==================== block 1
block_1/wires.png
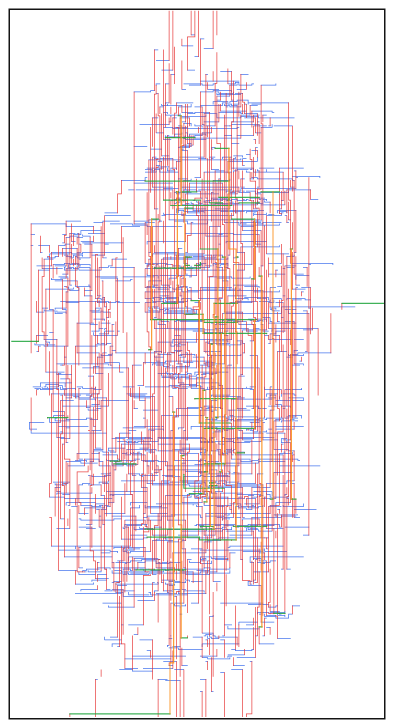

**src/rtl/rmii_tx_framer.sv**
```systemverilog
// rmii_tx_framer: Ethernet transmit framer for a 25 MHz, 4-bit-per-cycle RMII path.
// Each mii_clk cycle carries one nibble: mii_Q[1:0] is the first dibit on the wire, [3:2] the
// second. The external ODDRs serialise it. A frame is made of a 7-byte 0x55 preamble, an SFD
// (0xD5), the payload, optional zero padding, a 4-byte CRC-32 FCS and an inter-frame gap.
//
// Build option: define RMII_TX_PAD_EN to compile in the PAD state. PAD zero-fills short
// payloads up to MIN_LEN bytes. Without the macro, DATA always goes straight to FCS.
//
// Parameters:
//   IFG_CYCLES  inter-frame gap in mii_clk cycles (24 = 12 byte times), minimum 2
//   MIN_LEN     minimum payload byte count before the FCS (padding build only)
// Ports:
//   mii_clk   only clock, 25 MHz
//   rst_n     asynchronous active-low reset
//   tx_data   payload byte
//   tx_valid  payload byte available
//   tx_last   tx_data is the final byte of the frame
//   tx_ready  byte is taken when tx_valid && tx_ready
//   mii_Q     transmit nibble, low nibble of each byte first, LSB first
//   mii_QV    transmit enable
//   busy      high in every state except IDLE
//   underrun  one-cycle pulse when the payload source fails to deliver a byte
module rmii_tx_framer #(
  parameter int unsigned IFG_CYCLES = 24,
  parameter int unsigned MIN_LEN    = 60
) (
  input  logic       mii_clk,
  input  logic       rst_n,
  input  logic [7:0] tx_data,
  input  logic       tx_valid,
  input  logic       tx_last,
  output logic       tx_ready,
  output logic [3:0] mii_Q,
  output logic       mii_QV,
  output logic       busy,
  output logic       underrun
);

  // The padding counter is 11 bits wide, so larger minimum lengths cannot be honoured.
  if (MIN_LEN > 2047) begin : gen_min_len_chk
    $error("MIN_LEN must not exceed 2047");
  end

  // The IDLE cycle that samples tx_valid is the final gap cycle. IFG therefore lasts one cycle
  // less than IFG_CYCLES.
  localparam logic [15:0] IfgLast = (IFG_CYCLES < 2) ? 16'd0 : 16'(IFG_CYCLES - 2);

`ifdef RMII_TX_PAD_EN
  localparam logic [10:0] MinLen = 11'(MIN_LEN);

  typedef enum logic [2:0] {
    StIdle, StPre, StSfd, StData, StPad, StFcs, StIfg
  } state_e;
`else
  typedef enum logic [2:0] {
    StIdle, StPre, StSfd, StData, StFcs, StIfg
  } state_e;
`endif

  state_e      state_q, state_d;
  logic [15:0] cnt_q, cnt_d;        // cycle index within the current state
  logic [31:0] crc_q, crc_d;
  logic [3:0]  hi_q, hi_d;          // high nibble of the byte in flight
  logic        last_q, last_d;
  logic        bad_q, bad_d;        // frame underran: send the corrupted FCS
  logic [3:0]  q_q, q_d;
  logic        qv_q, qv_d;
  logic        ready_q, ready_d;
  logic        busy_q, busy_d;
  logic        underrun_q, underrun_d;
`ifdef RMII_TX_PAD_EN
  logic [10:0] bcnt_q, bcnt_d;      // payload + pad bytes, saturating
`endif

  logic accept;       // this cycle's tx_ready slot is resolved
  logic end_payload;  // last payload or pad byte finished its high nibble

  // Reflected CRC-32 (0xEDB88320), four bits per call, LSB first.
  function automatic logic [31:0] crc_nib(input logic [31:0] crc, input logic [3:0] nib);
    logic [31:0] c;
    c = crc;
    for (int i = 0; i < 4; i++) begin
      c = (c[0] ^ nib[i]) ? ((c >> 1) ^ 32'hEDB8_8320) : (c >> 1);
    end
    return c;
  endfunction

  // The *_d values describe the cycle after the next edge. State and every output register
  // update together, so the wire always matches state_q.
  always_comb begin
    state_d     = state_q;
    cnt_d       = cnt_q;
    crc_d       = crc_q;
    hi_d        = hi_q;
    last_d      = last_q;
    bad_d       = bad_q;
    q_d         = 4'h0;
    qv_d        = 1'b1;
    ready_d     = 1'b0;
    underrun_d  = 1'b0;
    accept      = 1'b0;
    end_payload = 1'b0;
`ifdef RMII_TX_PAD_EN
    bcnt_d      = bcnt_q;
`endif

    unique case (state_q)
      StIdle: begin
        qv_d = 1'b0;
        if (tx_valid) begin
          state_d = StPre;
          cnt_d   = 16'd0;
          qv_d    = 1'b1;
          q_d     = 4'h5;
        end
      end
      StPre: begin
        q_d   = 4'h5;
        cnt_d = cnt_q + 16'd1;
        if (cnt_q == 16'd13) begin
          state_d = StSfd;
          cnt_d   = 16'd0;
          crc_d   = 32'hFFFF_FFFF;
          bad_d   = 1'b0;
`ifdef RMII_TX_PAD_EN
          bcnt_d  = 11'd0;
`endif
        end
      end
      StSfd: begin
        if (cnt_q == 16'd0) begin
          cnt_d   = 16'd1;
          q_d     = 4'hD;
          ready_d = 1'b1;
        end else begin
          accept = 1'b1;
        end
      end
      StData: begin
        if (cnt_q == 16'd0) begin
          cnt_d   = 16'd1;
          q_d     = hi_q;
          crc_d   = crc_nib(crc_q, hi_q);
          ready_d = !last_q;
        end else if (last_q) begin
          end_payload = 1'b1;
        end else begin
          accept = 1'b1;
        end
      end
`ifdef RMII_TX_PAD_EN
      StPad: begin
        if (cnt_q == 16'd0) begin
          cnt_d = 16'd1;
          crc_d = crc_nib(crc_q, 4'h0);
        end else begin
          end_payload = 1'b1;
        end
      end
`endif
      StFcs: begin
        q_d   = bad_q ? crc_q[3:0] : ~crc_q[3:0];
        crc_d = {4'h0, crc_q[31:4]};
        cnt_d = cnt_q + 16'd1;
        if (cnt_q == 16'd7) begin
          state_d = StIfg;
          cnt_d   = 16'd0;
          qv_d    = 1'b0;
          q_d     = 4'h0;
        end
      end
      StIfg: begin
        qv_d  = 1'b0;
        cnt_d = cnt_q + 16'd1;
        if (cnt_q >= IfgLast) begin
          state_d = StIdle;
          cnt_d   = 16'd0;
        end
      end
      default: begin
        state_d = StIdle;
        qv_d    = 1'b0;
      end
    endcase

    // tx_ready was high this cycle: take the byte, or abort the frame with a bad FCS.
    if (accept) begin
      cnt_d = 16'd0;
      if (tx_valid) begin
        state_d = StData;
        q_d     = tx_data[3:0];
        hi_d    = tx_data[7:4];
        last_d  = tx_last;
        crc_d   = crc_nib(crc_q, tx_data[3:0]);
`ifdef RMII_TX_PAD_EN
        bcnt_d  = (bcnt_q == 11'h7FF) ? bcnt_q : bcnt_q + 11'd1;
`endif
      end else begin
        state_d    = StFcs;
        underrun_d = 1'b1;
        bad_d      = 1'b1;
        q_d        = crc_q[3:0];
        crc_d      = {4'h0, crc_q[31:4]};
      end
    end

    if (end_payload) begin
      state_d = StFcs;
      cnt_d   = 16'd0;
      q_d     = ~crc_q[3:0];
      crc_d   = {4'h0, crc_q[31:4]};
`ifdef RMII_TX_PAD_EN
      if (bcnt_q < MinLen) begin
        state_d = StPad;
        q_d     = 4'h0;
        crc_d   = crc_nib(crc_q, 4'h0);
        bcnt_d  = (bcnt_q == 11'h7FF) ? bcnt_q : bcnt_q + 11'd1;
      end
`endif
    end

    busy_d = (state_d != StIdle);
  end

  always_ff @(posedge mii_clk or negedge rst_n) begin
    if (!rst_n) begin
      state_q    <= StIdle;
      cnt_q      <= 16'd0;
      crc_q      <= 32'hFFFF_FFFF;
      hi_q       <= 4'h0;
      last_q     <= 1'b0;
      bad_q      <= 1'b0;
      q_q        <= 4'h0;
      qv_q       <= 1'b0;
      ready_q    <= 1'b0;
      busy_q     <= 1'b0;
      underrun_q <= 1'b0;
`ifdef RMII_TX_PAD_EN
      bcnt_q     <= 11'd0;
`endif
    end else begin
      state_q    <= state_d;
      cnt_q      <= cnt_d;
      crc_q      <= crc_d;
      hi_q       <= hi_d;
      last_q     <= last_d;
      bad_q      <= bad_d;
      q_q        <= q_d;
      qv_q       <= qv_d;
      ready_q    <= ready_d;
      busy_q     <= busy_d;
      underrun_q <= underrun_d;
`ifdef RMII_TX_PAD_EN
      bcnt_q     <= bcnt_d;
`endif
    end
  end

  assign tx_ready = ready_q;
  assign mii_Q    = q_q;
  assign mii_QV   = qv_q;
  assign busy     = busy_q;
  assign underrun = underrun_q;

endmodule

```
**config.mk**
```make
export PLATFORM = sky130hd
export DESIGN_NAME = rmii_tx_framer
export DESIGN_NICKNAME = d
export VERILOG_FILES = /design/src/rtl/rmii_tx_framer.sv
export SDC_FILE = /design/constraint.sdc
export NUM_CORES = 1
export LEC_CHECK = 0
export CAP_MARGIN = 0
export CORE_ASPECT_RATIO = 2
export CORE_MARGIN = 5
export CORE_UTILIZATION = 31
export DETAILED_ROUTE_END_ITERATION = 8
export PLACE_DENSITY = 0.53
export SLEW_MARGIN = 10
export SYNTH_ARGS = -nofsm -noshare
export SYNTH_HDL_FRONTEND = slang
export SYNTH_SLANG_ARGS = --single-unit
```
**constraint.sdc**
```tcl
create_clock -name mii_clk -period 2.6 [get_ports mii_clk]
set_input_delay 0.78 -clock mii_clk [delete_from_list [all_inputs] [get_ports mii_clk]]
set_output_delay 0.78 -clock mii_clk [all_outputs]
set_load 0.02 [all_outputs]
```
==================== block 2
===== config.mk =====
export PLATFORM = sky130hd
export DESIGN_NAME = quadrature_gen
export DESIGN_NICKNAME = d
export VERILOG_FILES = /design/src/rtl/quadrature_gen.sv
export SDC_FILE = /design/constraint.sdc
export NUM_CORES = 1
export LEC_CHECK = 0
export ABC_AREA = 0
export CAP_MARGIN = 20
export CORE_MARGIN = 10
export CORE_UTILIZATION = 39
export CTS_BUF_LIST = sky130_fd_sc_hd__clkbuf_2
export CTS_CLUSTER_SIZE = 8
export DETAILED_ROUTE_END_ITERATION = 7
export GPL_TIMING_DRIVEN = 0
export HOLD_SLACK_MARGIN = 0.03
export PLACE_DENSITY = 0.61
export RECOVER_POWER = 100
export SLEW_MARGIN = 5
export SYNTH_ARGS = -nofsm -noshare
export SYNTH_HDL_FRONTEND = slang
export SYNTH_SLANG_ARGS = --single-unit

===== constraint.sdc =====
create_clock -name clk -period 5.57 [get_ports clk]
set_clock_uncertainty 0.15 [all_clocks]
set_input_delay 0.8355 -clock clk [delete_from_list [all_inputs] [get_ports clk]]
set_output_delay 0.8355 -clock clk [all_outputs]
set_load 0.05 [all_outputs]

===== src/rtl/quadrature_gen.sv =====
// quadrature_gen: quadrature A/B waveform generator (transmit side of the
// rotary-encoder interface). It accepts a target position through a
// valid/ready command port. It then steps Gray-coded A/B phases at a
// programmable rate until the internal position reaches the target.
//
// Optional build macro: QUAD_GEN_RETARGET_EN
//   When defined, commands are also accepted while a move is running. The new
//   target and ticks take effect immediately. The direction is only re-chosen
//   at the next count boundary (a/b == 00), so a cycle in flight always
//   completes first.
module quadrature_gen #(
  parameter int POS_W  = 8,
  parameter int TICK_W = 16
) (
  input  logic              clk,
  input  logic              reset,
  input  logic              cmd_valid,
  output logic              cmd_ready,
  input  logic [POS_W-1:0]  cmd_target,
  input  logic [TICK_W-1:0] phase_ticks,
  output logic              a,
  output logic              b,
  output logic              busy,
  output logic              done,
  output logic [POS_W-1:0]  position
);

  typedef enum logic {
    IDLE = 1'b0,
    RUN  = 1'b1
  } state_t;

  state_t state;

  // Latched move parameters
  logic [POS_W-1:0]  target;
  logic [TICK_W-1:0] ticks;

  // Rate divider and phase tracking
  logic [TICK_W-1:0] counter;
  logic [1:0]        phase;   // 0..3 within one count; 0 means a/b == 00
  logic              down;    // direction of the count currently in flight

  // Combinational helpers
  logic              cmd_fire;
  logic              retarget_fire;
  logic [TICK_W-1:0] cmd_ticks;
  logic [POS_W-1:0]  diff;
  logic              step_down;
  logic [1:0]        phase_next;
  logic [1:0]        ab_next;
  logic              count_done;
  logic [POS_W-1:0]  pos_step;
  logic [POS_W-1:0]  pos_next;
  logic              reached;
  logic              run_ready;

  // Command handshake and step decode
  always_comb begin
    cmd_fire   = cmd_valid & cmd_ready;
    cmd_ticks  = (phase_ticks == '0) ? TICK_W'(1) : phase_ticks;
    diff       = target - position;
    // Direction is chosen only when leaving a/b == 00; mid-cycle we keep going
    step_down  = (phase == 2'd0) ? diff[POS_W-1] : down;
    phase_next = phase + 2'd1;
    count_done = (phase == 2'd3);
    pos_step   = step_down ? (position - POS_W'(1)) : (position + POS_W'(1));
    pos_next   = count_done ? pos_step : position;
    reached    = count_done && (pos_step == target);
    ab_next    = 2'b00;
    case (phase_next)
      2'd0: ab_next = 2'b00;
      2'd1: ab_next = step_down ? 2'b01 : 2'b10;
      2'd2: ab_next = 2'b11;
      2'd3: ab_next = step_down ? 2'b10 : 2'b01;
      default: ab_next = 2'b00;
    endcase
`ifdef QUAD_GEN_RETARGET_EN
    run_ready     = 1'b1;
    retarget_fire = cmd_fire && (state == RUN);
`else
    run_ready     = 1'b0;
    retarget_fire = 1'b0;
`endif
  end

  // Control FSM with registered outputs
  always_ff @(posedge clk) begin
    if (reset) begin
      state     <= IDLE;
      target    <= '0;
      ticks     <= '0;
      counter   <= '0;
      phase     <= 2'd0;
      down      <= 1'b0;
      a         <= 1'b0;
      b         <= 1'b0;
      busy      <= 1'b0;
      done      <= 1'b0;
      position  <= '0;
      cmd_ready <= 1'b1;
    end else begin
      done <= 1'b0;
      case (state)
        IDLE: begin
          if (cmd_fire) begin
            if (cmd_target == position) begin
              // Null move: report completion without touching a/b
              done <= 1'b1;
            end else begin
              target    <= cmd_target;
              ticks     <= cmd_ticks;
              counter   <= cmd_ticks;
              state     <= RUN;
              busy      <= 1'b1;
              cmd_ready <= run_ready;
            end
          end
        end

        RUN: begin
          if (counter == TICK_W'(1)) begin
            counter <= ticks;
            if ((phase == 2'd0) && (diff == '0)) begin
              // A retarget landed on the current position at a boundary
              state     <= IDLE;
              busy      <= 1'b0;
              done      <= 1'b1;
              cmd_ready <= 1'b1;
              counter   <= '0;
            end else begin
              phase    <= phase_next;
              a        <= ab_next[1];
              b        <= ab_next[0];
              down     <= step_down;
              position <= pos_next;
              // Completion only on a full cycle; a fresh retarget defers it
              if (reached && !retarget_fire) begin
                state     <= IDLE;
                busy      <= 1'b0;
                done      <= 1'b1;
                cmd_ready <= 1'b1;
                counter   <= '0;
              end
            end
          end else begin
            counter <= counter - TICK_W'(1);
          end
          if (retarget_fire) begin
            target <= cmd_target;
            ticks  <= cmd_ticks;
          end
        end

        default: begin
          state <= IDLE;
        end
      endcase
    end
  end

endmodule


==================== block 3
[config.mk]
export PLATFORM = sky130hd
export DESIGN_NAME = bp_update_queue
export DESIGN_NICKNAME = d
export VERILOG_FILES = /design/src/rtl/bp_update_queue.sv
export SDC_FILE = /design/constraint.sdc
export NUM_CORES = 1
export LEC_CHECK = 0
export CORE_ASPECT_RATIO = 0.9
export CORE_MARGIN = 1.5
export CORE_UTILIZATION = 30
export CTS_BUF_LIST = sky130_fd_sc_hd__clkbuf_4 sky130_fd_sc_hd__clkbuf_8
export DETAILED_ROUTE_END_ITERATION = 10
export PLACE_DENSITY = 0.56
export SLEW_MARGIN = 15
export SYNTH_ARGS = -nofsm -noshare
export SYNTH_HDL_FRONTEND = slang
export SYNTH_SLANG_ARGS = --single-unit
[constraint.sdc]
create_clock -name clk -period 6.2 [get_ports clk]
set_input_delay 0.93 -clock clk [delete_from_list [all_inputs] [get_ports clk]]
set_output_delay 0.93 -clock clk [all_outputs]
set_load 0.01 [all_outputs]
[src/rtl/bp_update_queue.sv]
// In-order queue of predicted conditional branches between fetch and execute.
// When the oldest branch resolves, it emits a registered one-cycle update bundle for the tournament chooser.
module bp_update_queue #(
  parameter int DEPTH = 4,
  parameter int IDX_W = 10
) (
  input  logic                     clk,
  input  logic                     rst_n,
  input  logic                     push,
  input  logic [31:0]              push_pc,
  input  logic                     push_gshare,
  input  logic                     push_local,
  input  logic                     push_choice,
  input  logic [IDX_W-1:0]         push_index,
  input  logic                     resolve,
  input  logic                     resolve_taken,
  input  logic                     flush,
  output logic                     full,
  output logic                     empty,
  output logic [$clog2(DEPTH):0]   count,
  output logic                     update,
  output logic                     taken,
  output logic                     Gshare,
  output logic                     Local,
  output logic [IDX_W-1:0]         GPT_index_update,
  output logic [31:0]              pc_ex,
  output logic                     mispredict,
  output logic                     err
);

  localparam int PW = $clog2(DEPTH);
  localparam int CW = PW + 1;
  localparam logic [CW-1:0] FULL_CNT = CW'(DEPTH);

  logic [31:0]      pcMem     [DEPTH];
  logic [IDX_W-1:0] idxMem    [DEPTH];
  logic             gshareMem [DEPTH];
  logic             localMem  [DEPTH];
  logic             choiceMem [DEPTH];

  logic [PW-1:0]    wp_q, wp_d, rp_q, rp_d;
  logic [CW-1:0]    count_q, count_d;
  logic             update_q, taken_q, gshare_q, local_q, mispredict_q, err_q, err_d;
  logic [IDX_W-1:0] index_q;
  logic [31:0]      pc_q;

  logic isFull, isEmpty, popEff, pushEff, selPred;

  assign isFull  = (count_q == FULL_CNT);
  assign isEmpty = (count_q == '0);
  assign popEff  = resolve && !isEmpty;
  // A full queue still accepts a push when the oldest entry leaves in the same cycle.
  assign pushEff = push && !flush && (!isFull || popEff);
  assign selPred = choiceMem[rp_q] ? gshareMem[rp_q] : localMem[rp_q];

  always_comb begin
    wp_d    = wp_q + PW'(pushEff);
    rp_d    = rp_q + PW'(popEff);
    count_d = count_q + CW'(pushEff) - CW'(popEff);
    // Flush lands after the pop; the dropped push never moved wp, so rp simply catches up.
    if (flush) begin
      rp_d    = wp_q;
      count_d = '0;
    end
    err_d = err_q || (resolve && isEmpty) || (push && isFull && !popEff && !flush);
  end

  always_ff @(posedge clk) begin
    if (pushEff) begin
      pcMem[wp_q]     <= push_pc;
      idxMem[wp_q]    <= push_index;
      gshareMem[wp_q] <= push_gshare;
      localMem[wp_q]  <= push_local;
      choiceMem[wp_q] <= push_choice;
    end
  end

  always_ff @(posedge clk or negedge rst_n) begin
    if (!rst_n) begin
      wp_q         <= '0;
      rp_q         <= '0;
      count_q      <= '0;
      update_q     <= 1'b0;
      taken_q      <= 1'b0;
      gshare_q     <= 1'b0;
      local_q      <= 1'b0;
      mispredict_q <= 1'b0;
      index_q      <= '0;
      pc_q         <= '0;
      err_q        <= 1'b0;
    end else begin
      wp_q         <= wp_d;
      rp_q         <= rp_d;
      count_q      <= count_d;
      err_q        <= err_d;
      update_q     <= popEff;
      mispredict_q <= popEff && (selPred ^ resolve_taken);
      if (popEff) begin
        taken_q  <= resolve_taken;
        gshare_q <= gshareMem[rp_q];
        local_q  <= localMem[rp_q];
        index_q  <= idxMem[rp_q];
        pc_q     <= pcMem[rp_q];
      end
    end
  end

  assign full             = isFull;
  assign empty            = isEmpty;
  assign count            = count_q;
  assign update           = update_q;
  assign taken            = taken_q;
  assign Gshare           = gshare_q;
  assign Local            = local_q;
  assign GPT_index_update = index_q;
  assign pc_ex            = pc_q;
  assign mispredict       = mispredict_q;
  assign err              = err_q;

endmodule

==================== block 4
==> src/rtl/priority_encoder32_5.sv <==
// priority_encoder32_5
//   Accepts a 32-bit multi-hot request vector and emits the index of every set
//   bit, lowest index first, one index per output handshake. The popcount of
//   the accepted vector is reported alongside. An all-zero vector produces no
//   indices, only a one-cycle zero_pulse.
//
// Ports
//   clk        : single clock, all state updates on the rising edge
//   reset_n    : synchronous active-low reset
//   in_valid   : in_vec is valid this cycle
//   in_ready   : block can accept a vector (IDLE and not in reset)
//   in_vec     : request vector, bit i requests index i
//   out_valid  : out_idx holds a valid index
//   out_ready  : consumer accepts out_idx
//   out_idx    : index of the lowest pending bit (0 when out_valid is low)
//   out_last   : current index is the final one of this vector
//   out_count  : popcount of the accepted vector, 0..32
//   zero_pulse : one-cycle flag that an all-zero vector was accepted
module priority_encoder32_5 (
  input  logic        clk,
  input  logic        reset_n,
  input  logic        in_valid,
  output logic        in_ready,
  input  logic [31:0] in_vec,
  output logic        out_valid,
  input  logic        out_ready,
  output logic [4:0]  out_idx,
  output logic        out_last,
  output logic [5:0]  out_count,
  output logic        zero_pulse
);

  typedef enum logic {
    IDLE = 1'b0,
    SCAN = 1'b1
  } state_t;

  state_t      state_r;
  logic [31:0] pending_r;
  logic [5:0]  count_r;
  logic        zero_pulse_r;
  logic [4:0]  low_idx_s;
  logic        one_left_s;

  // Number of set bits in a 32-bit vector.
  function automatic logic [5:0] popcount32(input logic [31:0] v);
    logic [5:0] cnt;
    cnt = 6'd0;
    for (int i = 0; i < 32; i++) begin
      cnt = cnt + {5'd0, v[i]};
    end
    return cnt;
  endfunction

  // Index of the lowest set bit; scanning downward lets the lowest hit win.
  function automatic logic [4:0] lowest_set(input logic [31:0] v);
    logic [4:0] idx;
    idx = 5'd0;
    for (int i = 31; i >= 0; i--) begin
      if (v[i]) begin
        idx = i[4:0];
      end else begin
        idx = idx;
      end
    end
    return idx;
  endfunction

  // Decode of the pending register: lowest index and "exactly one bit left".
  always_comb begin
    low_idx_s  = lowest_set(pending_r);
    // Clearing the lowest set bit leaves zero only if a single bit was set.
    one_left_s = (pending_r != 32'd0) &&
                 ((pending_r & (pending_r - 32'd1)) == 32'd0);
  end

  // Output decode from the registered state.
  always_comb begin
    in_ready   = 1'b0;
    out_valid  = 1'b0;
    out_idx    = 5'd0;
    out_last   = 1'b0;
    case (state_r)
      IDLE: begin
        in_ready = reset_n;
      end
      SCAN: begin
        out_valid = 1'b1;
        out_idx   = low_idx_s;
        out_last  = one_left_s;
      end
      default: begin
        in_ready = 1'b0;
      end
    endcase
  end

  assign out_count  = count_r;
  assign zero_pulse = zero_pulse_r;

  // State, pending bits, popcount and zero flag.
  always_ff @(posedge clk) begin
    if (!reset_n) begin
      state_r      <= IDLE;
      pending_r    <= 32'd0;
      count_r      <= 6'd0;
      zero_pulse_r <= 1'b0;
    end else begin
      zero_pulse_r <= 1'b0;
      case (state_r)
        IDLE: begin
          if (in_valid) begin
            count_r <= popcount32(in_vec);
            if (in_vec != 32'd0) begin
              pending_r <= in_vec;
              state_r   <= SCAN;
            end else begin
              zero_pulse_r <= 1'b1;
            end
          end else begin
            state_r <= IDLE;
          end
        end
        SCAN: begin
          if (out_ready) begin
            // Dropping the lowest set bit is the same as clearing pending[out_idx].
            pending_r <= pending_r & (pending_r - 32'd1);
            if (one_left_s) begin
              state_r <= IDLE;
            end else begin
              state_r <= SCAN;
            end
          end else begin
            state_r <= SCAN;
          end
        end
        default: begin
          state_r   <= IDLE;
          pending_r <= 32'd0;
        end
      endcase
    end
  end

endmodule

==> config.mk <==
export PLATFORM = sky130hd
export DESIGN_NAME = priority_encoder32_5
export DESIGN_NICKNAME = d
export VERILOG_FILES = /design/src/rtl/priority_encoder32_5.sv
export SDC_FILE = /design/constraint.sdc
export NUM_CORES = 1
export LEC_CHECK = 0
export CORE_MARGIN = 4
export CORE_UTILIZATION = 55
export CTS_BUF_LIST = sky130_fd_sc_hd__clkbuf_8 sky130_fd_sc_hd__clkbuf_16
export DETAILED_ROUTE_END_ITERATION = 7
export PLACE_DENSITY = 0.86
export SLEW_MARGIN = 20
export SYNTH_ARGS = -nofsm -noshare
export SYNTH_HDL_FRONTEND = slang
export SYNTH_SLANG_ARGS = --single-unit
==> constraint.sdc <==
create_clock -name clk -period 7.35 [get_ports clk]
set_input_delay 2.205 -clock clk [delete_from_list [all_inputs] [get_ports clk]]
set_output_delay 2.205 -clock clk [all_outputs]
set_load 0.02 [all_outputs]

==> screenshots <==
Supply network.
panel A
The bar under the picture is 50 um long. Pins as bars on the die edge. Tap cells in grey.
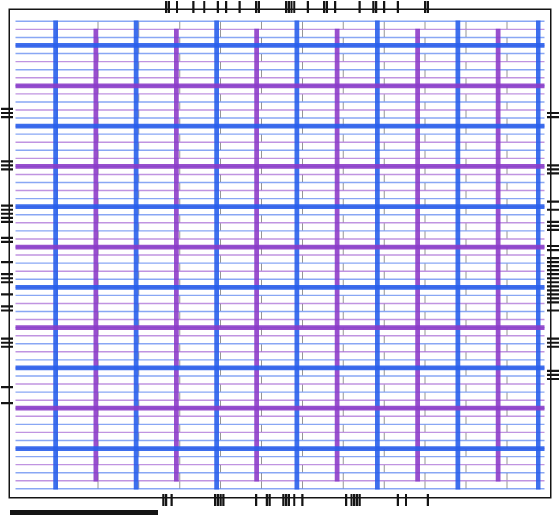
panel B
The bar under the picture is 20 um long. Pins as bars on the die edge. Tap cells in grey.
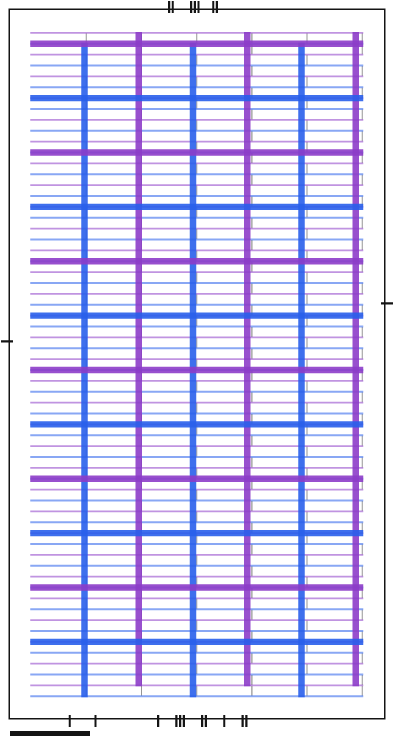
panel C
The bar under the picture is 20 um long. Pins as bars on the die edge. Tap cells in grey.
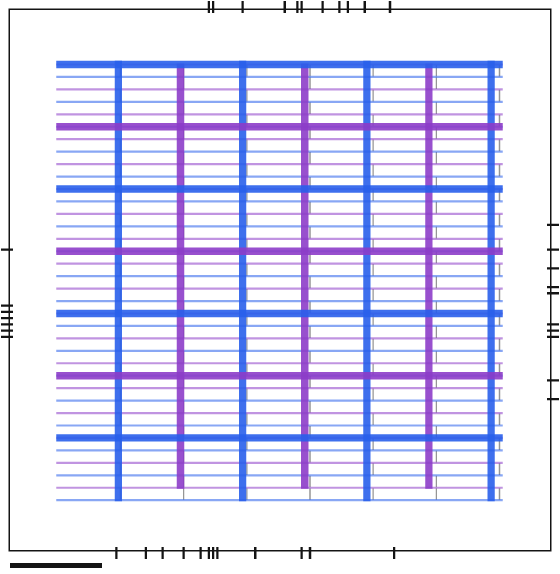
panel D
The bar under the picture is 20 um long. Pins as bars on the die edge. Tap cells in grey.
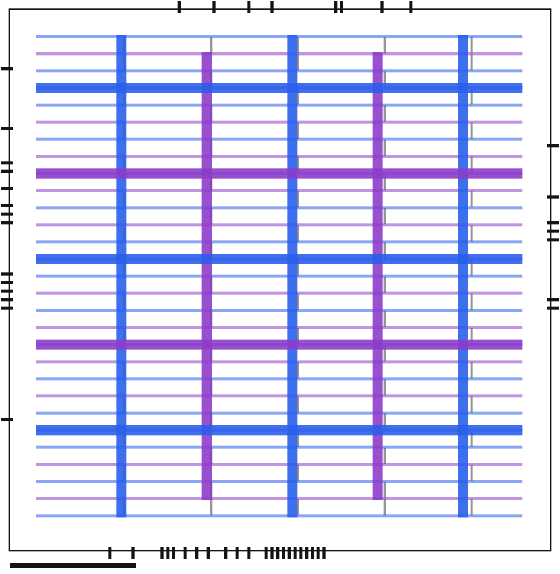
Panel D comes from block 4.
Panel B comes from block 1.
Panel C comes from block 2.
Panel A comes from block 3.

Key to panel D:
[VSS] blue
[VDD] purple
met4 straps: 5
met5 straps: 5

block_1/placement_by_type.png
The bar under the picture is 20 um long.
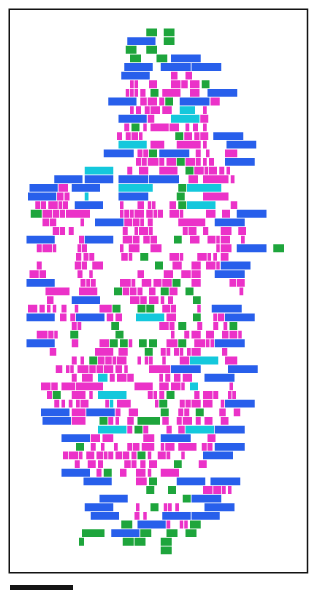
[flops] blue | cells: 65
[combinational and other logic] magenta | cells: 382
[clock drivers and dummy loads] cyan | cells: 16
[other buffers and delay cells] green | cells: 72
core outline area: 13800 um^2
number of placement rows: 61
sequential share of cell area: 31.1%

## Picture notes: block_1/wires.png
[metal 1] blue | wire length: 4790 um
[metal 3] green | wire length: 375 um
[metal 4] orange | wire length: 913 um
[metal 2] red | wire length: 7890 um
overall routed net length: 14000 um
Avg WL per Cell: 19.3 um
via count: 4007
all-layer global routing usage: 17.7%

==> deck_impl_summary.md, block 1 <==
Flow Results at a Glance

Outcome
  • Run status: finished, final reports clean

Route
  • Detail Route Antenna Nets: 0
  • Number of design rule violations left after detail routing: 0
  • Drt first pass iters: 5

Timing
  • Hold Violations, Final: 0
  • RSZ-0062 raised after global routing: no

Final layout
  • Commonest cells after routing, fill and taps aside: 51 x sky130_fd_sc_hd__nand2_1, 51 x sky130_fd_sc_hd__buf_4, 39 x sky130_fd_sc_hd__nor2_1
  • Sequential cells: 65

Floorplanning
  • Die height: 177 um
  • Width of the die: 93.5 um
  • Inserted tap cell count: 189

Clock tree
  • Setup Fix Bufs, Post-CTS: 0

Synthesis
  • Cell variety after synth: 82
  • Fraction of registers with async set or reset after synthesis: 100%
  • Post-synthesis cell type with the largest combined area: sky130_fd_sc_hd__dfstp_2
  • Synth warn: 0

Power
  • Pwr per Cell Area: 1360 nW/um^2
  • Maximum VDD drop: 0.000482 V
  • Portion of total power attributed to the clock network: 18.0%
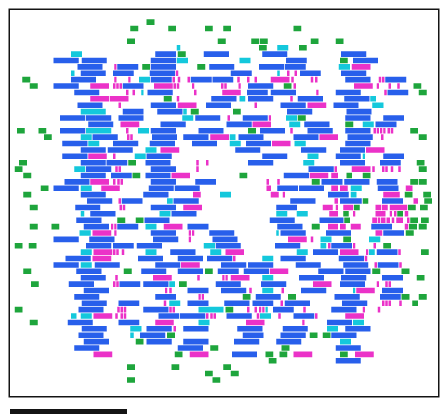
block_3/placement_by_type.png
The bar under the picture is 50 um long.
[combinational and other logic] magenta | cells: 215
[other buffers and delay cells] green | cells: 109
[clock drivers and dummy loads] cyan | cells: 71
[flops] blue | cells: 235
sequential share of cell area: 61.8%
number of placement rows: 58
total non-filler cell area in the finished layout: 11000 um^2
end-of-flow core utilization: 39.0%

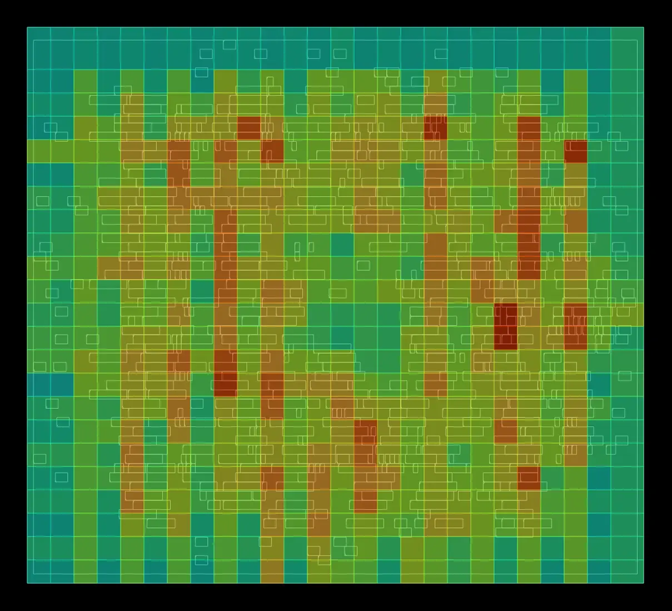
block_3/congestion.png
highest-utilization routing layer at the global route stage: met2
fraction of met2 tracks used by global routing: 21.8%

==> deck_impl_summary.md, block 3 <==
Flow Results at a Glance

Timing
  • Number of slew-limit violations in the final report: 0
  • Final hold slack: 0.472 ns
  • Final setup viols: 0

Worst setup path
  • Crit path arrival time: 3.39 ns
  • Crit path DRT: 6.59 ns

Synthesis
  • Net count of the mapped netlist: 525
  • Cell area after synthesis: 8670 um^2
  • Area share of the leading cell type in the synthesized netlist: 62.3%
  • Most numerous cell types in the synthesized netlist: 180 x sky130_fd_sc_hd__edfxtp_1, 136 x sky130_fd_sc_hd__nand2_1, 55 x sky130_fd_sc_hd__dfrtp_1

Final layout
  • Number of logic gates: 211
  • Sequential cell area: 6790 um^2
  • Antenna diode count: 1

Flow run
  • Tally of OpenROAD warnings: 26

Placement
  • Count of buffers inserted at the top-level ports: 103

Clock tree
  • TritonCTS Buffers: 39

Route
  • Average via count per standard cell: 4.49

Outcome
  • Run status: finished, final reports clean

Power
  • Pwr per Cell Area: 454 nW/um^2
  • Switching power of the nets: 1.41 mW
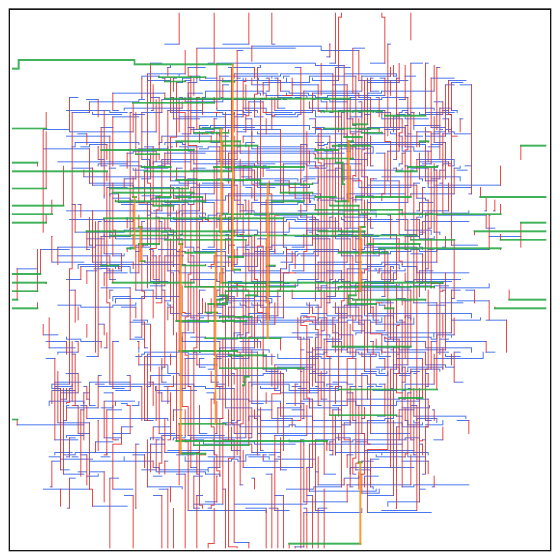
block_4/wires.png
[metal 1] blue | wire length: 3860 um
[metal 2] red | wire length: 4640 um
[metal 4] orange | wire length: 188 um
[metal 3] green | wire length: 982 um
overall routed net length: 9660 um
via count: 3372
Avg WL per Cell: 18.3 um
all-layer global routing usage: 27.6%

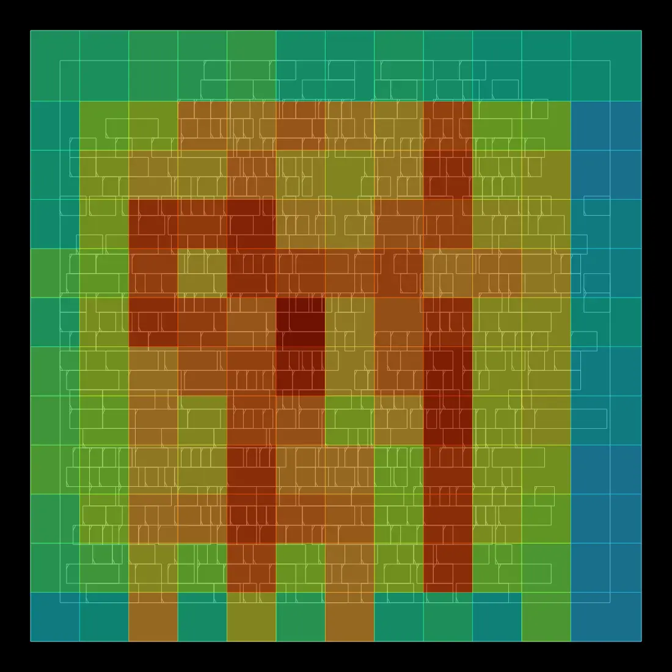
block_4/congestion.png
global-route track usage on met1: 36.9%
highest-utilization routing layer at the global route stage: met2
fraction of met2 tracks used by global routing: 44.6%

==> deck_impl_summary.md, block 4 <==
Flow Results at a Glance

Outcome
  • Run status: finished, final reports clean

Worst setup path
  • Sum of buffers and inverters on the critical path: 7
  • Reg-to-reg critical path startpoint: pending_r[12]
  • Most frequent cell on the critical path: sky130_fd_sc_hd__fa_1

Route
  • Met2 wire len: 4640 um
  • Average via count per standard cell: 6.40
  • Drt first pass iters: 5

Final layout
  • Antenna diode count: 0
  • Top cell excl fill/tap: sky130_fd_sc_hd__clkdlybuf4s50_1
  • Final nets: 519
  • Signal inverters: 35
  • Layout filler cell count: 507
  • Number of flip-flops in the largest register: 32
  • End-of-flow core utilization: 66.7%
  • Clk_buf instances: 6

Clock tree
  • H-tree depth: 2

Power
  • Power Internal: 0.615 mW
  • Maximum VDD drop: 0.000479 V
  • Portion of total power attributed to the clock network: 14.3%

Placement
  • Final weighted congestion in routability-driven placement: 0.982
  • Placed cell areas: 3830 um^2
  • DP HPWL: 7370 um

Global routing
  • Global-route wire length before repair: 16000 um

Timing
  • Fmax: 144 MHz
  • Pin slew with the least headroom to its limit: 0.801 ns

Synthesis
  • Post-synthesis cell type with the largest combined area: sky130_fd_sc_hd__dfxtp_1
  • Cell variety after synth: 56
  • Fraction of the mapped netlist area in adder cells: 18.0%

Floorplanning
  • Number of placement rows: 28
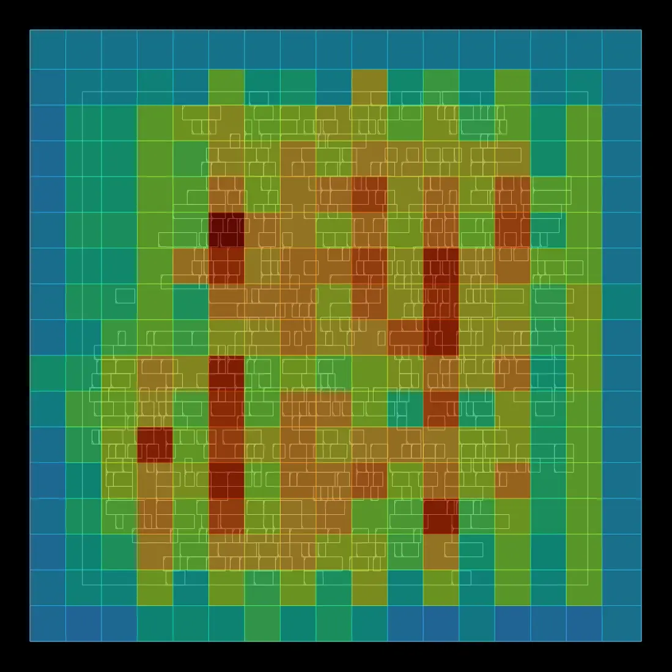
block_2/congestion.png
Avg WL per Cell: 16.9 um
highest-utilization routing layer at the global route stage: met2
all-layer global routing usage: 15.2%

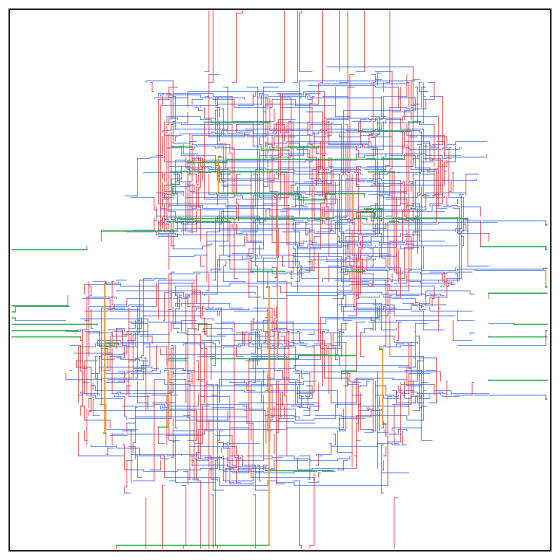
block_2/wires.png
[metal 2] red | wire length: 4850 um
[metal 4] orange | wire length: 170 um
[metal 3] green | wire length: 515 um
[metal 1] blue | wire length: 5430 um
via count: 3507
overall routed net length: 11000 um

==> deck_impl_summary.md, block 2 <==
Flow Results at a Glance

Outcome
  • Run status: finished, final reports clean

Final layout
  • Logic share of the area: 54.7%
  • Synth-to-Final Area Change: 15.9%
  • Antenna diode count: 1
  • Finished Layout Cells: 648
  • Ratio of cells with drive above 1 in the final layout: 5.41%

Power
  • Top contributor to total power: sequential cells
  • Combinational logic power: 0.361 mW
  • Design Power: 1.05 mW
  • Power Internal: 0.647 mW

Worst setup path
  • Worst Setup Path Type: register to register
  • Critical path peak fanout: 10
  • Critical R2R Capture: busy
  • Sum of buffers and inverters on the critical path: 3
  • CP Launch Point: position[4]

Global routing
  • Aggregate global routing overflow: 0

Synthesis
  • Post-synthesis cell type with the largest combined area: sky130_fd_sc_hd__dfxtp_1
  • Most numerous cell types in the synthesized netlist: 60 x sky130_fd_sc_hd__nand2_1, 57 x sky130_fd_sc_hd__dfxtp_1, 40 x sky130_fd_sc_hd__a21oi_1

Clock tree
  • TritonCTS Buffers: 9
  • Clock slew seen by the registers of the worst setup and hold paths: 0.21 ns
  • Cells resized by post-CTS repair: 0
  • Hold bufs inserted after CTS: 0

Placement
  • Placed Instances: 631
  • Final weighted congestion in routability-driven placement: 0.923
  • Count of buffers inserted at the top-level ports: 39

Route
  • Detail Route Antenna Nets: 0
  • Met2 wire len: 4850 um

==================== block 5
File: src/rtl/fetch_unit_pkg.sv
// Shared types and constants for the instruction-fetch stage.
// State codes, datapath widths and the sequential PC step.
package fetch_unit_pkg;

  localparam int WORD      = 64;
  localparam int INSTR_LEN = 32;

  localparam logic [WORD-1:0] PC_STEP = 64'd4;

  typedef enum logic [1:0] {
    FETCH_RESET = 2'd0,
    FETCH_FETCH = 2'd1,
    FETCH_VALID = 2'd2,
    FETCH_FAULT = 2'd3
  } fetch_state_t;

endpackage

File: src/rtl/fetch_unit_pc_next.sv
// Next-PC select: sequential step or word-offset branch target.
// Pure combinational so a pipelined fetch can reuse it.
module pc_next_logic
  import fetch_unit_pkg::*;
(
  input  logic [WORD-1:0] pc,
  input  logic            unconditional_branch,
  input  logic            branch,
  input  logic            alu_zero,
  input  logic [WORD-1:0] extended_instruction,
  output logic [WORD-1:0] next_pc
);

  logic            take;
  logic [WORD-1:0] target;
  logic [WORD-1:0] seq;

  assign take   = unconditional_branch
                | (branch & alu_zero);
  assign target = pc
                + (extended_instruction << 2);
  assign seq    = pc + PC_STEP;

  assign next_pc = take ? target : seq;

endmodule

File: src/rtl/fetch_unit.sv
// Fetch stage: PC, imem req/ack handshake, held instruction,
// sticky fault on error or timeout, retired-instruction count.
module fetch_unit
  import fetch_unit_pkg::*;
#(
  parameter logic [WORD-1:0] RESET_PC = 64'h0,
  parameter int unsigned     TIMEOUT  = 255
) (
  input  logic                 clk,
  input  logic                 rst_n,
  output logic                 imem_req,
  output logic [WORD-1:0]      imem_addr,
  input  logic                 imem_ack,
  input  logic                 imem_err,
  input  logic [INSTR_LEN-1:0] imem_rdata,
  output logic [INSTR_LEN-1:0] instruction,
  output logic                 instr_valid,
  output logic [WORD-1:0]      pc,
  input  logic                 retire,
  input  logic                 unconditional_branch,
  input  logic                 branch,
  input  logic                 alu_zero,
  input  logic [WORD-1:0]      extended_instruction,
  output logic                 fault,
  output logic [31:0]          retired_count
);

  localparam logic [7:0] TMO = TIMEOUT[7:0];

  fetch_state_t    state;
  fetch_state_t    state_nx;
  logic [7:0]      tcnt;
  logic [7:0]      tcnt_inc;
  logic [WORD-1:0] next_pc;
  logic            in_fetch;
  logic            fetch_ok;
  logic            fetch_bad;
  logic            expire;
  logic            retire_ok;

  pc_next_logic u_pc_next (
    .pc                   (pc),
    .unconditional_branch (unconditional_branch),
    .branch               (branch),
    .alu_zero             (alu_zero),
    .extended_instruction (extended_instruction),
    .next_pc              (next_pc)
  );

  assign in_fetch  = (state == FETCH_FETCH);
  assign tcnt_inc  = tcnt + 8'd1;
  assign fetch_ok  = in_fetch & imem_ack & ~imem_err;
  // An ack in the expiry cycle takes priority over the timeout.
  assign fetch_bad = in_fetch & imem_ack & imem_err;
  assign expire    = in_fetch & ~imem_ack
                   & (tcnt_inc == TMO);
  assign retire_ok = (state == FETCH_VALID) & retire;

  assign imem_addr = pc;
  assign fault     = (state == FETCH_FAULT);

  always_ff @(posedge clk or negedge rst_n) begin
    if (!rst_n) state <= FETCH_RESET;
    else        state <= state_nx;
  end

  always_comb begin
    state_nx    = state;
    imem_req    = 1'b0;
    instr_valid = 1'b0;
    unique case (state)
      FETCH_RESET: state_nx = FETCH_FETCH;
      FETCH_FETCH: begin
        imem_req = 1'b1;
        if (fetch_ok)
          state_nx = FETCH_VALID;
        else if (fetch_bad | expire)
          state_nx = FETCH_FAULT;
      end
      FETCH_VALID: begin
        instr_valid = 1'b1;
        if (retire_ok) state_nx = FETCH_FETCH;
      end
      FETCH_FAULT: state_nx = FETCH_FAULT;
      default:     state_nx = FETCH_RESET;
    endcase
  end

  always_ff @(posedge clk or negedge rst_n) begin
    if (!rst_n) begin
      pc            <= RESET_PC;
      instruction   <= '0;
      retired_count <= '0;
      tcnt          <= '0;
    end else begin
      if (fetch_ok)
        instruction <= imem_rdata;
      if (retire_ok) begin
        pc            <= next_pc;
        retired_count <= retired_count + 32'd1;
      end
      if ((state_nx == FETCH_FETCH) && !in_fetch)
        tcnt <= '0;
      else if (in_fetch && !imem_ack)
        tcnt <= tcnt_inc;
    end
  end

endmodule

File: config.mk
export PLATFORM = sky130hd
export DESIGN_NAME = fetch_unit
export DESIGN_NICKNAME = d
export VERILOG_FILES = /design/src/rtl/fetch_unit_pkg.sv /design/src/rtl/fetch_unit_pc_next.sv /design/src/rtl/fetch_unit.sv
export SDC_FILE = /design/constraint.sdc
export NUM_CORES = 1
export LEC_CHECK = 0
export CORE_ASPECT_RATIO = 1.5
export CORE_MARGIN = 5
export CORE_UTILIZATION = 30
export CTS_CLUSTER_DIAMETER = 200
export CTS_CLUSTER_SIZE = 25
export DETAILED_ROUTE_END_ITERATION = 10
export GPL_ROUTABILITY_DRIVEN = 0
export PLACE_DENSITY = 0.55
export REMOVE_ABC_BUFFERS = 1
export SYNTH_ARGS = -nofsm -noshare
export SYNTH_HDL_FRONTEND = slang
export SYNTH_SLANG_ARGS = --single-unit
File: constraint.sdc
create_clock -name clk -period 3.2 [get_ports clk]
set_input_delay 0.48 -clock clk [delete_from_list [all_inputs] [get_ports clk]]
set_output_delay 0.48 -clock clk [all_outputs]
set_load 0.05 [all_outputs]
==================== block 6
<file path="src/rtl/tts_pkg.sv">
// Shared state encoding and default sizing for the truth-table scanner.
package tts_pkg;

  typedef enum logic [1:0] {
    IDLE = 2'd0,
    RUN  = 2'd1,
    DONE = 2'd2
  } tts_state_e;

  localparam int DEF_N_IN   = 3;
  localparam int DEF_SETTLE = 1;
  localparam int N_COMB     = 2**DEF_N_IN;

  function automatic int settle_w(input int settle);
    return (settle > 0) ? $clog2(settle + 1) : 1;
  endfunction

endpackage

</file>
<file path="src/rtl/tts_settle_timer.sv">
// Settle down-counter: sample_now is high once SETTLE enabled cycles have
// elapsed since load, then reloads itself on the sampling cycle.
module tts_settle_timer
  import tts_pkg::*;
#(
  parameter int SETTLE = DEF_SETTLE
) (
  input  logic clk,
  input  logic rst_n,
  input  logic load,
  input  logic en,
  output logic sample_now
);

  localparam int             W      = settle_w(SETTLE);
  localparam logic [W-1:0]   PRESET = W'(SETTLE);

  logic [W-1:0] cnt_q;

  always_ff @(posedge clk or negedge rst_n) begin
    if (!rst_n) begin
      cnt_q <= '0;
    end else if (load) begin
      cnt_q <= PRESET;
    end else if (en) begin
      cnt_q <= (cnt_q == '0) ? PRESET : cnt_q - W'(1);
    end
  end

  assign sample_now = (cnt_q == '0);

endmodule

</file>
<file path="src/rtl/truth_table_scanner.sv">
// Walks a combinational function through every input combination, capturing
// its minterm mask and ones count, then compares against an expected mask.
module truth_table_scanner
  import tts_pkg::*;
#(
  parameter int N_IN   = DEF_N_IN,
  parameter int SETTLE = DEF_SETTLE
) (
  input  logic                 clk,
  input  logic                 rst_n,
  input  logic                 start,
  input  logic                 abort,
  input  logic [2**N_IN-1:0]   expected,
  output logic [N_IN-1:0]      in_vec,
  input  logic                 f_in,
  output logic                 busy,
  output logic                 done,
  output logic [2**N_IN-1:0]   minterm_mask,
  output logic [N_IN:0]        ones_cnt,
  output logic                 match
);

  localparam int              NC       = 2**N_IN;
  localparam logic [N_IN-1:0] LAST_IDX = N_IN'(NC - 1);

  tts_state_e      state_q;
  logic [N_IN-1:0] idx_q;
  logic [N_IN-1:0] in_vec_q;
  logic [NC-1:0]   exp_q;
  logic [NC-1:0]   mask_q;
  logic [NC-1:0]   mask_d;
  logic [N_IN:0]   ones_q;
  logic [N_IN:0]   ones_d;
  logic            busy_q;
  logic            done_q;
  logic            match_q;
  logic            sample_now;
  logic            timer_load;
  logic            timer_en;

  assign timer_load = (state_q == IDLE) && start;
  assign timer_en   = (state_q == RUN) && !abort;

  tts_settle_timer #(
    .SETTLE (SETTLE)
  ) u_settle_timer (
    .clk        (clk),
    .rst_n      (rst_n),
    .load       (timer_load),
    .en         (timer_en),
    .sample_now (sample_now)
  );

  // Mask/count including the current sample, so match sees the final bit.
  always_comb begin
    mask_d        = mask_q;
    mask_d[idx_q] = f_in;
    ones_d        = ones_q + {{N_IN{1'b0}}, f_in};
  end

  always_ff @(posedge clk or negedge rst_n) begin
    if (!rst_n) begin
      state_q  <= IDLE;
      idx_q    <= '0;
      in_vec_q <= '0;
      exp_q    <= '0;
      mask_q   <= '0;
      ones_q   <= '0;
      busy_q   <= 1'b0;
      done_q   <= 1'b0;
      match_q  <= 1'b0;
    end else begin
      done_q <= 1'b0;
      unique case (state_q)
        IDLE: begin
          if (start) begin
            state_q  <= RUN;
            busy_q   <= 1'b1;
            idx_q    <= '0;
            in_vec_q <= '0;
            mask_q   <= '0;
            ones_q   <= '0;
            match_q  <= 1'b0;
            exp_q    <= expected;
          end
        end
        RUN: begin
          if (abort) begin
            state_q  <= IDLE;
            busy_q   <= 1'b0;
            match_q  <= 1'b0;
            in_vec_q <= '0;
          end else if (sample_now) begin
            mask_q <= mask_d;
            ones_q <= ones_d;
            if (idx_q == LAST_IDX) begin
              state_q <= DONE;
              busy_q  <= 1'b0;
              done_q  <= 1'b1;
              match_q <= (mask_d == exp_q);
            end else begin
              idx_q    <= idx_q + N_IN'(1);
              in_vec_q <= idx_q + N_IN'(1);
            end
          end
        end
        DONE: begin
          state_q <= IDLE;
        end
        default: begin
          state_q <= IDLE;
        end
      endcase
    end
  end

  assign in_vec       = in_vec_q;
  assign busy         = busy_q;
  assign done         = done_q;
  assign minterm_mask = mask_q;
  assign ones_cnt     = ones_q;
  assign match        = match_q;

endmodule

</file>
<file path="config.mk">
export PLATFORM = sky130hd
export DESIGN_NAME = truth_table_scanner
export DESIGN_NICKNAME = d
export VERILOG_FILES = /design/src/rtl/tts_pkg.sv /design/src/rtl/tts_settle_timer.sv /design/src/rtl/truth_table_scanner.sv
export SDC_FILE = /design/constraint.sdc
export NUM_CORES = 1
export LEC_CHECK = 0
export ABC_AREA = 1
export CAP_MARGIN = 25
export CORE_ASPECT_RATIO = 1.75
export CORE_UTILIZATION = 46
export CTS_CLUSTER_DIAMETER = 40
export DETAILED_ROUTE_END_ITERATION = 6
export GPL_ROUTABILITY_DRIVEN = 0
export PLACE_DENSITY = 0.75
export RECOVER_POWER = 100
export SYNTH_ARGS = -nofsm -noshare
export SYNTH_HDL_FRONTEND = slang
export SYNTH_SLANG_ARGS = --single-unit
export TNS_END_PERCENT = 1
</file>
<file path="constraint.sdc">
create_clock -name clk -period 1.27 [get_ports clk]
set_clock_uncertainty 0.05 [all_clocks]
set_input_delay 0.254 -clock clk [delete_from_list [all_inputs] [get_ports clk]]
set_output_delay 0.254 -clock clk [all_outputs]
set_load 0.02 [all_outputs]
</file>
==================== block 7
[config.mk]
export PLATFORM = sky130hd
export DESIGN_NAME = reorder_buffer_mp
export DESIGN_NICKNAME = d
export VERILOG_FILES = /design/src/rtl/reorder_buffer_mp.sv
export SDC_FILE = /design/constraint.sdc
export NUM_CORES = 2
export LEC_CHECK = 0
export CAP_MARGIN = 20
export CORE_ASPECT_RATIO = 0.9
export CORE_MARGIN = 2
export CORE_UTILIZATION = 45
export CTS_BUF_LIST = sky130_fd_sc_hd__clkbuf_8
export DETAILED_ROUTE_END_ITERATION = 10
export PLACE_DENSITY_LB_ADDON = 0.08
export SLEW_MARGIN = 25
export SYNTH_ARGS = -nofsm -noshare
export SYNTH_HDL_FRONTEND = slang
export SYNTH_SLANG_ARGS = --single-unit
[constraint.sdc]
create_clock -name clk -period 17.4 [get_ports clk]
set_clock_uncertainty 0.1 [all_clocks]
set_input_delay 5.22 -clock clk [delete_from_list [all_inputs] [get_ports clk]]
set_output_delay 5.22 -clock clk [all_outputs]
set_load 0.01 [all_outputs]
[src/rtl/reorder_buffer_mp.sv]
// Reorder buffer: circular queue with ALU/LSB write-back, operand lookup and in-order commit.
// Define ROB_DUAL_COMMIT_EN to retire up to two entries per cycle.
module reorder_buffer_mp #(
    parameter int unsigned DEPTH = 16,
    parameter int unsigned TAG_W = 5
) (
    input  logic             clk,
    input  logic             rst,
    output logic             full_out,
    input  logic             issue_in,
    input  logic [6:0]       issue_opcode_in,
    input  logic [4:0]       issue_rd_in,
    input  logic [31:0]      issue_pc_in,
    input  logic [31:0]      issue_predict_pc_in,
    output logic [TAG_W-1:0] issue_tag_out,
    input  logic             wb0_valid_in,
    input  logic [TAG_W-1:0] wb0_tag_in,
    input  logic [31:0]      wb0_data_in,
    input  logic [31:0]      wb0_new_pc_in,
    input  logic             wb1_valid_in,
    input  logic [TAG_W-1:0] wb1_tag_in,
    input  logic [31:0]      wb1_data_in,
    input  logic [TAG_W-1:0] qj_tag_in,
    input  logic [TAG_W-1:0] qk_tag_in,
    output logic             qj_ready_out,
    output logic             qk_ready_out,
    output logic [31:0]      qj_data_out,
    output logic [31:0]      qk_data_out,
    output logic             commit0_valid_out,
    output logic [TAG_W-1:0] commit0_tag_out,
    output logic [4:0]       commit0_rd_out,
    output logic [31:0]      commit0_data_out,
    output logic             commit0_rf_we_out,
    output logic             commit0_store_out,
    output logic             commit1_valid_out,
    output logic [TAG_W-1:0] commit1_tag_out,
    output logic [4:0]       commit1_rd_out,
    output logic [31:0]      commit1_data_out,
    output logic             commit1_rf_we_out,
    output logic             commit1_store_out,
    output logic             flush_out,
    output logic [31:0]      flush_pc_out
);
    localparam int unsigned IDX_W = $clog2(DEPTH);
    localparam int unsigned CNT_W = IDX_W + 1;
    localparam logic [6:0] OP_BRANCH = 7'b1100011;
    localparam logic [6:0] OP_STORE  = 7'b0100011;
    localparam logic [6:0] OP_JALR   = 7'b1100111;

    logic [IDX_W-1:0] head, tail, head1;
    logic [CNT_W-1:0] count, n_commit;
    logic [DEPTH-1:0] ready, occupied;
    logic [6:0]       opcode_mem  [DEPTH];
    logic [4:0]       rd_mem      [DEPTH];
    logic [31:0]      data_mem    [DEPTH];
    logic [31:0]      new_pc_mem  [DEPTH];
    logic [31:0]      predict_mem [DEPTH];

    logic wb0_go, wb1_go, issue_go, go0, go1, store0, ctl0, mispredict;
    logic unused_ok;
    logic [TAG_W-1:0] q_tag [2];
    logic [1:0]       q_ready;
    logic [31:0]      q_data [2];

    function automatic logic [IDX_W-1:0] tag_index(input logic [TAG_W-1:0] tag);
        return IDX_W'(tag - TAG_W'(1));
    endfunction

    function automatic logic tag_live(input logic [TAG_W-1:0] tag, input logic [DEPTH-1:0] occ);
        return (tag != '0) && (tag <= TAG_W'(DEPTH)) && occ[tag_index(tag)];
    endfunction

    assign unused_ok = ^{issue_pc_in, 1'b0};

    // An index is live when its distance from head is below count.
    always_comb begin
        for (int i = 0; i < DEPTH; i++) begin
            occupied[i] = {1'b0, IDX_W'(i) - head} < count;
        end
    end

    assign full_out      = (count == CNT_W'(DEPTH));
    assign issue_tag_out = full_out ? '0 : TAG_W'(tail) + TAG_W'(1);
    assign wb0_go = wb0_valid_in && !flush_out && tag_live(wb0_tag_in, occupied);
    assign wb1_go = wb1_valid_in && !flush_out && tag_live(wb1_tag_in, occupied);

    assign q_tag[0] = qj_tag_in;
    assign q_tag[1] = qk_tag_in;

    // Operand lookup with same-cycle forwarding; ALU port has priority.
    always_comb begin
        for (int k = 0; k < 2; k++) begin
            q_ready[k] = 1'b0;
            q_data[k]  = '0;
            if (tag_live(q_tag[k], occupied)) begin
                if (wb0_go && (wb0_tag_in == q_tag[k])) begin
                    q_ready[k] = 1'b1;
                    q_data[k]  = wb0_data_in;
                end else if (wb1_go && (wb1_tag_in == q_tag[k])) begin
                    q_ready[k] = 1'b1;
                    q_data[k]  = wb1_data_in;
                end else begin
                    q_ready[k] = ready[tag_index(q_tag[k])];
                    q_data[k]  = data_mem[tag_index(q_tag[k])];
                end
            end
        end
    end

    assign qj_ready_out = q_ready[0];
    assign qk_ready_out = q_ready[1];
    assign qj_data_out  = q_data[0];
    assign qk_data_out  = q_data[1];

    assign head1      = head + IDX_W'(1);
    assign store0     = (opcode_mem[head] == OP_STORE);
    assign ctl0       = (opcode_mem[head] == OP_BRANCH) || (opcode_mem[head] == OP_JALR);
    assign go0        = (count != '0) && (ready[head] || store0);
    assign mispredict = go0 && ctl0 && (new_pc_mem[head] != predict_mem[head]);

`ifdef ROB_DUAL_COMMIT_EN
    logic store1, ctl1;
    assign store1 = (opcode_mem[head1] == OP_STORE);
    assign ctl1   = (opcode_mem[head1] == OP_BRANCH) || (opcode_mem[head1] == OP_JALR);
    // Redirects are only resolved in slot 0, so a control op in slot 1 waits a cycle.
    assign go1 = go0 && !ctl0 && !ctl1 && (count >= CNT_W'(2))
               && (ready[head1] || store1) && !(store0 && store1);
`else
    assign go1 = 1'b0;
`endif

    assign n_commit = CNT_W'(go0) + CNT_W'(go1);
    assign issue_go = issue_in && !full_out && !flush_out && !mispredict;

    // Entry payload storage; the ALU write is ordered last so it wins a tag collision.
    always_ff @(posedge clk) begin
        if (issue_go) begin
            opcode_mem[tail]  <= issue_opcode_in;
            rd_mem[tail]      <= issue_rd_in;
            predict_mem[tail] <= issue_predict_pc_in;
            new_pc_mem[tail]  <= issue_predict_pc_in;
        end
        if (wb1_go) begin
            data_mem[tag_index(wb1_tag_in)] <= wb1_data_in;
        end
        if (wb0_go) begin
            data_mem[tag_index(wb0_tag_in)]   <= wb0_data_in;
            new_pc_mem[tag_index(wb0_tag_in)] <= wb0_new_pc_in;
        end
    end

    // Queue pointers, ready bits, commit slots and redirect.
    always_ff @(posedge clk) begin
        if (rst) begin
            head <= '0; tail <= '0; count <= '0; ready <= '0;
            commit0_valid_out <= 1'b0; commit0_tag_out <= '0; commit0_rd_out <= '0;
            commit0_data_out <= '0; commit0_rf_we_out <= 1'b0; commit0_store_out <= 1'b0;
            commit1_valid_out <= 1'b0; commit1_tag_out <= '0; commit1_rd_out <= '0;
            commit1_data_out <= '0; commit1_rf_we_out <= 1'b0; commit1_store_out <= 1'b0;
            flush_out <= 1'b0; flush_pc_out <= '0;
        end else begin
            commit0_valid_out <= go0;
            commit1_valid_out <= go1;
            flush_out         <= mispredict;
            if (go0) begin
                commit0_tag_out   <= TAG_W'(head) + TAG_W'(1);
                commit0_rd_out    <= rd_mem[head];
                commit0_data_out  <= data_mem[head];
                commit0_store_out <= store0;
                commit0_rf_we_out <= !store0 && (opcode_mem[head] != OP_BRANCH);
            end
            if (go1) begin
                commit1_tag_out   <= TAG_W'(head1) + TAG_W'(1);
                commit1_rd_out    <= rd_mem[head1];
                commit1_data_out  <= data_mem[head1];
                commit1_store_out <= (opcode_mem[head1] == OP_STORE);
                commit1_rf_we_out <= (opcode_mem[head1] != OP_STORE)
                                  && (opcode_mem[head1] != OP_BRANCH);
            end
            if (mispredict) begin
                flush_pc_out <= new_pc_mem[head];
            end
            if (issue_go) begin
                ready[tail] <= 1'b0;
            end
            if (wb1_go) begin
                ready[tag_index(wb1_tag_in)] <= 1'b1;
            end
            if (wb0_go) begin
                ready[tag_index(wb0_tag_in)] <= 1'b1;
            end
            if (mispredict) begin
                head  <= head1;
                tail  <= head1;
                count <= '0;
                ready <= '0;
            end else begin
                head  <= head + IDX_W'(n_commit);
                tail  <= tail + IDX_W'(issue_go);
                count <= count + CNT_W'(issue_go) - n_commit;
            end
        end
    end
endmodule

block_6/wires.png
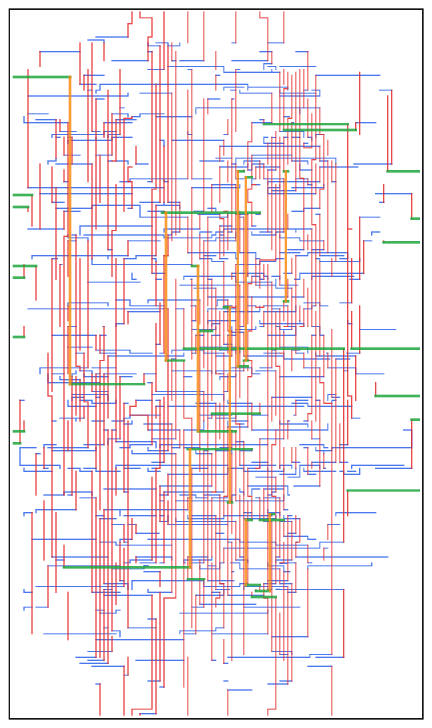
[metal 1] blue | wire length: 1690 um
[metal 4] orange | wire length: 182 um
[metal 2] red | wire length: 2590 um
[metal 3] green | wire length: 154 um
overall routed net length: 4620 um
Avg WL per Cell: 14.3 um

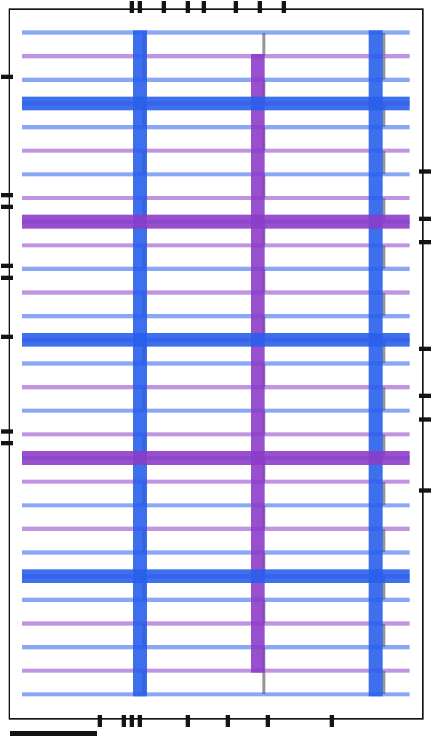
block_6/power_grid.png
The bar under the picture is 10 um long. Pins as bars on the die edge. Tap cells in grey.
[VSS] blue
[VDD] purple
rows: 28
met5 straps: 5
met4 straps: 3
tap cells: 45
core outline area: 3400 um^2
width of the die: 47.4 um
die height: 81.5 um
maximum VDD drop: 0.00132 V

==> deck_impl_summary.md, block 6 <==
Flow Results at a Glance

Route
  • Sum of met3 wire segment lengths after detailed routing: 153 um
  • Average via count per standard cell: 5.24

Worst setup path
  • Crit path capture type: register
  • Critical R2R Capture: match
  • Category of cells accounting for the largest share of critical-path delay: simple AND/OR/NAND/NOR gates
  • List of cells traversed by the critical path: inv_1 -> buf_4 -> nand3_1 -> nand2_1 -> nand3_1 -> nand2_2 -> nand2_1 -> nor2_1 -> nand3_1 -> nand2_1

Placement
  • DP HPWL: 3190 um

Outcome
  • Violated checks: negative setup slack
  • Run status: finished with violations

Power
  • Switching power of the nets: 1.90 mW

Timing
  • Final setup viols: 24
  • Least setup slack across all paths after layout: -0.263 ns

Clock tree
  • Worst skew pair latency: 0.28 ns
  • CTS tree: yes
  • Clock slew seen by the registers of the worst setup and hold paths: 0.07 ns

Final layout
  • Logic share of the area: 34.3%
  • Total non-filler cell area in the finished layout: 2420 um^2
  • Clk_buf instances: 8

Global routing
  • Global-route track usage on met1: 27.6%

Synthesis
  • Area contributors post-synth: sky130_fd_sc_hd__dfrtp_1 48%, sky130_fd_sc_hd__nand2_1 13%, sky130_fd_sc_hd__nand3_1 7.5%
  • Most repeated cell in the gate-level netlist after synthesis: sky130_fd_sc_hd__nand2_1
  • Net count of the mapped netlist: 222
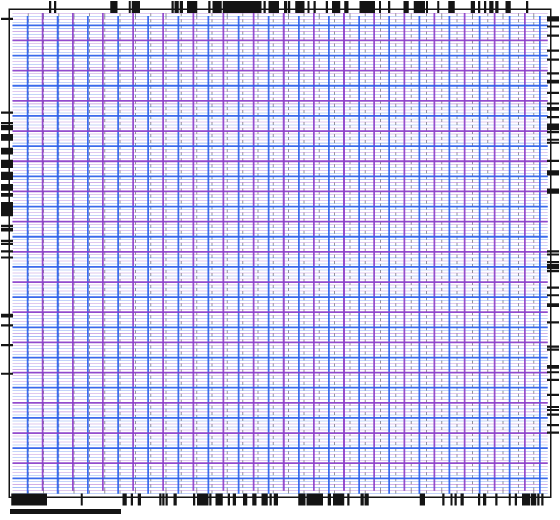
block_7/power_grid.png
The bar under the picture is 100 um long. Pins as bars on the die edge. Tap cells in grey.
[VSS] blue
[VDD] purple
tap cells: 2737
met4 straps: 35
width of the die: 486 um
maximum VDD drop: 0.0000726 V
core outline area: 208000 um^2
die height: 438 um

==> deck_impl_summary.md, block 7 <==
Flow Results at a Glance

Outcome
  • Run status: finished, final reports clean

Worst hold path
  • Hold Path Origin: flush_pc_out[5]
  • Endpoint, Worst Hold: flush_pc_out[5]

Global routing
  • Highest-utilization routing layer at the global route stage: met2

Power
  • Seq pwr: 5.03 mW
  • Net switching fraction of the power: 26.6%
  • Relative contribution of combinational cells to total power: 14.5%

Placement
  • DP HPWL: 169000 um

Worst setup path
  • Critical Path Stages: 12

Synthesis
  • Cell variety after synth: 59
  • Synthesized-area fraction occupied by and/or/nand/nor cells: 2.07%

Clock tree
  • Cells resized by post-CTS repair: 0

Floorplanning
  • IO Count: 392

Final layout
  • Sequential cell area: 54000 um^2
  • Finished Layout Cells: 8712

Route
  • Avg WL per Cell: 36.1 um
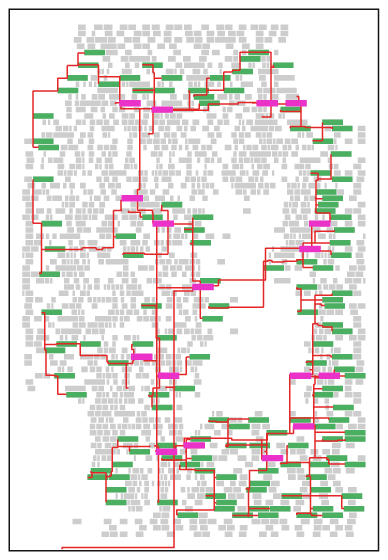
block_5/clk_routes.png
[clock drivers] magenta | count: 17
[flip-flops] green | count: 136
[clock wires] red | length: 2190 um
flops lie: all over the die
worst skew pair latency: 0.44 ns
portion of total power attributed to the clock network: 17.1%
final clock skew: 0.0144 ns
power consumed by the clock network: 1.95 mW

==> deck_impl_summary.md, block 5 <==
Flow Results at a Glance

Final layout
  • Number of flip-flops in the largest register: 62
  • Total non-filler cell area in the finished layout: 15900 um^2
  • Sequential cell area: 3400 um^2
  • Logic share of the area: 40.0%

Global routing
  • Fraction of met2 tracks used by global routing: 33.7%

Floorplanning
  • Area of the die: 36600 um^2

Timing
  • Final setup viols: 0

Clock tree
  • Setup Fix Bufs, Post-CTS: 13
  • Root Driver: sky130_fd_sc_hd__clkbuf_16

Synthesis
  • Synthesized-area fraction occupied by and/or/nand/nor cells: 19.5%
  • Most repeated cell in the gate-level netlist after synthesis: sky130_fd_sc_hd__dfrtp_1
  • Post-Synthesis Cells: 1118
  • Fraction of the mapped netlist area in adder cells: 8.34%

Worst setup path
  • Most frequent cell on the critical path: sky130_fd_sc_hd__a21oi_2
  • Critical R2R Capture: imem_addr[62]
  • Critical-path cell with the highest stage delay: sky130_fd_sc_hd__or4b_1
  • Sum of buffers and inverters on the critical path: 4

Route
  • Sum of met3 wire segment lengths after detailed routing: 1220 um

Outcome
  • Run status: finished, final reports clean

==================== block 8
block_8/power_grid.png
The bar under the picture is 20 um long. Pins as bars on the die edge. Tap cells in grey.
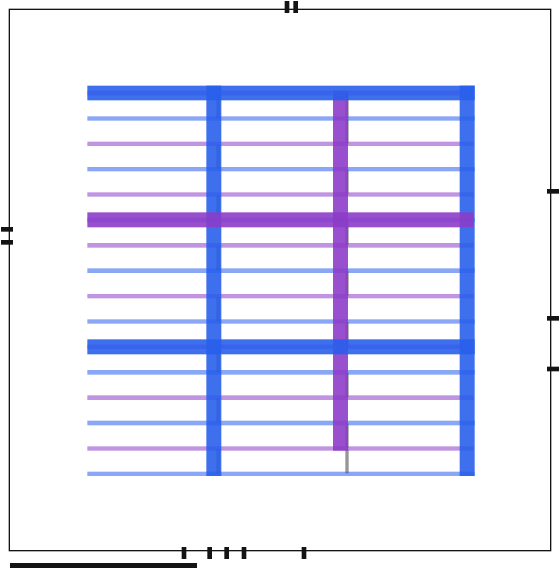

--- src/rtl/sat_counter.sv ---
// Up-counter with synchronous clear; optionally saturates at all-ones instead of wrapping.
module sat_counter #(
   parameter int WIDTH = 8,
   parameter bit SAT   = 1'b1
) (
   input  logic             i_clk,
   input  logic             i_rst_n,
   input  logic             i_inc,
   input  logic             i_clr,
   output logic [WIDTH-1:0] o_cnt
);

   logic [WIDTH-1:0] cnt_q, cnt_d;

   // Clear has priority over a same-cycle increment.
   always_comb begin
      cnt_d = cnt_q;
      if (i_clr)
         cnt_d = '0;
      else if (i_inc && !(SAT && (&cnt_q)))
         cnt_d = WIDTH'(cnt_q + 1'b1);
   end

   always_ff @(posedge i_clk) begin
      if (!i_rst_n)
         cnt_q <= '0;
      else
         cnt_q <= cnt_d;
   end

   assign o_cnt = cnt_q;

endmodule

--- config.mk ---
export PLATFORM = sky130hd
export DESIGN_NAME = sat_counter
export DESIGN_NICKNAME = d
export VERILOG_FILES = /design/src/rtl/sat_counter.sv
export SDC_FILE = /design/constraint.sdc
export NUM_CORES = 1
export LEC_CHECK = 0
export ABC_AREA = 1
export CAP_MARGIN = 30
export CELL_PAD_IN_SITES_DETAIL_PLACEMENT = 1
export CELL_PAD_IN_SITES_GLOBAL_PLACEMENT = 1
export CORE_MARGIN = 8
export CORE_UTILIZATION = 28
export DETAILED_ROUTE_END_ITERATION = 10
export GPL_TIMING_DRIVEN = 0
export HOLD_SLACK_MARGIN = 0.02
export PLACE_DENSITY = 0.76
export SLEW_MARGIN = 10
export SYNTH_ARGS = -nofsm -noshare
export SYNTH_HDL_FRONTEND = slang
export SYNTH_SLANG_ARGS = --single-unit
--- constraint.sdc ---
create_clock -name i_clk -period 1.2 [get_ports i_clk]
set_clock_uncertainty 0.15 [all_clocks]
set_input_delay 0.18 -clock i_clk [delete_from_list [all_inputs] [get_ports i_clk]]
set_output_delay 0.18 -clock i_clk [all_outputs]
set_load 0.1 [all_outputs]
==================== block 9
==> src/rtl/mult_div_unit.sv <==
// Iterative signed multiply/divide unit: radix-2 Booth multiply and restoring divide,
// one iteration per cycle, with results held in HI/LO until the next operation finishes.
module mult_div_unit #(
    parameter int WIDTH = 32,
    parameter int CNT_W = 6
) (
    input  logic             clk,
    input  logic             reset,
    input  logic             start,
    input  logic             op,
    input  logic [WIDTH-1:0] a_in,
    input  logic [WIDTH-1:0] b_in,
    output logic             busy,
    output logic             done,
    output logic             div_zero,
    output logic [WIDTH-1:0] hi_out,
    output logic [WIDTH-1:0] lo_out
);

    typedef enum logic [1:0] {IDLE, RUN, FIX, ZERO} state_t;

    state_t                  state;
    logic                    op_q;
    logic                    neg_q;
    logic                    neg_r;
    logic signed [WIDTH-1:0] mcand;
    logic [2*WIDTH:0]        prod;
    logic [WIDTH:0]          rem;
    logic [WIDTH-1:0]        quo;
    logic [WIDTH-1:0]        dvs;
    logic [CNT_W-1:0]        cnt;

    function automatic logic [WIDTH-1:0] cond_neg(input logic [WIDTH-1:0] v, input logic n);
        return n ? (~v + 1'b1) : v;
    endfunction

    function automatic logic [WIDTH-1:0] mag(input logic [WIDTH-1:0] v);
        return cond_neg(v, v[WIDTH-1]);
    endfunction

    // Booth step: the accumulator is widened by one bit so that adding or subtracting
    // the most negative multiplicand cannot corrupt the sign shifted in.
    logic signed [WIDTH:0] booth_acc;
    logic signed [WIDTH:0] mcand_ext;
    logic signed [WIDTH:0] booth_sum;

    assign booth_acc = {prod[2*WIDTH], prod[2*WIDTH:WIDTH+1]};
    assign mcand_ext = {mcand[WIDTH-1], mcand};

    always_comb begin
        booth_sum = booth_acc;
        case (prod[1:0])
            2'b01:   booth_sum = booth_acc + mcand_ext;
            2'b10:   booth_sum = booth_acc - mcand_ext;
            default: booth_sum = booth_acc;
        endcase
    end

    logic [WIDTH:0] div_shift;
    logic [WIDTH:0] div_trial;

    assign div_shift = {rem[WIDTH-1:0], quo[WIDTH-1]};
    assign div_trial = div_shift - {1'b0, dvs};

    always_ff @(posedge clk or posedge reset) begin
        if (reset) begin
            state    <= IDLE;
            op_q     <= 1'b0;
            neg_q    <= 1'b0;
            neg_r    <= 1'b0;
            mcand    <= '0;
            prod     <= '0;
            rem      <= '0;
            quo      <= '0;
            dvs      <= '0;
            cnt      <= '0;
            busy     <= 1'b0;
            done     <= 1'b0;
            div_zero <= 1'b0;
            hi_out   <= '0;
            lo_out   <= '0;
        end else begin
            case (state)
                IDLE: begin
                    done     <= 1'b0;
                    div_zero <= 1'b0;
                    if (start) begin
                        op_q  <= op;
                        neg_q <= a_in[WIDTH-1] ^ b_in[WIDTH-1];
                        neg_r <= a_in[WIDTH-1];
                        mcand <= b_in;
                        prod  <= {{WIDTH{1'b0}}, a_in, 1'b0};
                        rem   <= '0;
                        quo   <= mag(a_in);
                        dvs   <= mag(b_in);
                        cnt   <= '0;
                        busy  <= 1'b1;
                        state <= (op && (b_in == '0)) ? ZERO : RUN;
                    end
                end
                RUN: begin
                    if (op_q) begin
                        if (!div_trial[WIDTH]) begin
                            rem <= div_trial;
                            quo <= {quo[WIDTH-2:0], 1'b1};
                        end else begin
                            rem <= div_shift;
                            quo <= {quo[WIDTH-2:0], 1'b0};
                        end
                    end else begin
                        prod <= {booth_sum, prod[WIDTH:1]};
                    end
                    cnt <= cnt + 1'b1;
                    if (cnt == CNT_W'(WIDTH - 1))
                        state <= FIX;
                end
                FIX: begin
                    if (op_q) begin
                        lo_out <= cond_neg(quo, neg_q);
                        hi_out <= cond_neg(rem[WIDTH-1:0], neg_r);
                    end else begin
                        hi_out <= prod[2*WIDTH:WIDTH+1];
                        lo_out <= prod[WIDTH:1];
                    end
                    done  <= 1'b1;
                    busy  <= 1'b0;
                    state <= IDLE;
                end
                ZERO: begin
                    done     <= 1'b1;
                    div_zero <= 1'b1;
                    busy     <= 1'b0;
                    state    <= IDLE;
                end
                default: state <= IDLE;
            endcase
        end
    end

endmodule

==> config.mk <==
export PLATFORM = sky130hd
export DESIGN_NAME = mult_div_unit
export DESIGN_NICKNAME = d
export VERILOG_FILES = /design/src/rtl/mult_div_unit.sv
export SDC_FILE = /design/constraint.sdc
export NUM_CORES = 1
export LEC_CHECK = 0
export ABC_AREA = 1
export CORE_MARGIN = 2
export CORE_UTILIZATION = 30
export DETAILED_ROUTE_END_ITERATION = 6
export GPL_ROUTABILITY_DRIVEN = 1
export PLACE_DENSITY_LB_ADDON = 0.15
export RECOVER_POWER = 100
export SLEW_MARGIN = 20
export SYNTH_ARGS = -nofsm -noshare
export SYNTH_HDL_FRONTEND = slang
export SYNTH_SLANG_ARGS = --single-unit
==> constraint.sdc <==
create_clock -name clk -period 23.2 [get_ports clk]
set_input_delay 3.48 -clock clk [delete_from_list [all_inputs] [get_ports clk]]
set_output_delay 3.48 -clock clk [all_outputs]
set_load 0.02 [all_outputs]
block_9/placement_by_type.png
The bar under the picture is 100 um long.
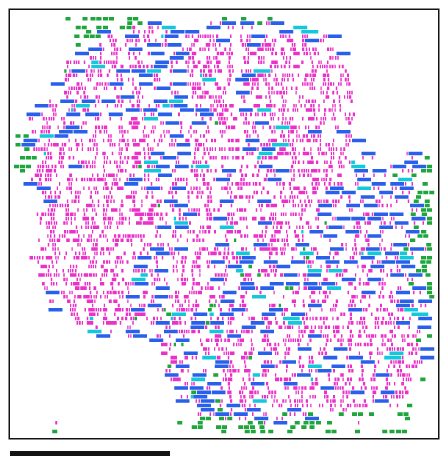
[other buffers and delay cells] green | cells: 158
[flops] blue | cells: 270
[clock drivers and dummy loads] cyan | cells: 67
[combinational and other logic] magenta | cells: 2906
sequential share of cell area: 27.6%
number of placement rows: 96
total non-filler cell area in the finished layout: 24400 um^2

==> deck_impl_summary.md, block 9 <==
Flow Results at a Glance

Outcome
  • Run status: finished with violations
  • Violated checks: max-capacitance violations, max-slew violations

Worst setup path
  • Worst Setup Path Type: input pin to register
  • Crit path capture type: register
  • List of cells traversed by the critical path: dlygate4sd3_1 -> nand2_1 -> clkbuf_1 -> clkinvlp_2 -> nor2_1 -> inv_1 -> nand2_1 -> clkbuf_1 -> inv_1 -> o221ai_1
  • Critical Path Stages: 10

Route
  • Met1 layer wirelength in the final routing: 38200 um
  • Average via count per standard cell: 4.96
  • Sum of met3 wire segment lengths after detailed routing: 3590 um
  • Topmost layer with routed signal wires: met5

Synthesis
  • Net count of the mapped netlist: 3424
  • And-or/or-and share of the synthesized area: 15.0%
  • Chip area estimate from yosys synthesis: 20900 um^2
  • Post-synthesis cell type with the largest combined area: sky130_fd_sc_hd__dfrtp_1

Timing
  • Pin slew with the least headroom to its limit: 3.56 ns
  • Number of slew-limit violations in the final report: 598
  • Share of the clock period used by the worst path: 43.0%
  • Fmax: 100 MHz

Global routing
  • All-layer global routing usage: 22.7%
  • Maximum number of pins on one net before global-route repair: 79

Clock tree
  • CTS tree: yes
  • Root Driver: sky130_fd_sc_hd__clkbuf_16

Power
  • Pwr per Cell Area: 150 nW/um^2
  • Power consumed by the clock network: 0.630 mW

Final layout
  • Top cell excl fill/tap: sky130_fd_sc_hd__nand2_1
  • Finished Layout Cells: 4333
  • Signal inverters: 479

Worst hold path
  • Worst min-delay path class: register to register

Floorplanning
  • Width of the die: 268 um

Flow run
  • Maximum capacitance violations: 12
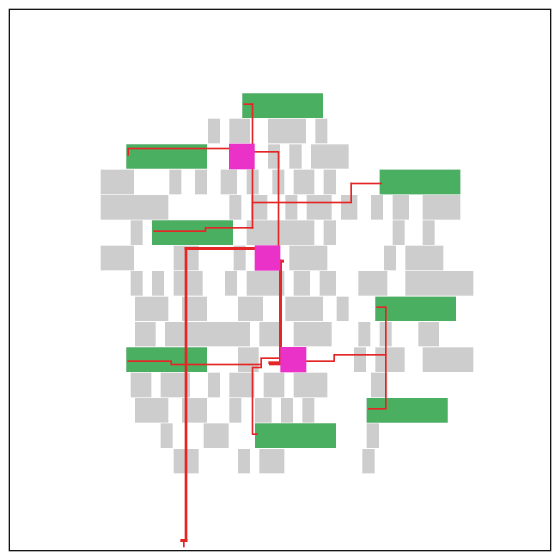
block_8/clk_routes.png
[clock drivers] magenta | count: 3
[flip-flops] green | count: 8
[clock wires] red | length: 178 um
routed clock nets: 4
portion of total power attributed to the clock network: 39.5%
power consumed by the clock network: 0.223 mW
worst skew pair latency: 0.26 ns

Notes on block_8/power_grid.png above:
[VDD] purple
[VSS] blue
met1 rails: 16
signal pins: 12
met5 straps: 3
rows: 15
tap cells: 17
maximum VDD drop: 0.000338 V
width of the die: 57.9 um

==> deck_impl_summary.md, block 8 <==
Flow Results at a Glance

Synthesis
  • Synth warn: 0
  • Post-synth EDFFs: 0

Final layout
  • Count of plain and timing-repair buffers: 16
  • Antenna diode count: 0
  • Total area of multi-input combinational cells: 347 um^2

Timing
  • Least setup slack across all paths after layout: -0.109 ns
  • Hold Violations, Final: 0
  • Final setup viols: 11

Worst setup path
  • Crit path arrival time: 1.32 ns
  • Critical R2R Capture: o_cnt[1]

Route
  • Overall routed net length: 1420 um
  • Average via count per standard cell: 4.82
  • Avg WL per Cell: 13.2 um
  • Met1 layer wirelength in the final routing: 580 um

Power
  • Top contributor to total power: sequential cells
  • Relative contribution of combinational cells to total power: 15.0%

Outcome
  • Run status: finished with violations
  • Violated checks: negative setup slack

Global routing
  • Global-route track usage on met1: 9.11%
  • Global-route wire length before repair: 2420 um

Clock tree
  • CTS max path bufs: 2

Floorplanning
  • Starting Density: 29.0%
  • IO Count: 12

==================== block 10
block_10/congestion.png
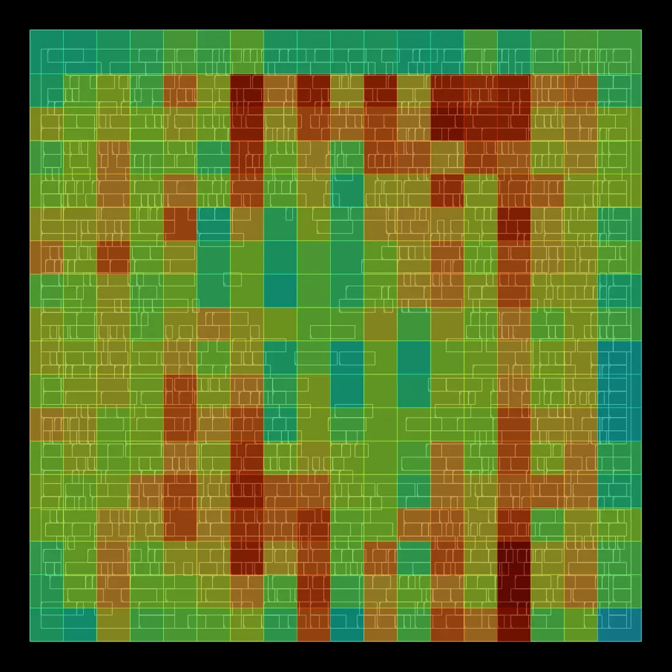

<file path="config.mk">
export PLATFORM = sky130hd
export DESIGN_NAME = core_inst_seq
export DESIGN_NICKNAME = d
export VERILOG_FILES = /design/src/rtl/core_inst_seq.sv
export SDC_FILE = /design/constraint.sdc
export NUM_CORES = 1
export LEC_CHECK = 0
export CAP_MARGIN = 10
export CORE_MARGIN = 2
export CORE_UTILIZATION = 42
export DETAILED_ROUTE_END_ITERATION = 10
export PLACE_DENSITY = 0.81
export SLEW_MARGIN = 40
export SYNTH_ARGS = -nofsm -noshare
export SYNTH_HDL_FRONTEND = slang
export SYNTH_SLANG_ARGS = --single-unit
</file>
<file path="constraint.sdc">
create_clock -name clk -period 1.9 [get_ports clk]
set_input_delay 0.38 -clock clk [delete_from_list [all_inputs] [get_ports clk]]
set_output_delay 0.38 -clock clk [all_outputs]
set_load 0.02 [all_outputs]
</file>
<file path="src/rtl/core_inst_seq.sv">
// Instruction sequencer for one attention-score pass on the single-core datapath.
// Optional SEQ_PERF_CNT_EN adds cycle_cnt / stall_cnt performance counters.
module core_inst_seq #(
    parameter int bw  = 8,
    parameter int pr  = 16,
    parameter int col = 8,
    parameter int len = 8
) (
    input  logic             clk,
    input  logic             reset,
    input  logic             start,
    input  logic             in_valid,
    output logic             in_ready,
    input  logic [pr*bw-1:0] mem_in,
    output logic [pr*bw-1:0] mem_out,
    input  logic             fifo_valid,
    output logic [18:0]      inst,
    output logic             busy,
    output logic             done
`ifdef SEQ_PERF_CNT_EN
    ,
    output logic [15:0]      cycle_cnt,
    output logic [15:0]      stall_cnt
`endif
);

    localparam logic [4:0] LEN_N = 5'(len);
    localparam logic [4:0] COL_N = 5'(col);

    typedef enum logic [3:0] {
        IDLE,
        QLOAD,
        KLOAD,
        KPRE,
        EXEC,
        DRAIN,
        ACC,
        DIV,
        DONE
    } state_t;

    state_t      state, state_n;
    logic [4:0]  cnt, cnt_n;
    logic [4:0]  rcnt, rcnt_n;
    logic [4:0]  wcnt, wcnt_n;
    logic        rd_d, rd_n;
    logic        ph, ph_n;
    logic        accept;
    logic [18:0] inst_n;

    assign in_ready = (state == QLOAD) || (state == KLOAD);
    assign busy     = (state != IDLE);
    assign done     = (state == DONE);

    always_ff @(posedge clk) begin
        if (reset) begin
            state   <= IDLE;
            cnt     <= '0;
            rcnt    <= '0;
            wcnt    <= '0;
            rd_d    <= 1'b0;
            ph      <= 1'b0;
            inst    <= '0;
            mem_out <= '0;
        end else begin
            state <= state_n;
            cnt   <= cnt_n;
            rcnt  <= rcnt_n;
            wcnt  <= wcnt_n;
            rd_d  <= rd_n;
            ph    <= ph_n;
            inst  <= inst_n;
            if (accept) begin
                mem_out <= mem_in;
            end
        end
    end

    always_comb begin
        state_n = state;
        cnt_n   = cnt;
        rcnt_n  = rcnt;
        wcnt_n  = wcnt;
        rd_n    = 1'b0;
        ph_n    = ph;
        accept  = 1'b0;
        inst_n  = '0;
        unique case (state)
            IDLE: begin
                if (start) begin
                    state_n = QLOAD;
                    cnt_n   = '0;
                end
            end
            QLOAD: begin
                if (in_valid) begin
                    accept         = 1'b1;
                    inst_n[4]      = 1'b1;
                    inst_n[15:12]  = cnt[3:0];
                    if (cnt == LEN_N - 5'd1) begin
                        state_n = KLOAD;
                        cnt_n   = '0;
                    end else begin
                        cnt_n = cnt + 5'd1;
                    end
                end
            end
            KLOAD: begin
                if (in_valid) begin
                    accept         = 1'b1;
                    inst_n[2]      = 1'b1;
                    inst_n[15:12]  = cnt[3:0];
                    if (cnt == COL_N - 5'd1) begin
                        state_n = KPRE;
                        cnt_n   = '0;
                    end else begin
                        cnt_n = cnt + 5'd1;
                    end
                end
            end
            // Load/execute flags trail the SRAM read by one cycle.
            KPRE: begin
                if (cnt < COL_N) begin
                    inst_n[3]     = 1'b1;
                    inst_n[15:12] = cnt[3:0];
                end
                inst_n[6] = (cnt != 5'd0);
                if (cnt == COL_N) begin
                    state_n = EXEC;
                    cnt_n   = '0;
                end else begin
                    cnt_n = cnt + 5'd1;
                end
            end
            EXEC: begin
                if (cnt < LEN_N) begin
                    inst_n[5]     = 1'b1;
                    inst_n[15:12] = cnt[3:0];
                end
                inst_n[7] = (cnt != 5'd0);
                if (cnt == LEN_N) begin
                    state_n = DRAIN;
                    cnt_n   = '0;
                    rcnt_n  = '0;
                    wcnt_n  = '0;
                end else begin
                    cnt_n = cnt + 5'd1;
                end
            end
            DRAIN: begin
                if (fifo_valid && (rcnt < LEN_N)) begin
                    inst_n[16] = 1'b1;
                    rd_n       = 1'b1;
                    rcnt_n     = rcnt + 5'd1;
                end
                // The row popped last cycle is written to PSUM now.
                if (rd_d) begin
                    inst_n[0]    = 1'b1;
                    inst_n[11:8] = wcnt[3:0];
                    wcnt_n       = wcnt + 5'd1;
                    if (wcnt == LEN_N - 5'd1) begin
                        state_n = ACC;
                        cnt_n   = '0;
                    end
                end
            end
            ACC: begin
                if (cnt < LEN_N) begin
                    inst_n[1]    = 1'b1;
                    inst_n[11:8] = cnt[3:0];
                end
                inst_n[17] = (cnt != 5'd0);
                if (cnt == LEN_N) begin
                    state_n = DIV;
                    cnt_n   = '0;
                    ph_n    = 1'b0;
                end else begin
                    cnt_n = cnt + 5'd1;
                end
            end
            DIV: begin
                inst_n[11:8] = cnt[3:0];
                if (!ph) begin
                    inst_n[1] = 1'b1;
                    ph_n      = 1'b1;
                end else begin
                    inst_n[18] = 1'b1;
                    inst_n[0]  = 1'b1;
                    ph_n       = 1'b0;
                    if (cnt == LEN_N - 5'd1) begin
                        state_n = DONE;
                        cnt_n   = '0;
                    end else begin
                        cnt_n = cnt + 5'd1;
                    end
                end
            end
            DONE: begin
                state_n = IDLE;
            end
            default: begin
                state_n = IDLE;
            end
        endcase
    end

`ifdef SEQ_PERF_CNT_EN
    logic stall;

    assign stall = (in_ready && !in_valid) ||
                   ((state == DRAIN) && !fifo_valid && (rcnt < LEN_N));

    always_ff @(posedge clk) begin
        if (reset) begin
            cycle_cnt <= '0;
            stall_cnt <= '0;
        end else if ((state == IDLE) && start) begin
            cycle_cnt <= '0;
            stall_cnt <= '0;
        end else begin
            if (busy && (cycle_cnt != 16'hFFFF)) begin
                cycle_cnt <= cycle_cnt + 16'd1;
            end
            if (stall && (stall_cnt != 16'hFFFF)) begin
                stall_cnt <= stall_cnt + 16'd1;
            end
        end
    end
`endif

endmodule

</file>
==================== block 11
<file path="src/rtl/mem_lsu_pkg.sv">
// rtl/mem_lsu_pkg.sv - shared size codes, FSM states and lane-offset helper for mem_lsu
package mem_lsu_pkg;

  localparam logic [1:0] SZ_B = 2'd0;
  localparam logic [1:0] SZ_H = 2'd1;
  localparam logic [1:0] SZ_W = 2'd2;
  localparam logic [1:0] SZ_D = 2'd3;

  typedef enum logic [1:0] {
    ST_IDLE = 2'd0,
    ST_REQ  = 2'd1,
    ST_WAIT = 2'd2
  } state_t;

  // Number of byte-offset bits inside one RAM word.
  function automatic int off_bits(input int data_width);
    return $clog2(data_width / 8);
  endfunction

endpackage

</file>
<file path="src/rtl/mem_lsu_align.sv">
// rtl/mem_lsu_align.sv - store lane alignment, load extract/extend and misalign detect
module mem_lsu_align import mem_lsu_pkg::*; #(
  parameter int DATA_WIDTH = 32,
  localparam int LANES = DATA_WIDTH / 8,
  localparam int OFF = off_bits(DATA_WIDTH)
) (
  input  logic [1:0]            size,
  input  logic [OFF-1:0]        off,
  input  logic [DATA_WIDTH-1:0] wdata,
  output logic [LANES-1:0]      be,
  output logic [DATA_WIDTH-1:0] wdata_lane,
  output logic                  misalign,
  input  logic [1:0]            ld_size,
  input  logic [OFF-1:0]        ld_off,
  input  logic                  ld_signed,
  input  logic [DATA_WIDTH-1:0] rdata,
  output logic [DATA_WIDTH-1:0] ld_data
);

  logic [LANES-1:0]      mask;
  logic [2:0]            off3;
  logic [DATA_WIDTH-1:0] sh;

  assign off3       = 3'(off);
  assign be         = mask << off;
  assign wdata_lane = wdata << {off, 3'b000};
  assign sh         = rdata >> {ld_off, 3'b000};

  always_comb begin
    mask     = '0;
    misalign = 1'b0;
    case (size)
      SZ_B: begin mask = LANES'(1);  misalign = 1'b0; end
      SZ_H: begin mask = LANES'(3);  misalign = off3[0]; end
      SZ_W: begin mask = LANES'(15); misalign = |off3[1:0]; end
      default: begin
        mask     = '1;
        misalign = (DATA_WIDTH == 32) ? 1'b1 : |off3;
      end
    endcase
  end

  always_comb begin
    ld_data = '0;
    case (ld_size)
      SZ_B: ld_data = ld_signed ? DATA_WIDTH'($signed(sh[7:0]))  : DATA_WIDTH'(sh[7:0]);
      SZ_H: ld_data = ld_signed ? DATA_WIDTH'($signed(sh[15:0])) : DATA_WIDTH'(sh[15:0]);
      SZ_W: ld_data = ld_signed ? DATA_WIDTH'($signed(sh[31:0])) : DATA_WIDTH'(sh[31:0]);
      default: ld_data = sh;
    endcase
  end

endmodule

</file>
<file path="src/rtl/mem_lsu.sv">
// rtl/mem_lsu.sv - load/store unit with req/gnt/rvalid RAM port; option MEM_LSU_MISALIGN_EXC_EN
module mem_lsu import mem_lsu_pkg::*; #(
  parameter int DATA_WIDTH = 32,
  parameter int ADDR_WIDTH = 32,
  parameter int REG_ADDR_WIDTH = 5,
  localparam int LANES = DATA_WIDTH / 8,
  localparam int OFF = off_bits(DATA_WIDTH)
) (
  input  logic                      clk,
  input  logic                      rst,
  input  logic                      in_valid,
  output logic                      in_ready,
  input  logic                      in_read,
  input  logic                      in_write,
  input  logic                      in_signed,
  input  logic [1:0]                in_size,
  input  logic [DATA_WIDTH-1:0]     in_result,
  input  logic [DATA_WIDTH-1:0]     in_wdata,
  input  logic                      in_reg_we,
  input  logic [REG_ADDR_WIDTH-1:0] in_reg_waddr,
  input  logic [ADDR_WIDTH-1:0]     in_pc,
  output logic                      ram_req,
  input  logic                      ram_gnt,
  output logic                      ram_we,
  output logic [LANES-1:0]          ram_be,
  output logic [ADDR_WIDTH-1:0]     ram_addr,
  output logic [DATA_WIDTH-1:0]     ram_wdata,
  input  logic                      ram_rvalid,
  input  logic [DATA_WIDTH-1:0]     ram_rdata,
  output logic                      out_valid,
  output logic                      out_reg_we,
  output logic [REG_ADDR_WIDTH-1:0] out_reg_waddr,
  output logic [DATA_WIDTH-1:0]     out_result,
  output logic [ADDR_WIDTH-1:0]     out_pc,
  output logic                      load_pending,
  output logic                      excp_misalign,
  output logic [ADDR_WIDTH-1:0]     excp_addr
);

  state_t state, state_next;

  logic [ADDR_WIDTH-1:0]     addr;
  logic                      mem_op, misalign, skip, accept;
  logic [LANES-1:0]          be;
  logic [DATA_WIDTH-1:0]     wdata_lane, ld_data;

  logic                      lat_read, lat_signed, lat_reg_we, lat_mis;
  logic [1:0]                lat_size;
  logic [OFF-1:0]            lat_off;
  logic [REG_ADDR_WIDTH-1:0] lat_reg_waddr;
  logic [ADDR_WIDTH-1:0]     lat_pc;
  logic [DATA_WIDTH-1:0]     lat_result;

  assign addr         = ADDR_WIDTH'(in_result);
  assign mem_op       = in_read | in_write;
  assign in_ready     = (state == ST_IDLE);
  assign accept       = in_valid & in_ready;
  assign load_pending = (state != ST_IDLE) & lat_read;

  mem_lsu_align #(.DATA_WIDTH(DATA_WIDTH)) u_align (
    .size       (in_size),
    .off        (addr[OFF-1:0]),
    .wdata      (in_wdata),
    .be         (be),
    .wdata_lane (wdata_lane),
    .misalign   (misalign),
    .ld_size    (lat_size),
    .ld_off     (lat_off),
    .ld_signed  (lat_signed),
    .rdata      (ram_rdata),
    .ld_data    (ld_data)
  );

`ifdef MEM_LSU_MISALIGN_EXC_EN
  // A misaligned op never reaches the RAM; it retires from IDLE as a fault.
  assign skip = mem_op & misalign;

  always_ff @(posedge clk) begin
    if (!rst) begin
      excp_misalign <= 1'b0;
      excp_addr     <= '0;
    end else begin
      excp_misalign <= 1'b0;
      if (accept && skip) begin
        excp_misalign <= 1'b1;
        excp_addr     <= addr;
      end
    end
  end
`else
  assign skip          = 1'b0;
  assign excp_misalign = 1'b0;
  assign excp_addr     = '0;
`endif

  always_ff @(posedge clk) begin
    if (!rst) state <= ST_IDLE;
    else      state <= state_next;
  end

  always_comb begin
    state_next = state;
    case (state)
      ST_IDLE: if (accept && mem_op && !skip) state_next = ST_REQ;
      ST_REQ:  if (ram_gnt) state_next = ram_we ? ST_IDLE : ST_WAIT;
      ST_WAIT: if (ram_rvalid) state_next = ST_IDLE;
      default: state_next = ST_IDLE;
    endcase
  end

  always_ff @(posedge clk) begin
    if (!rst) begin
      ram_req       <= 1'b0;
      ram_we        <= 1'b0;
      ram_be        <= '0;
      ram_addr      <= '0;
      ram_wdata     <= '0;
      out_valid     <= 1'b0;
      out_reg_we    <= 1'b0;
      out_reg_waddr <= '0;
      out_result    <= '0;
      out_pc        <= '0;
      lat_read      <= 1'b0;
      lat_signed    <= 1'b0;
      lat_reg_we    <= 1'b0;
      lat_mis       <= 1'b0;
      lat_size      <= '0;
      lat_off       <= '0;
      lat_reg_waddr <= '0;
      lat_pc        <= '0;
      lat_result    <= '0;
    end else begin
      out_valid <= 1'b0;
      if (accept) begin
        lat_read      <= in_read & ~in_write;
        lat_signed    <= in_signed;
        lat_reg_we    <= in_reg_we;
        lat_mis       <= misalign;
        lat_size      <= in_size;
        lat_off       <= addr[OFF-1:0];
        lat_reg_waddr <= in_reg_waddr;
        lat_pc        <= in_pc;
        lat_result    <= in_result;
        if (!mem_op || skip) begin
          out_valid     <= 1'b1;
          out_reg_we    <= in_reg_we & ~skip;
          out_reg_waddr <= in_reg_waddr;
          out_result    <= in_result;
          out_pc        <= in_pc;
        end else begin
          ram_req   <= 1'b1;
          ram_we    <= in_write;
          ram_addr  <= {addr[ADDR_WIDTH-1:OFF], {OFF{1'b0}}};
          ram_be    <= misalign ? '0 : be;
          ram_wdata <= wdata_lane;
        end
      end
      if (state == ST_REQ && ram_gnt) begin
        ram_req <= 1'b0;
        if (ram_we) begin
          out_valid     <= 1'b1;
          out_reg_we    <= 1'b0;
          out_reg_waddr <= lat_reg_waddr;
          out_result    <= lat_result;
          out_pc        <= lat_pc;
        end
      end
      if (state == ST_WAIT && ram_rvalid) begin
        out_valid     <= 1'b1;
        out_reg_we    <= lat_reg_we;
        out_reg_waddr <= lat_reg_waddr;
        out_result    <= lat_mis ? '0 : ld_data;
        out_pc        <= lat_pc;
      end
    end
  end

endmodule

</file>
<file path="config.mk">
export PLATFORM = sky130hd
export DESIGN_NAME = mem_lsu
export DESIGN_NICKNAME = d
export VERILOG_FILES = /design/src/rtl/mem_lsu_pkg.sv /design/src/rtl/mem_lsu_align.sv /design/src/rtl/mem_lsu.sv
export SDC_FILE = /design/constraint.sdc
export NUM_CORES = 1
export LEC_CHECK = 0
export ABC_CLOCK_PERIOD_IN_PS = 1780
export CAP_MARGIN = 20
export CORE_MARGIN = 5
export CORE_UTILIZATION = 44
export CTS_BUF_LIST = sky130_fd_sc_hd__clkbuf_8
export CTS_CLUSTER_DIAMETER = 50
export DETAILED_ROUTE_END_ITERATION = 10
export PLACE_DENSITY = 0.79
export SLEW_MARGIN = 20
export SYNTH_ARGS = -nofsm -noshare
export SYNTH_HDL_FRONTEND = slang
export SYNTH_HIERARCHICAL = 1
export SYNTH_SLANG_ARGS = --single-unit
</file>
<file path="constraint.sdc">
create_clock -name clk -period 1.78 [get_ports clk]
set_clock_uncertainty 0.1 [all_clocks]
set_input_delay 0.178 -clock clk [delete_from_list [all_inputs] [get_ports clk]]
set_output_delay 0.178 -clock clk [all_outputs]
set_load 0.02 [all_outputs]
</file>
==================== block 12
<file path="src/rtl/multicycle_ctrl_if.sv">
// Bundle of decoder controls, memory handshakes and datapath enables
// exchanged between the multicycle sequencer and the rest of the core.
interface multicycle_ctrl_if #(
   parameter int CNT_W = 32
);
   // Fetch permission
   logic             run;

   // Decoder control bits, held from DECODE to the end of the instruction
   logic             reg_wen;
   logic             mem_rw;
   logic             mem_to_reg;
   logic             branch;
   logic             jump;
   logic             illegal;

   // Branch comparator result, valid in EXEC
   logic             br_taken;

   // Memory handshake returns
   logic             imem_ready;
   logic             dmem_ready;

   // Memory requests and datapath enables
   logic             imem_req;
   logic             ir_we;
   logic             dmem_req;
   logic             dmem_we;
   logic             rf_we;
   logic             pc_we;
   logic             pc_sel;

   // Status
   logic             halted;
   logic [2:0]       state;
   logic [CNT_W-1:0] retired;

   // The sequencer drives requests, enables and status
   modport master (
      input  run, reg_wen, mem_rw, mem_to_reg, branch, jump, illegal,
             br_taken, imem_ready, dmem_ready,
      output imem_req, ir_we, dmem_req, dmem_we, rf_we, pc_we, pc_sel,
             halted, state, retired
   );

   // Decoder, memories and datapath side
   modport slave (
      output run, reg_wen, mem_rw, mem_to_reg, branch, jump, illegal,
             br_taken, imem_ready, dmem_ready,
      input  imem_req, ir_we, dmem_req, dmem_we, rf_we, pc_we, pc_sel,
             halted, state, retired
   );
endinterface

</file>
<file path="src/rtl/multicycle_ctrl.sv">
// Multi-cycle sequencing controller for the RV32I core.
// Steps the shared datapath through FETCH/DECODE/EXEC/MEM/WB, issues the
// instruction and data memory requests, generates every write enable and
// the PC update, counts retired instructions and parks in HALT on an
// illegal opcode until reset.
module multicycle_ctrl #(
   parameter int CNT_W = 32
) (
   input  logic              clk,
   input  logic              rst,
   multicycle_ctrl_if.master bus
);

   typedef enum logic [2:0] {
      S_FETCH  = 3'd0,
      S_DECODE = 3'd1,
      S_EXEC   = 3'd2,
      S_MEM    = 3'd3,
      S_WB     = 3'd4,
      S_HALT   = 3'd5
   } state_t;

   state_t           state_q, state_d;
   logic             fetch_pend_q, fetch_pend_d;
   logic [CNT_W-1:0] retired_q, retired_d;

   logic             imem_req;
   logic             ir_we;
   logic             dmem_req;
   logic             dmem_we;
   logic             rf_we;
   logic             pc_we;
   logic             pc_sel;
   logic             mem_access;

   // A load or a store both need the MEM phase; when the decoder flags both,
   // mem_rw wins everywhere below so the instruction behaves as a store.
   assign mem_access = bus.mem_to_reg | bus.mem_rw;

   // Next-state, pending-fetch flag, enables and retirement count
   always_comb begin
      state_d      = state_q;
      fetch_pend_d = fetch_pend_q;
      imem_req     = 1'b0;
      ir_we        = 1'b0;
      dmem_req     = 1'b0;
      dmem_we      = 1'b0;
      rf_we        = 1'b0;
      pc_we        = 1'b0;
      pc_sel       = 1'b0;

      case (state_q)
         S_FETCH: begin
            // Once issued, the request is held until accepted even if run drops.
            imem_req = bus.run | fetch_pend_q;
            if (imem_req && bus.imem_ready) begin
               ir_we        = 1'b1;
               fetch_pend_d = 1'b0;
               state_d      = S_DECODE;
            end else if (imem_req) begin
               fetch_pend_d = 1'b1;
            end
         end

         S_DECODE: begin
            state_d = bus.illegal ? S_HALT : S_EXEC;
         end

         S_EXEC: begin
            if (mem_access) begin
               state_d = S_MEM;
            end else if (bus.reg_wen) begin
               state_d = S_WB;
            end else begin
               // Branch-only instruction retires straight out of EXEC.
               pc_we   = 1'b1;
               pc_sel  = bus.branch & bus.br_taken;
               state_d = S_FETCH;
            end
         end

         S_MEM: begin
            dmem_req = 1'b1;
            dmem_we  = bus.mem_rw;
            if (bus.dmem_ready) begin
               if (bus.mem_rw) begin
                  // Store retires here; nothing to write back.
                  pc_we   = 1'b1;
                  state_d = S_FETCH;
               end else begin
                  state_d = S_WB;
               end
            end
         end

         S_WB: begin
            rf_we   = bus.reg_wen;
            pc_we   = 1'b1;
            pc_sel  = bus.jump;
            state_d = S_FETCH;
         end

         S_HALT: begin
            // Sticky: only reset leaves this state.
            state_d = S_HALT;
         end

         default: begin
            // Unused encodings fall back to a clean fetch.
            state_d      = S_FETCH;
            fetch_pend_d = 1'b0;
         end
      endcase

      // Retirement is marked by the PC update; wraps freely.
      retired_d = retired_q + CNT_W'(pc_we);
   end

   // State, pending-fetch flag and retired counter registers
   always_ff @(posedge clk) begin
      if (rst) begin
         state_q      <= S_FETCH;
         fetch_pend_q <= 1'b0;
         retired_q    <= '0;
      end else begin
         state_q      <= state_d;
         fetch_pend_q <= fetch_pend_d;
         retired_q    <= retired_d;
      end
   end

   assign bus.imem_req = imem_req;
   assign bus.ir_we    = ir_we;
   assign bus.dmem_req = dmem_req;
   assign bus.dmem_we  = dmem_we;
   assign bus.rf_we    = rf_we;
   assign bus.pc_we    = pc_we;
   assign bus.pc_sel   = pc_sel;
   assign bus.halted   = (state_q == S_HALT);
   assign bus.state    = state_q;
   assign bus.retired  = retired_q;

endmodule

</file>
<file path="src/flat_wrapper.sv">
// flat-port wrapper written by rule: the top's interface ports become plain ports
module multicycle_ctrl_flat 
#(
   parameter int CNT_W = 32
)
  (clk, rst, bus_run, bus_reg_wen, bus_mem_rw, bus_mem_to_reg, bus_branch, bus_jump, bus_illegal, bus_br_taken, bus_imem_ready, bus_dmem_ready, bus_imem_req, bus_ir_we, bus_dmem_req, bus_dmem_we, bus_rf_we, bus_pc_we, bus_pc_sel, bus_halted, bus_state, bus_retired);
  multicycle_ctrl_if #(.CNT_W(CNT_W)) bus_i ();
  input  logic clk;
  input  logic rst;
  input wire logic [$bits(bus_i.run)-1:0] bus_run;
  input wire logic [$bits(bus_i.reg_wen)-1:0] bus_reg_wen;
  input wire logic [$bits(bus_i.mem_rw)-1:0] bus_mem_rw;
  input wire logic [$bits(bus_i.mem_to_reg)-1:0] bus_mem_to_reg;
  input wire logic [$bits(bus_i.branch)-1:0] bus_branch;
  input wire logic [$bits(bus_i.jump)-1:0] bus_jump;
  input wire logic [$bits(bus_i.illegal)-1:0] bus_illegal;
  input wire logic [$bits(bus_i.br_taken)-1:0] bus_br_taken;
  input wire logic [$bits(bus_i.imem_ready)-1:0] bus_imem_ready;
  input wire logic [$bits(bus_i.dmem_ready)-1:0] bus_dmem_ready;
  output wire logic [$bits(bus_i.imem_req)-1:0] bus_imem_req;
  output wire logic [$bits(bus_i.ir_we)-1:0] bus_ir_we;
  output wire logic [$bits(bus_i.dmem_req)-1:0] bus_dmem_req;
  output wire logic [$bits(bus_i.dmem_we)-1:0] bus_dmem_we;
  output wire logic [$bits(bus_i.rf_we)-1:0] bus_rf_we;
  output wire logic [$bits(bus_i.pc_we)-1:0] bus_pc_we;
  output wire logic [$bits(bus_i.pc_sel)-1:0] bus_pc_sel;
  output wire logic [$bits(bus_i.halted)-1:0] bus_halted;
  output wire logic [$bits(bus_i.state)-1:0] bus_state;
  output wire logic [$bits(bus_i.retired)-1:0] bus_retired;
  assign bus_i.run = bus_run;
  assign bus_i.reg_wen = bus_reg_wen;
  assign bus_i.mem_rw = bus_mem_rw;
  assign bus_i.mem_to_reg = bus_mem_to_reg;
  assign bus_i.branch = bus_branch;
  assign bus_i.jump = bus_jump;
  assign bus_i.illegal = bus_illegal;
  assign bus_i.br_taken = bus_br_taken;
  assign bus_i.imem_ready = bus_imem_ready;
  assign bus_i.dmem_ready = bus_dmem_ready;
  assign bus_imem_req = bus_i.imem_req;
  assign bus_ir_we = bus_i.ir_we;
  assign bus_dmem_req = bus_i.dmem_req;
  assign bus_dmem_we = bus_i.dmem_we;
  assign bus_rf_we = bus_i.rf_we;
  assign bus_pc_we = bus_i.pc_we;
  assign bus_pc_sel = bus_i.pc_sel;
  assign bus_halted = bus_i.halted;
  assign bus_state = bus_i.state;
  assign bus_retired = bus_i.retired;
  multicycle_ctrl #(.CNT_W(CNT_W)) u_core (.clk(clk), .rst(rst), .bus(bus_i));
endmodule
</file>
<file path="config.mk">
export PLATFORM = sky130hd
export DESIGN_NAME = multicycle_ctrl_flat
export DESIGN_NICKNAME = d
export VERILOG_FILES = /design/src/rtl/multicycle_ctrl_if.sv /design/src/rtl/multicycle_ctrl.sv /design/src/flat_wrapper.sv
export SDC_FILE = /design/constraint.sdc
export NUM_CORES = 1
export LEC_CHECK = 0
export ABC_AREA = 1
export CAP_MARGIN = 20
export CELL_PAD_IN_SITES_DETAIL_PLACEMENT = 1
export CELL_PAD_IN_SITES_GLOBAL_PLACEMENT = 2
export CORE_MARGIN = 1
export CORE_UTILIZATION = 24
export DETAILED_ROUTE_END_ITERATION = 8
export GPL_TIMING_DRIVEN = 0
export PLACE_DENSITY_LB_ADDON = 0.1
export SLEW_MARGIN = 20
export SYNTH_ARGS = -nofsm -noshare
export SYNTH_HDL_FRONTEND = slang
export SYNTH_SLANG_ARGS = --single-unit
</file>
<file path="constraint.sdc">
create_clock -name clk -period 2.25 [get_ports clk]
set_input_delay 0.45 -clock clk [delete_from_list [all_inputs] [get_ports clk]]
set_output_delay 0.45 -clock clk [all_outputs]
set_load 0.1 [all_outputs]
</file>
block_12/wires.png
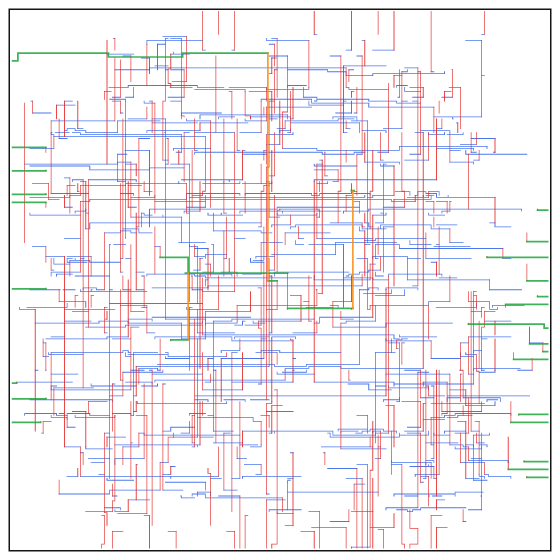
[metal 1] blue | wire length: 3350 um
[metal 2] red | wire length: 3120 um
[metal 4] orange | wire length: 71.4 um
[metal 3] green | wire length: 207 um
via count: 2160
Avg WL per Cell: 13.7 um

==> deck_impl_summary.md, block 12 <==
Flow Results at a Glance

Outcome
  • Run status: finished, final reports clean

Global routing
  • Aggregate global routing overflow: 0
  • Vias in the first global route: 2182
  • Global-route wire length before repair: 11000 um

Timing
  • Number of slew-limit violations in the final report: 0
  • Final total negative setup slack: 0 ns
  • Fmax: 457 MHz

Power
  • Seq pwr: 0.674 mW
  • Maximum VDD drop: 0.000218 V

Synthesis
  • Post-synth EDFFs: 0

Route
  • Topmost layer with routed signal wires: met4
  • Violation tally from detailed-route iteration zero: 52
  • Met1 layer wirelength in the final routing: 3350 um
  • Overall routed net length: 6750 um
  • Number of design rule violations left after detail routing: 0

Worst hold path
  • Worst min-delay path class: register to register

Final layout
  • Total non-filler cell area in the finished layout: 2860 um^2
  • Layout filler cell count: 1030

Clock tree
  • Cells resized by post-CTS repair: 64

Worst setup path
  • Crit path DRT: 1.80 ns
  • Crit path arrival time: 1.74 ns

Placement
  • Worst slack at placement: -0.803 ns

Floorplanning
  • Inserted tap cell count: 102
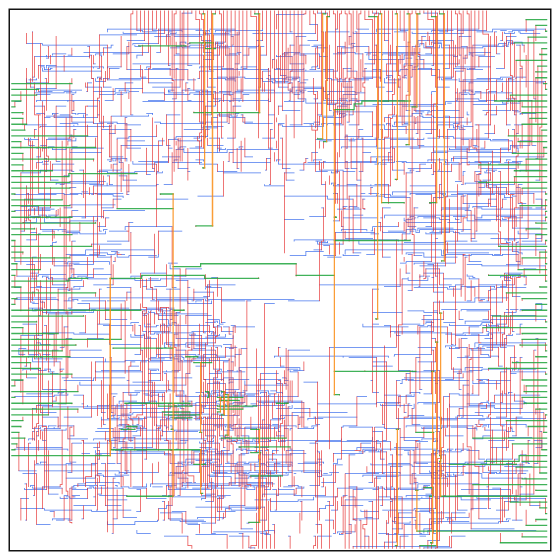
block_10/wires.png
[metal 3] green | wire length: 1540 um
[metal 1] blue | wire length: 7950 um
[metal 4] orange | wire length: 887 um
[metal 2] red | wire length: 9150 um
all-layer global routing usage: 24.2%
Avg WL per Cell: 15.6 um
overall routed net length: 19500 um
via count: 6370

About block_10/congestion.png:
GR met3 Demand/Resource: 7.68%
global-route track usage on met1: 28.3%

==> deck_impl_summary.md, block 10 <==
Flow Results at a Glance

Outcome
  • Run status: finished, final reports clean

Synthesis
  • Number of flip-flops and latches in the synthesized netlist: 167
  • Post-synthesis cell type with the largest combined area: sky130_fd_sc_hd__dfxtp_1
  • Cell count listed in synth_stat.txt: 768
  • Area share of the leading cell type in the synthesized netlist: 53.2%
  • Register area share after synthesis: 53.2%
  • XOR/XNOR Area Share: 0.139%
  • Post-Synthesis Cells: 768
  • Fraction of the mapped netlist area in adder cells: 0.796%

Final layout
  • Signal inverters: 5
  • Commonest cells after routing, fill and taps aside: 277 x sky130_fd_sc_hd__clkdlybuf4s50_1, 266 x sky130_fd_sc_hd__nand2_1, 161 x sky130_fd_sc_hd__dfxtp_1
  • Finished Layout Cells: 1253

Worst setup path
  • Crit path arrival time: 1.43 ns
  • Critical path peak fanout: 11

Route
  • Average via count per standard cell: 5.08
  • Detail Route Antenna Nets: 0
  • Topmost layer with routed signal wires: met4

Clock tree
  • Hold bufs inserted after CTS: 0

Worst hold path
  • Worst min-delay path class: input pin to register

Timing
  • Pin slew with the least headroom to its limit: 0.499 ns
  • Share of the clock period used by the worst path: 95.2%

Power
  • Switching power of the nets: 4.01 mW

Placement
  • DP HPWL: 14100 um
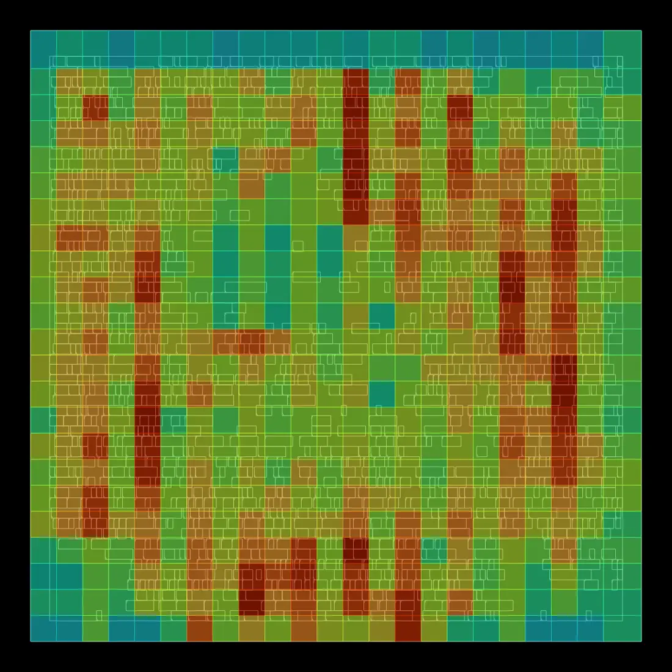
block_11/congestion.png
end-of-flow core utilization: 63.1%
Avg WL per Cell: 17.4 um

==> deck_impl_summary.md, block 11 <==
Flow Results at a Glance

Outcome
  • Run status: finished, final reports clean

Final layout
  • Top cell excl fill/tap: sky130_fd_sc_hd__nand2_1
  • Signal inverters: 4
  • Number of logic gates: 914
  • Total area of multi-input combinational cells: 5190 um^2

Route
  • Met2 wire len: 14800 um
  • Violation tally from detailed-route iteration zero: 662

Worst setup path
  • Last element of the critical path: ram_wdata[9]
  • Critical R2R Capture: out_result[23]
  • Crit path arrival time: 1.45 ns
  • Critical-path cell with the highest stage delay: sky130_fd_sc_hd__clkdlybuf4s50_1

Synthesis
  • Post-Synthesis Cells: 1236
  • Synthesized-area fraction occupied by and/or/nand/nor cells: 18.6%
  • Mux cell area share after synthesis: 6.51%
  • Register area share after synthesis: 42.6%

Clock tree
  • H-tree depth: 2
  • Hold bufs inserted after CTS: 1

Power
  • Pwr per Cell Area: 873 nW/um^2
  • Power consumed by the clock network: 4.89 mW
  • Switching power of the nets: 3.50 mW

Placement
  • Placed cell areas: 13400 um^2
  • Placed Instances: 1766

Timing
  • Final total negative setup slack: 0 ns

Floorplanning
  • Core outline area: 22700 um^2

==================== block 13
block_13/power_grid.png
The bar under the picture is 100 um long. Pins as bars on the die edge. Tap cells in grey.
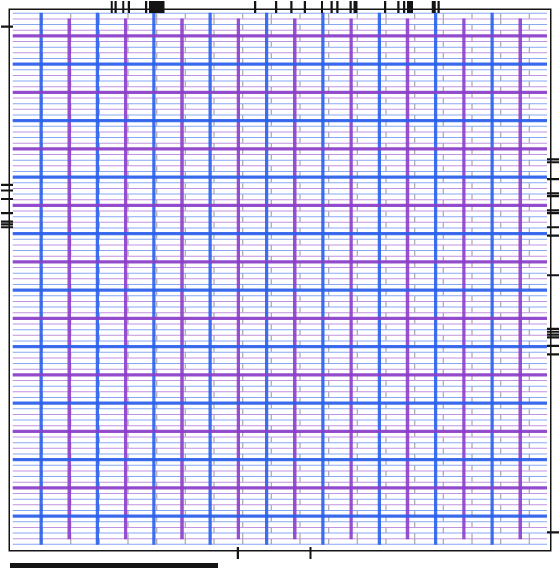
block_13/placement_by_type.png
The bar under the picture is 100 um long.
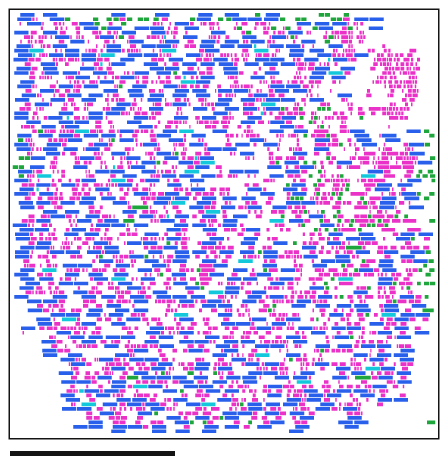
File: src/rtl/board_pkg.sv
// Shared constants and types for the board-row streaming link.
package board_pkg;
    localparam int ROWS   = 20;
    localparam int COLS   = 10;
    localparam int CELL_W = 3;
    localparam int IDX_W  = 5;
    localparam int COL_W  = 4;
    localparam int ROW_W  = COLS * CELL_W;

    localparam logic [IDX_W-1:0] ROWS_IDX   = IDX_W'(ROWS);
    localparam logic [COL_W-1:0] COLS_IDX   = COL_W'(COLS);
    localparam logic [IDX_W-1:0] IDLE_INDEX = '0;

    typedef logic [CELL_W-1:0] cell_t;
    typedef logic [ROW_W-1:0]  row_t;

    typedef enum logic [1:0] {IDLE, SEND, DONE} stream_state_t;

    // Number of set bits in a per-row flag vector.
    function automatic logic [IDX_W-1:0] popcount(input logic [ROWS-1:0] v);
        logic [IDX_W-1:0] cnt;
        cnt = '0;
        for (int i = 0; i < ROWS; i++) cnt = cnt + IDX_W'(v[i]);
        return cnt;
    endfunction
endpackage

File: src/rtl/dirty_row_picker.sv
// Lowest dirty row at or above the scan pointer.
module dirty_row_picker
    import board_pkg::*;
(
    input  logic [ROWS-1:0]  dirty_i,
    input  logic [IDX_W-1:0] ptr_i,
    output logic             found_o,
    output logic [IDX_W-1:0] row_o
);
    logic [ROWS-1:0] masked;

    // Drop rows below ptr, then priority-encode from the bottom up.
    always_comb begin
        masked  = dirty_i & ~((ROWS'(1) << ptr_i) - ROWS'(1));
        found_o = 1'b0;
        row_o   = '0;
        for (int r = ROWS - 1; r >= 0; r--) begin
            if (masked[r]) begin
                found_o = 1'b1;
                row_o   = IDX_W'(r);
            end
        end
    end
endmodule

File: src/rtl/board_row_streamer.sv
// Owns the cell grid and streams dirty rows to the renderer during blanking.
module board_row_streamer
    import board_pkg::*;
(
    input  logic        clk,
    input  logic        rst,
    input  logic        cell_we,
    input  logic [4:0]  cell_row,
    input  logic [3:0]  cell_col,
    input  logic [2:0]  cell_val,
    input  logic        full_refresh,
    input  logic        frame_start,
    input  logic        blank_end,
    output logic [29:0] row_data,
    output logic [4:0]  row_index,
    output logic        busy,
    output logic [4:0]  dirty_cnt
);
    row_t            grid_q [ROWS];
    row_t            grid_d [ROWS];
    logic [ROWS-1:0] dirty_q, dirty_d;
    logic [IDX_W-1:0] dirty_cnt_q;
    stream_state_t   state_q;
    logic [IDX_W-1:0] ptr_q, scan_ptr;
    row_t            row_data_q, emit_row;
    logic [IDX_W-1:0] row_index_q;
    logic            busy_q;
    logic            found, wr_ok, emit;
    logic [IDX_W-1:0] pick;

    assign wr_ok    = cell_we && (cell_row < ROWS_IDX) && (cell_col < COLS_IDX);
    // A frame_start arriving mid-burst rescans from the top in that same cycle.
    assign scan_ptr = (state_q == SEND && frame_start) ? '0 : ptr_q;
    assign emit     = (state_q == SEND) && !blank_end && found;

    dirty_row_picker u_picker (
        .dirty_i (dirty_q),
        .ptr_i   (scan_ptr),
        .found_o (found),
        .row_o   (pick)
    );

    // Next grid/dirty state: emission clears first, writes and refresh set after, so set wins.
    always_comb begin
        grid_d  = grid_q;
        dirty_d = dirty_q;
        for (int r = 0; r < ROWS; r++) begin
            if (emit && pick == IDX_W'(r)) dirty_d[r] = 1'b0;
            for (int c = 0; c < COLS; c++) begin
                if (wr_ok && cell_row == IDX_W'(r) && cell_col == COL_W'(c)) begin
                    grid_d[r][c*CELL_W +: CELL_W] = cell_val;
                    dirty_d[r] = 1'b1;
                end
            end
        end
        if (full_refresh) dirty_d = '1;
    end

    // Emitted row carries any write landing on the same edge.
    always_comb begin
        emit_row = '0;
        for (int r = 0; r < ROWS; r++)
            if (pick == IDX_W'(r)) emit_row = grid_d[r];
    end

    // Grid, dirty flags and dirty count; reset dirties every row so the first frame paints a blank board.
    always_ff @(posedge clk or negedge rst) begin
        if (!rst) begin
            for (int r = 0; r < ROWS; r++) grid_q[r] <= '0;
            dirty_q     <= '1;
            dirty_cnt_q <= ROWS_IDX;
        end else begin
            grid_q      <= grid_d;
            dirty_q     <= dirty_d;
            dirty_cnt_q <= popcount(dirty_d);
        end
    end

    // Stream FSM with registered link outputs.
    always_ff @(posedge clk or negedge rst) begin
        if (!rst) begin
            state_q     <= IDLE;
            ptr_q       <= '0;
            row_data_q  <= '0;
            row_index_q <= IDLE_INDEX;
            busy_q      <= 1'b0;
        end else begin
            case (state_q)
                IDLE: begin
                    row_index_q <= IDLE_INDEX;
                    busy_q      <= 1'b0;
                    if (frame_start) begin
                        state_q <= SEND;
                        ptr_q   <= '0;
                        busy_q  <= 1'b1;
                    end
                end
                SEND: begin
                    if (emit) begin
                        row_data_q  <= emit_row;
                        row_index_q <= pick + IDX_W'(1);
                        ptr_q       <= pick + IDX_W'(1);
                    end else begin
                        state_q     <= DONE;
                        row_index_q <= IDLE_INDEX;
                        busy_q      <= 1'b0;
                    end
                end
                DONE: begin
                    row_index_q <= IDLE_INDEX;
                    busy_q      <= 1'b0;
                    state_q     <= IDLE;
                end
                default: state_q <= IDLE;
            endcase
        end
    end

    assign row_data  = row_data_q;
    assign row_index = row_index_q;
    assign busy      = busy_q;
    assign dirty_cnt = dirty_cnt_q;
endmodule

File: config.mk
export PLATFORM = sky130hd
export DESIGN_NAME = board_row_streamer
export DESIGN_NICKNAME = d
export VERILOG_FILES = /design/src/rtl/board_pkg.sv /design/src/rtl/dirty_row_picker.sv /design/src/rtl/board_row_streamer.sv
export SDC_FILE = /design/constraint.sdc
export NUM_CORES = 1
export LEC_CHECK = 0
export ABC_AREA = 0
export CAP_MARGIN = 20
export CORE_MARGIN = 1
export CORE_UTILIZATION = 50
export CTS_CLUSTER_DIAMETER = 120
export CTS_CLUSTER_SIZE = 25
export DETAILED_ROUTE_END_ITERATION = 16
export PLACE_DENSITY_LB_ADDON = 0.1
export SLEW_MARGIN = 30
export SYNTH_ARGS = -nofsm -noshare
export SYNTH_HDL_FRONTEND = slang
export SYNTH_HIERARCHICAL = 1
export SYNTH_SLANG_ARGS = --single-unit
File: constraint.sdc
create_clock -name clk -period 11.7 [get_ports clk]
set_clock_uncertainty 0.2 [all_clocks]
set_input_delay 1.17 -clock clk [delete_from_list [all_inputs] [get_ports clk]]
set_output_delay 1.17 -clock clk [all_outputs]
set_load 0.01 [all_outputs]
==> deck_impl_summary.md <==
Flow Results at a Glance

Power
  • Design Power: 7.59 mW
  • Sequential cell fraction of total power: 32.8%

Clock tree
  • TritonCTS Buffers: 30
  • Clock slew seen by the registers of the worst setup and hold paths: 0.10 ns
  • Setup Fix Bufs, Post-CTS: 0

Worst setup path
  • Crit path capture type: register

Synthesis
  • Register area share after synthesis: 50.3%
  • Mux cell area share after synthesis: 15.0%

Floorplanning
  • Area of the die: 67600 um^2

Route
  • Sum of met3 wire segment lengths after detailed routing: 10200 um

Placement
  • Placed Instances: 3844
  • DP HPWL: 82000 um

Outcome
  • Run status: finished, final reports clean

Timing
  • Hold Violations, Final: 0
  • Final total negative setup slack: 0 ns

Final layout
  • Sequential cells: 668

Global routing
  • Highest-utilization routing layer at the global route stage: met2
Notes on block_13/power_grid.png above:
[VSS] blue
[VDD] purple
signal pins: 59
rows: 94
met1 rails: 95
met4 straps: 18
maximum VDD drop: 0.000167 V
core outline area: 65700 um^2
width of the die: 260 um

Notes on block_13/placement_by_type.png above:
[other buffers and delay cells] green | cells: 170
[clock drivers and dummy loads] cyan | cells: 44
[combinational and other logic] magenta | cells: 2145
[flops] blue | cells: 668
number of placement rows: 94
end-of-flow core utilization: 54.5%
total non-filler cell area in the finished layout: 35900 um^2



## Gallery

Placement by cell class.
Plate I
The bar under the picture is 20 um long.
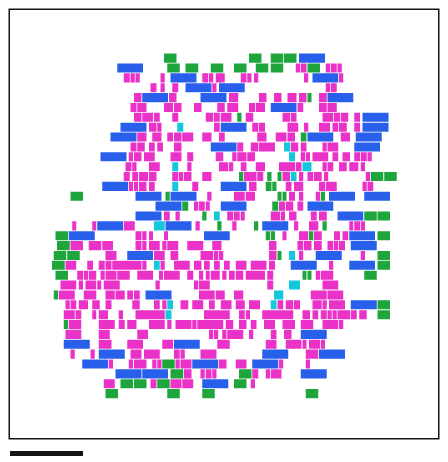
Plate II
The bar under the picture is 50 um long.
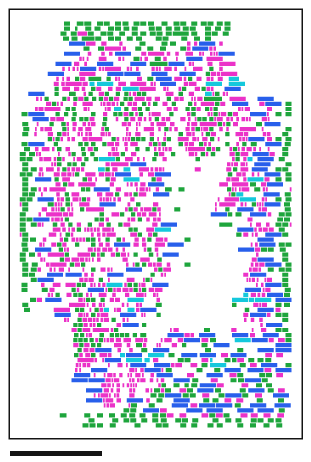
Plate III
The bar under the picture is 100 um long.
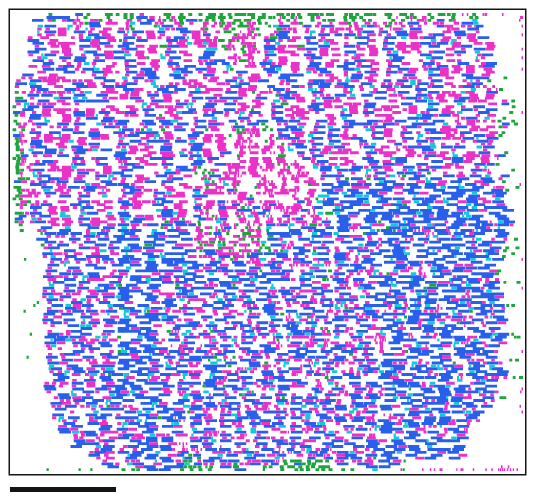
Plate IV
The bar under the picture is 20 um long.
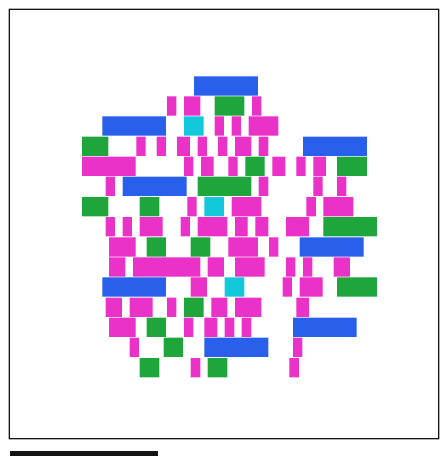
Plate V
The bar under the picture is 50 um long.
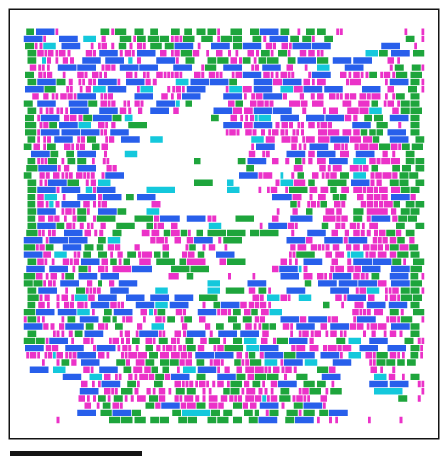
Plate VI
The bar under the picture is 50 um long.
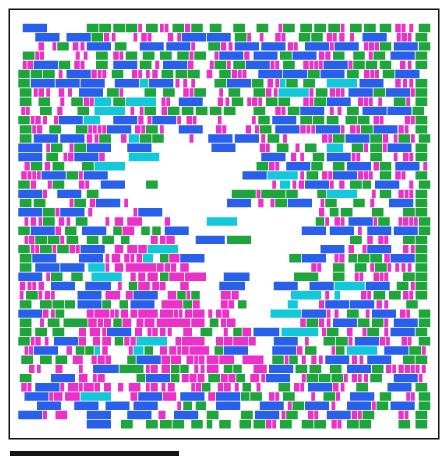
- block 8 = Plate IV
- block 11 = Plate V
- block 2 = Plate I
- block 10 = Plate VI
- block 5 = Plate II
- block 7 = Plate III
The one with the most sequential cells is Plate III.
The one with the fewest sequential cells is Plate IV.

Key to Plate II:
[other buffers and delay cells] green | cells: 553
[flops] blue | cells: 136
[clock drivers and dummy loads] cyan | cells: 32
[combinational and other logic] magenta | cells: 867


==> gallery <==
Congestion heat map.
image #1
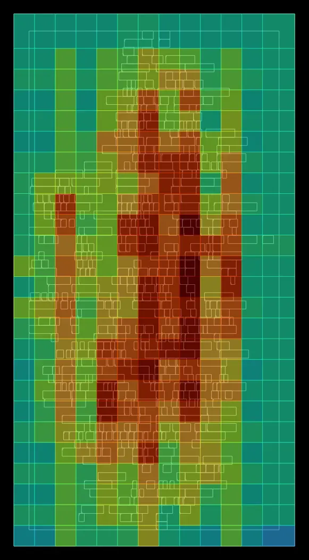
image #2
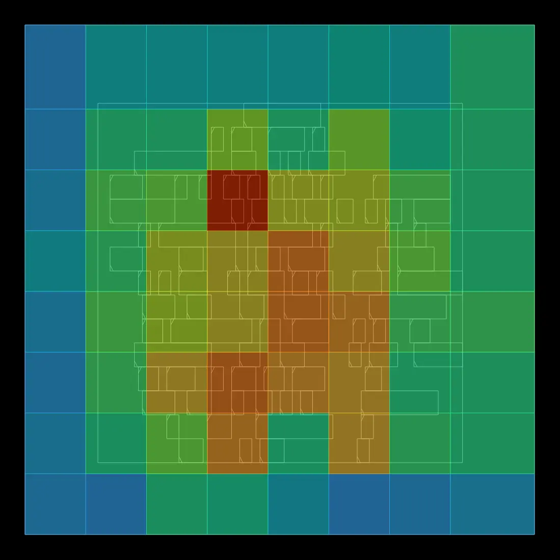
image #3
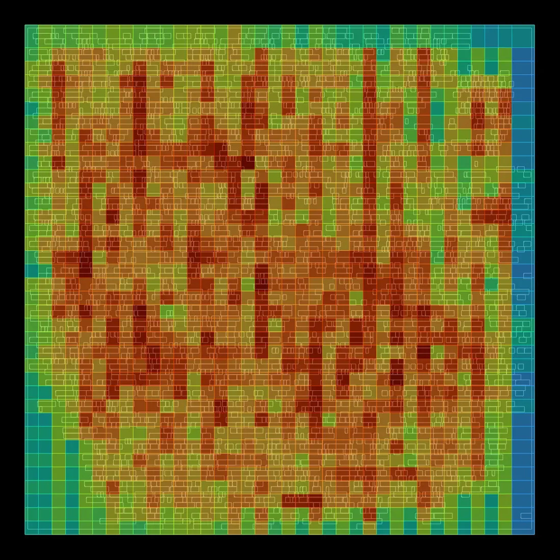
image #4
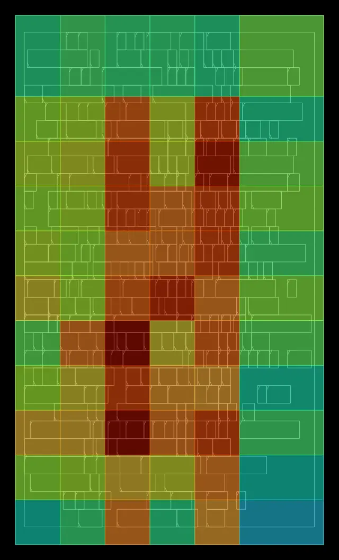
image #5
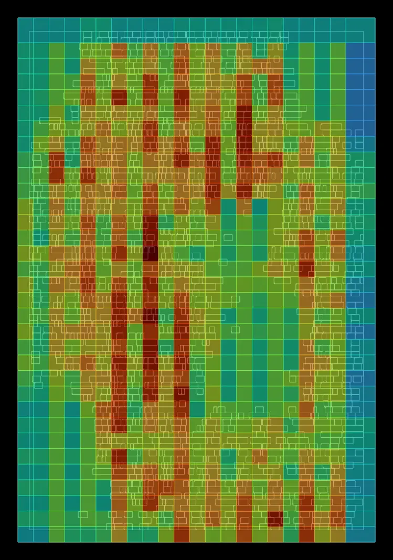
image #6
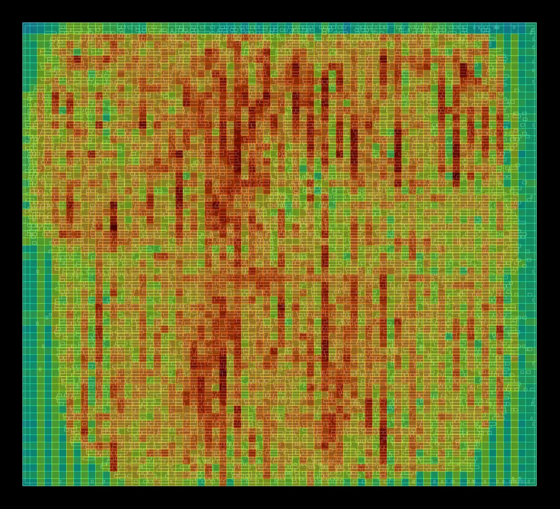
Image #4 is block 6.
Image #1 is block 1.
Image #2 is block 8.
Image #3 is block 13.
Image #5 is block 5.
Image #6 is block 7.
The one with the lowest track usage is image #2.
The one with the highest track usage is image #3.

No activity file was given, so power comes from the tool's default toggle rates.
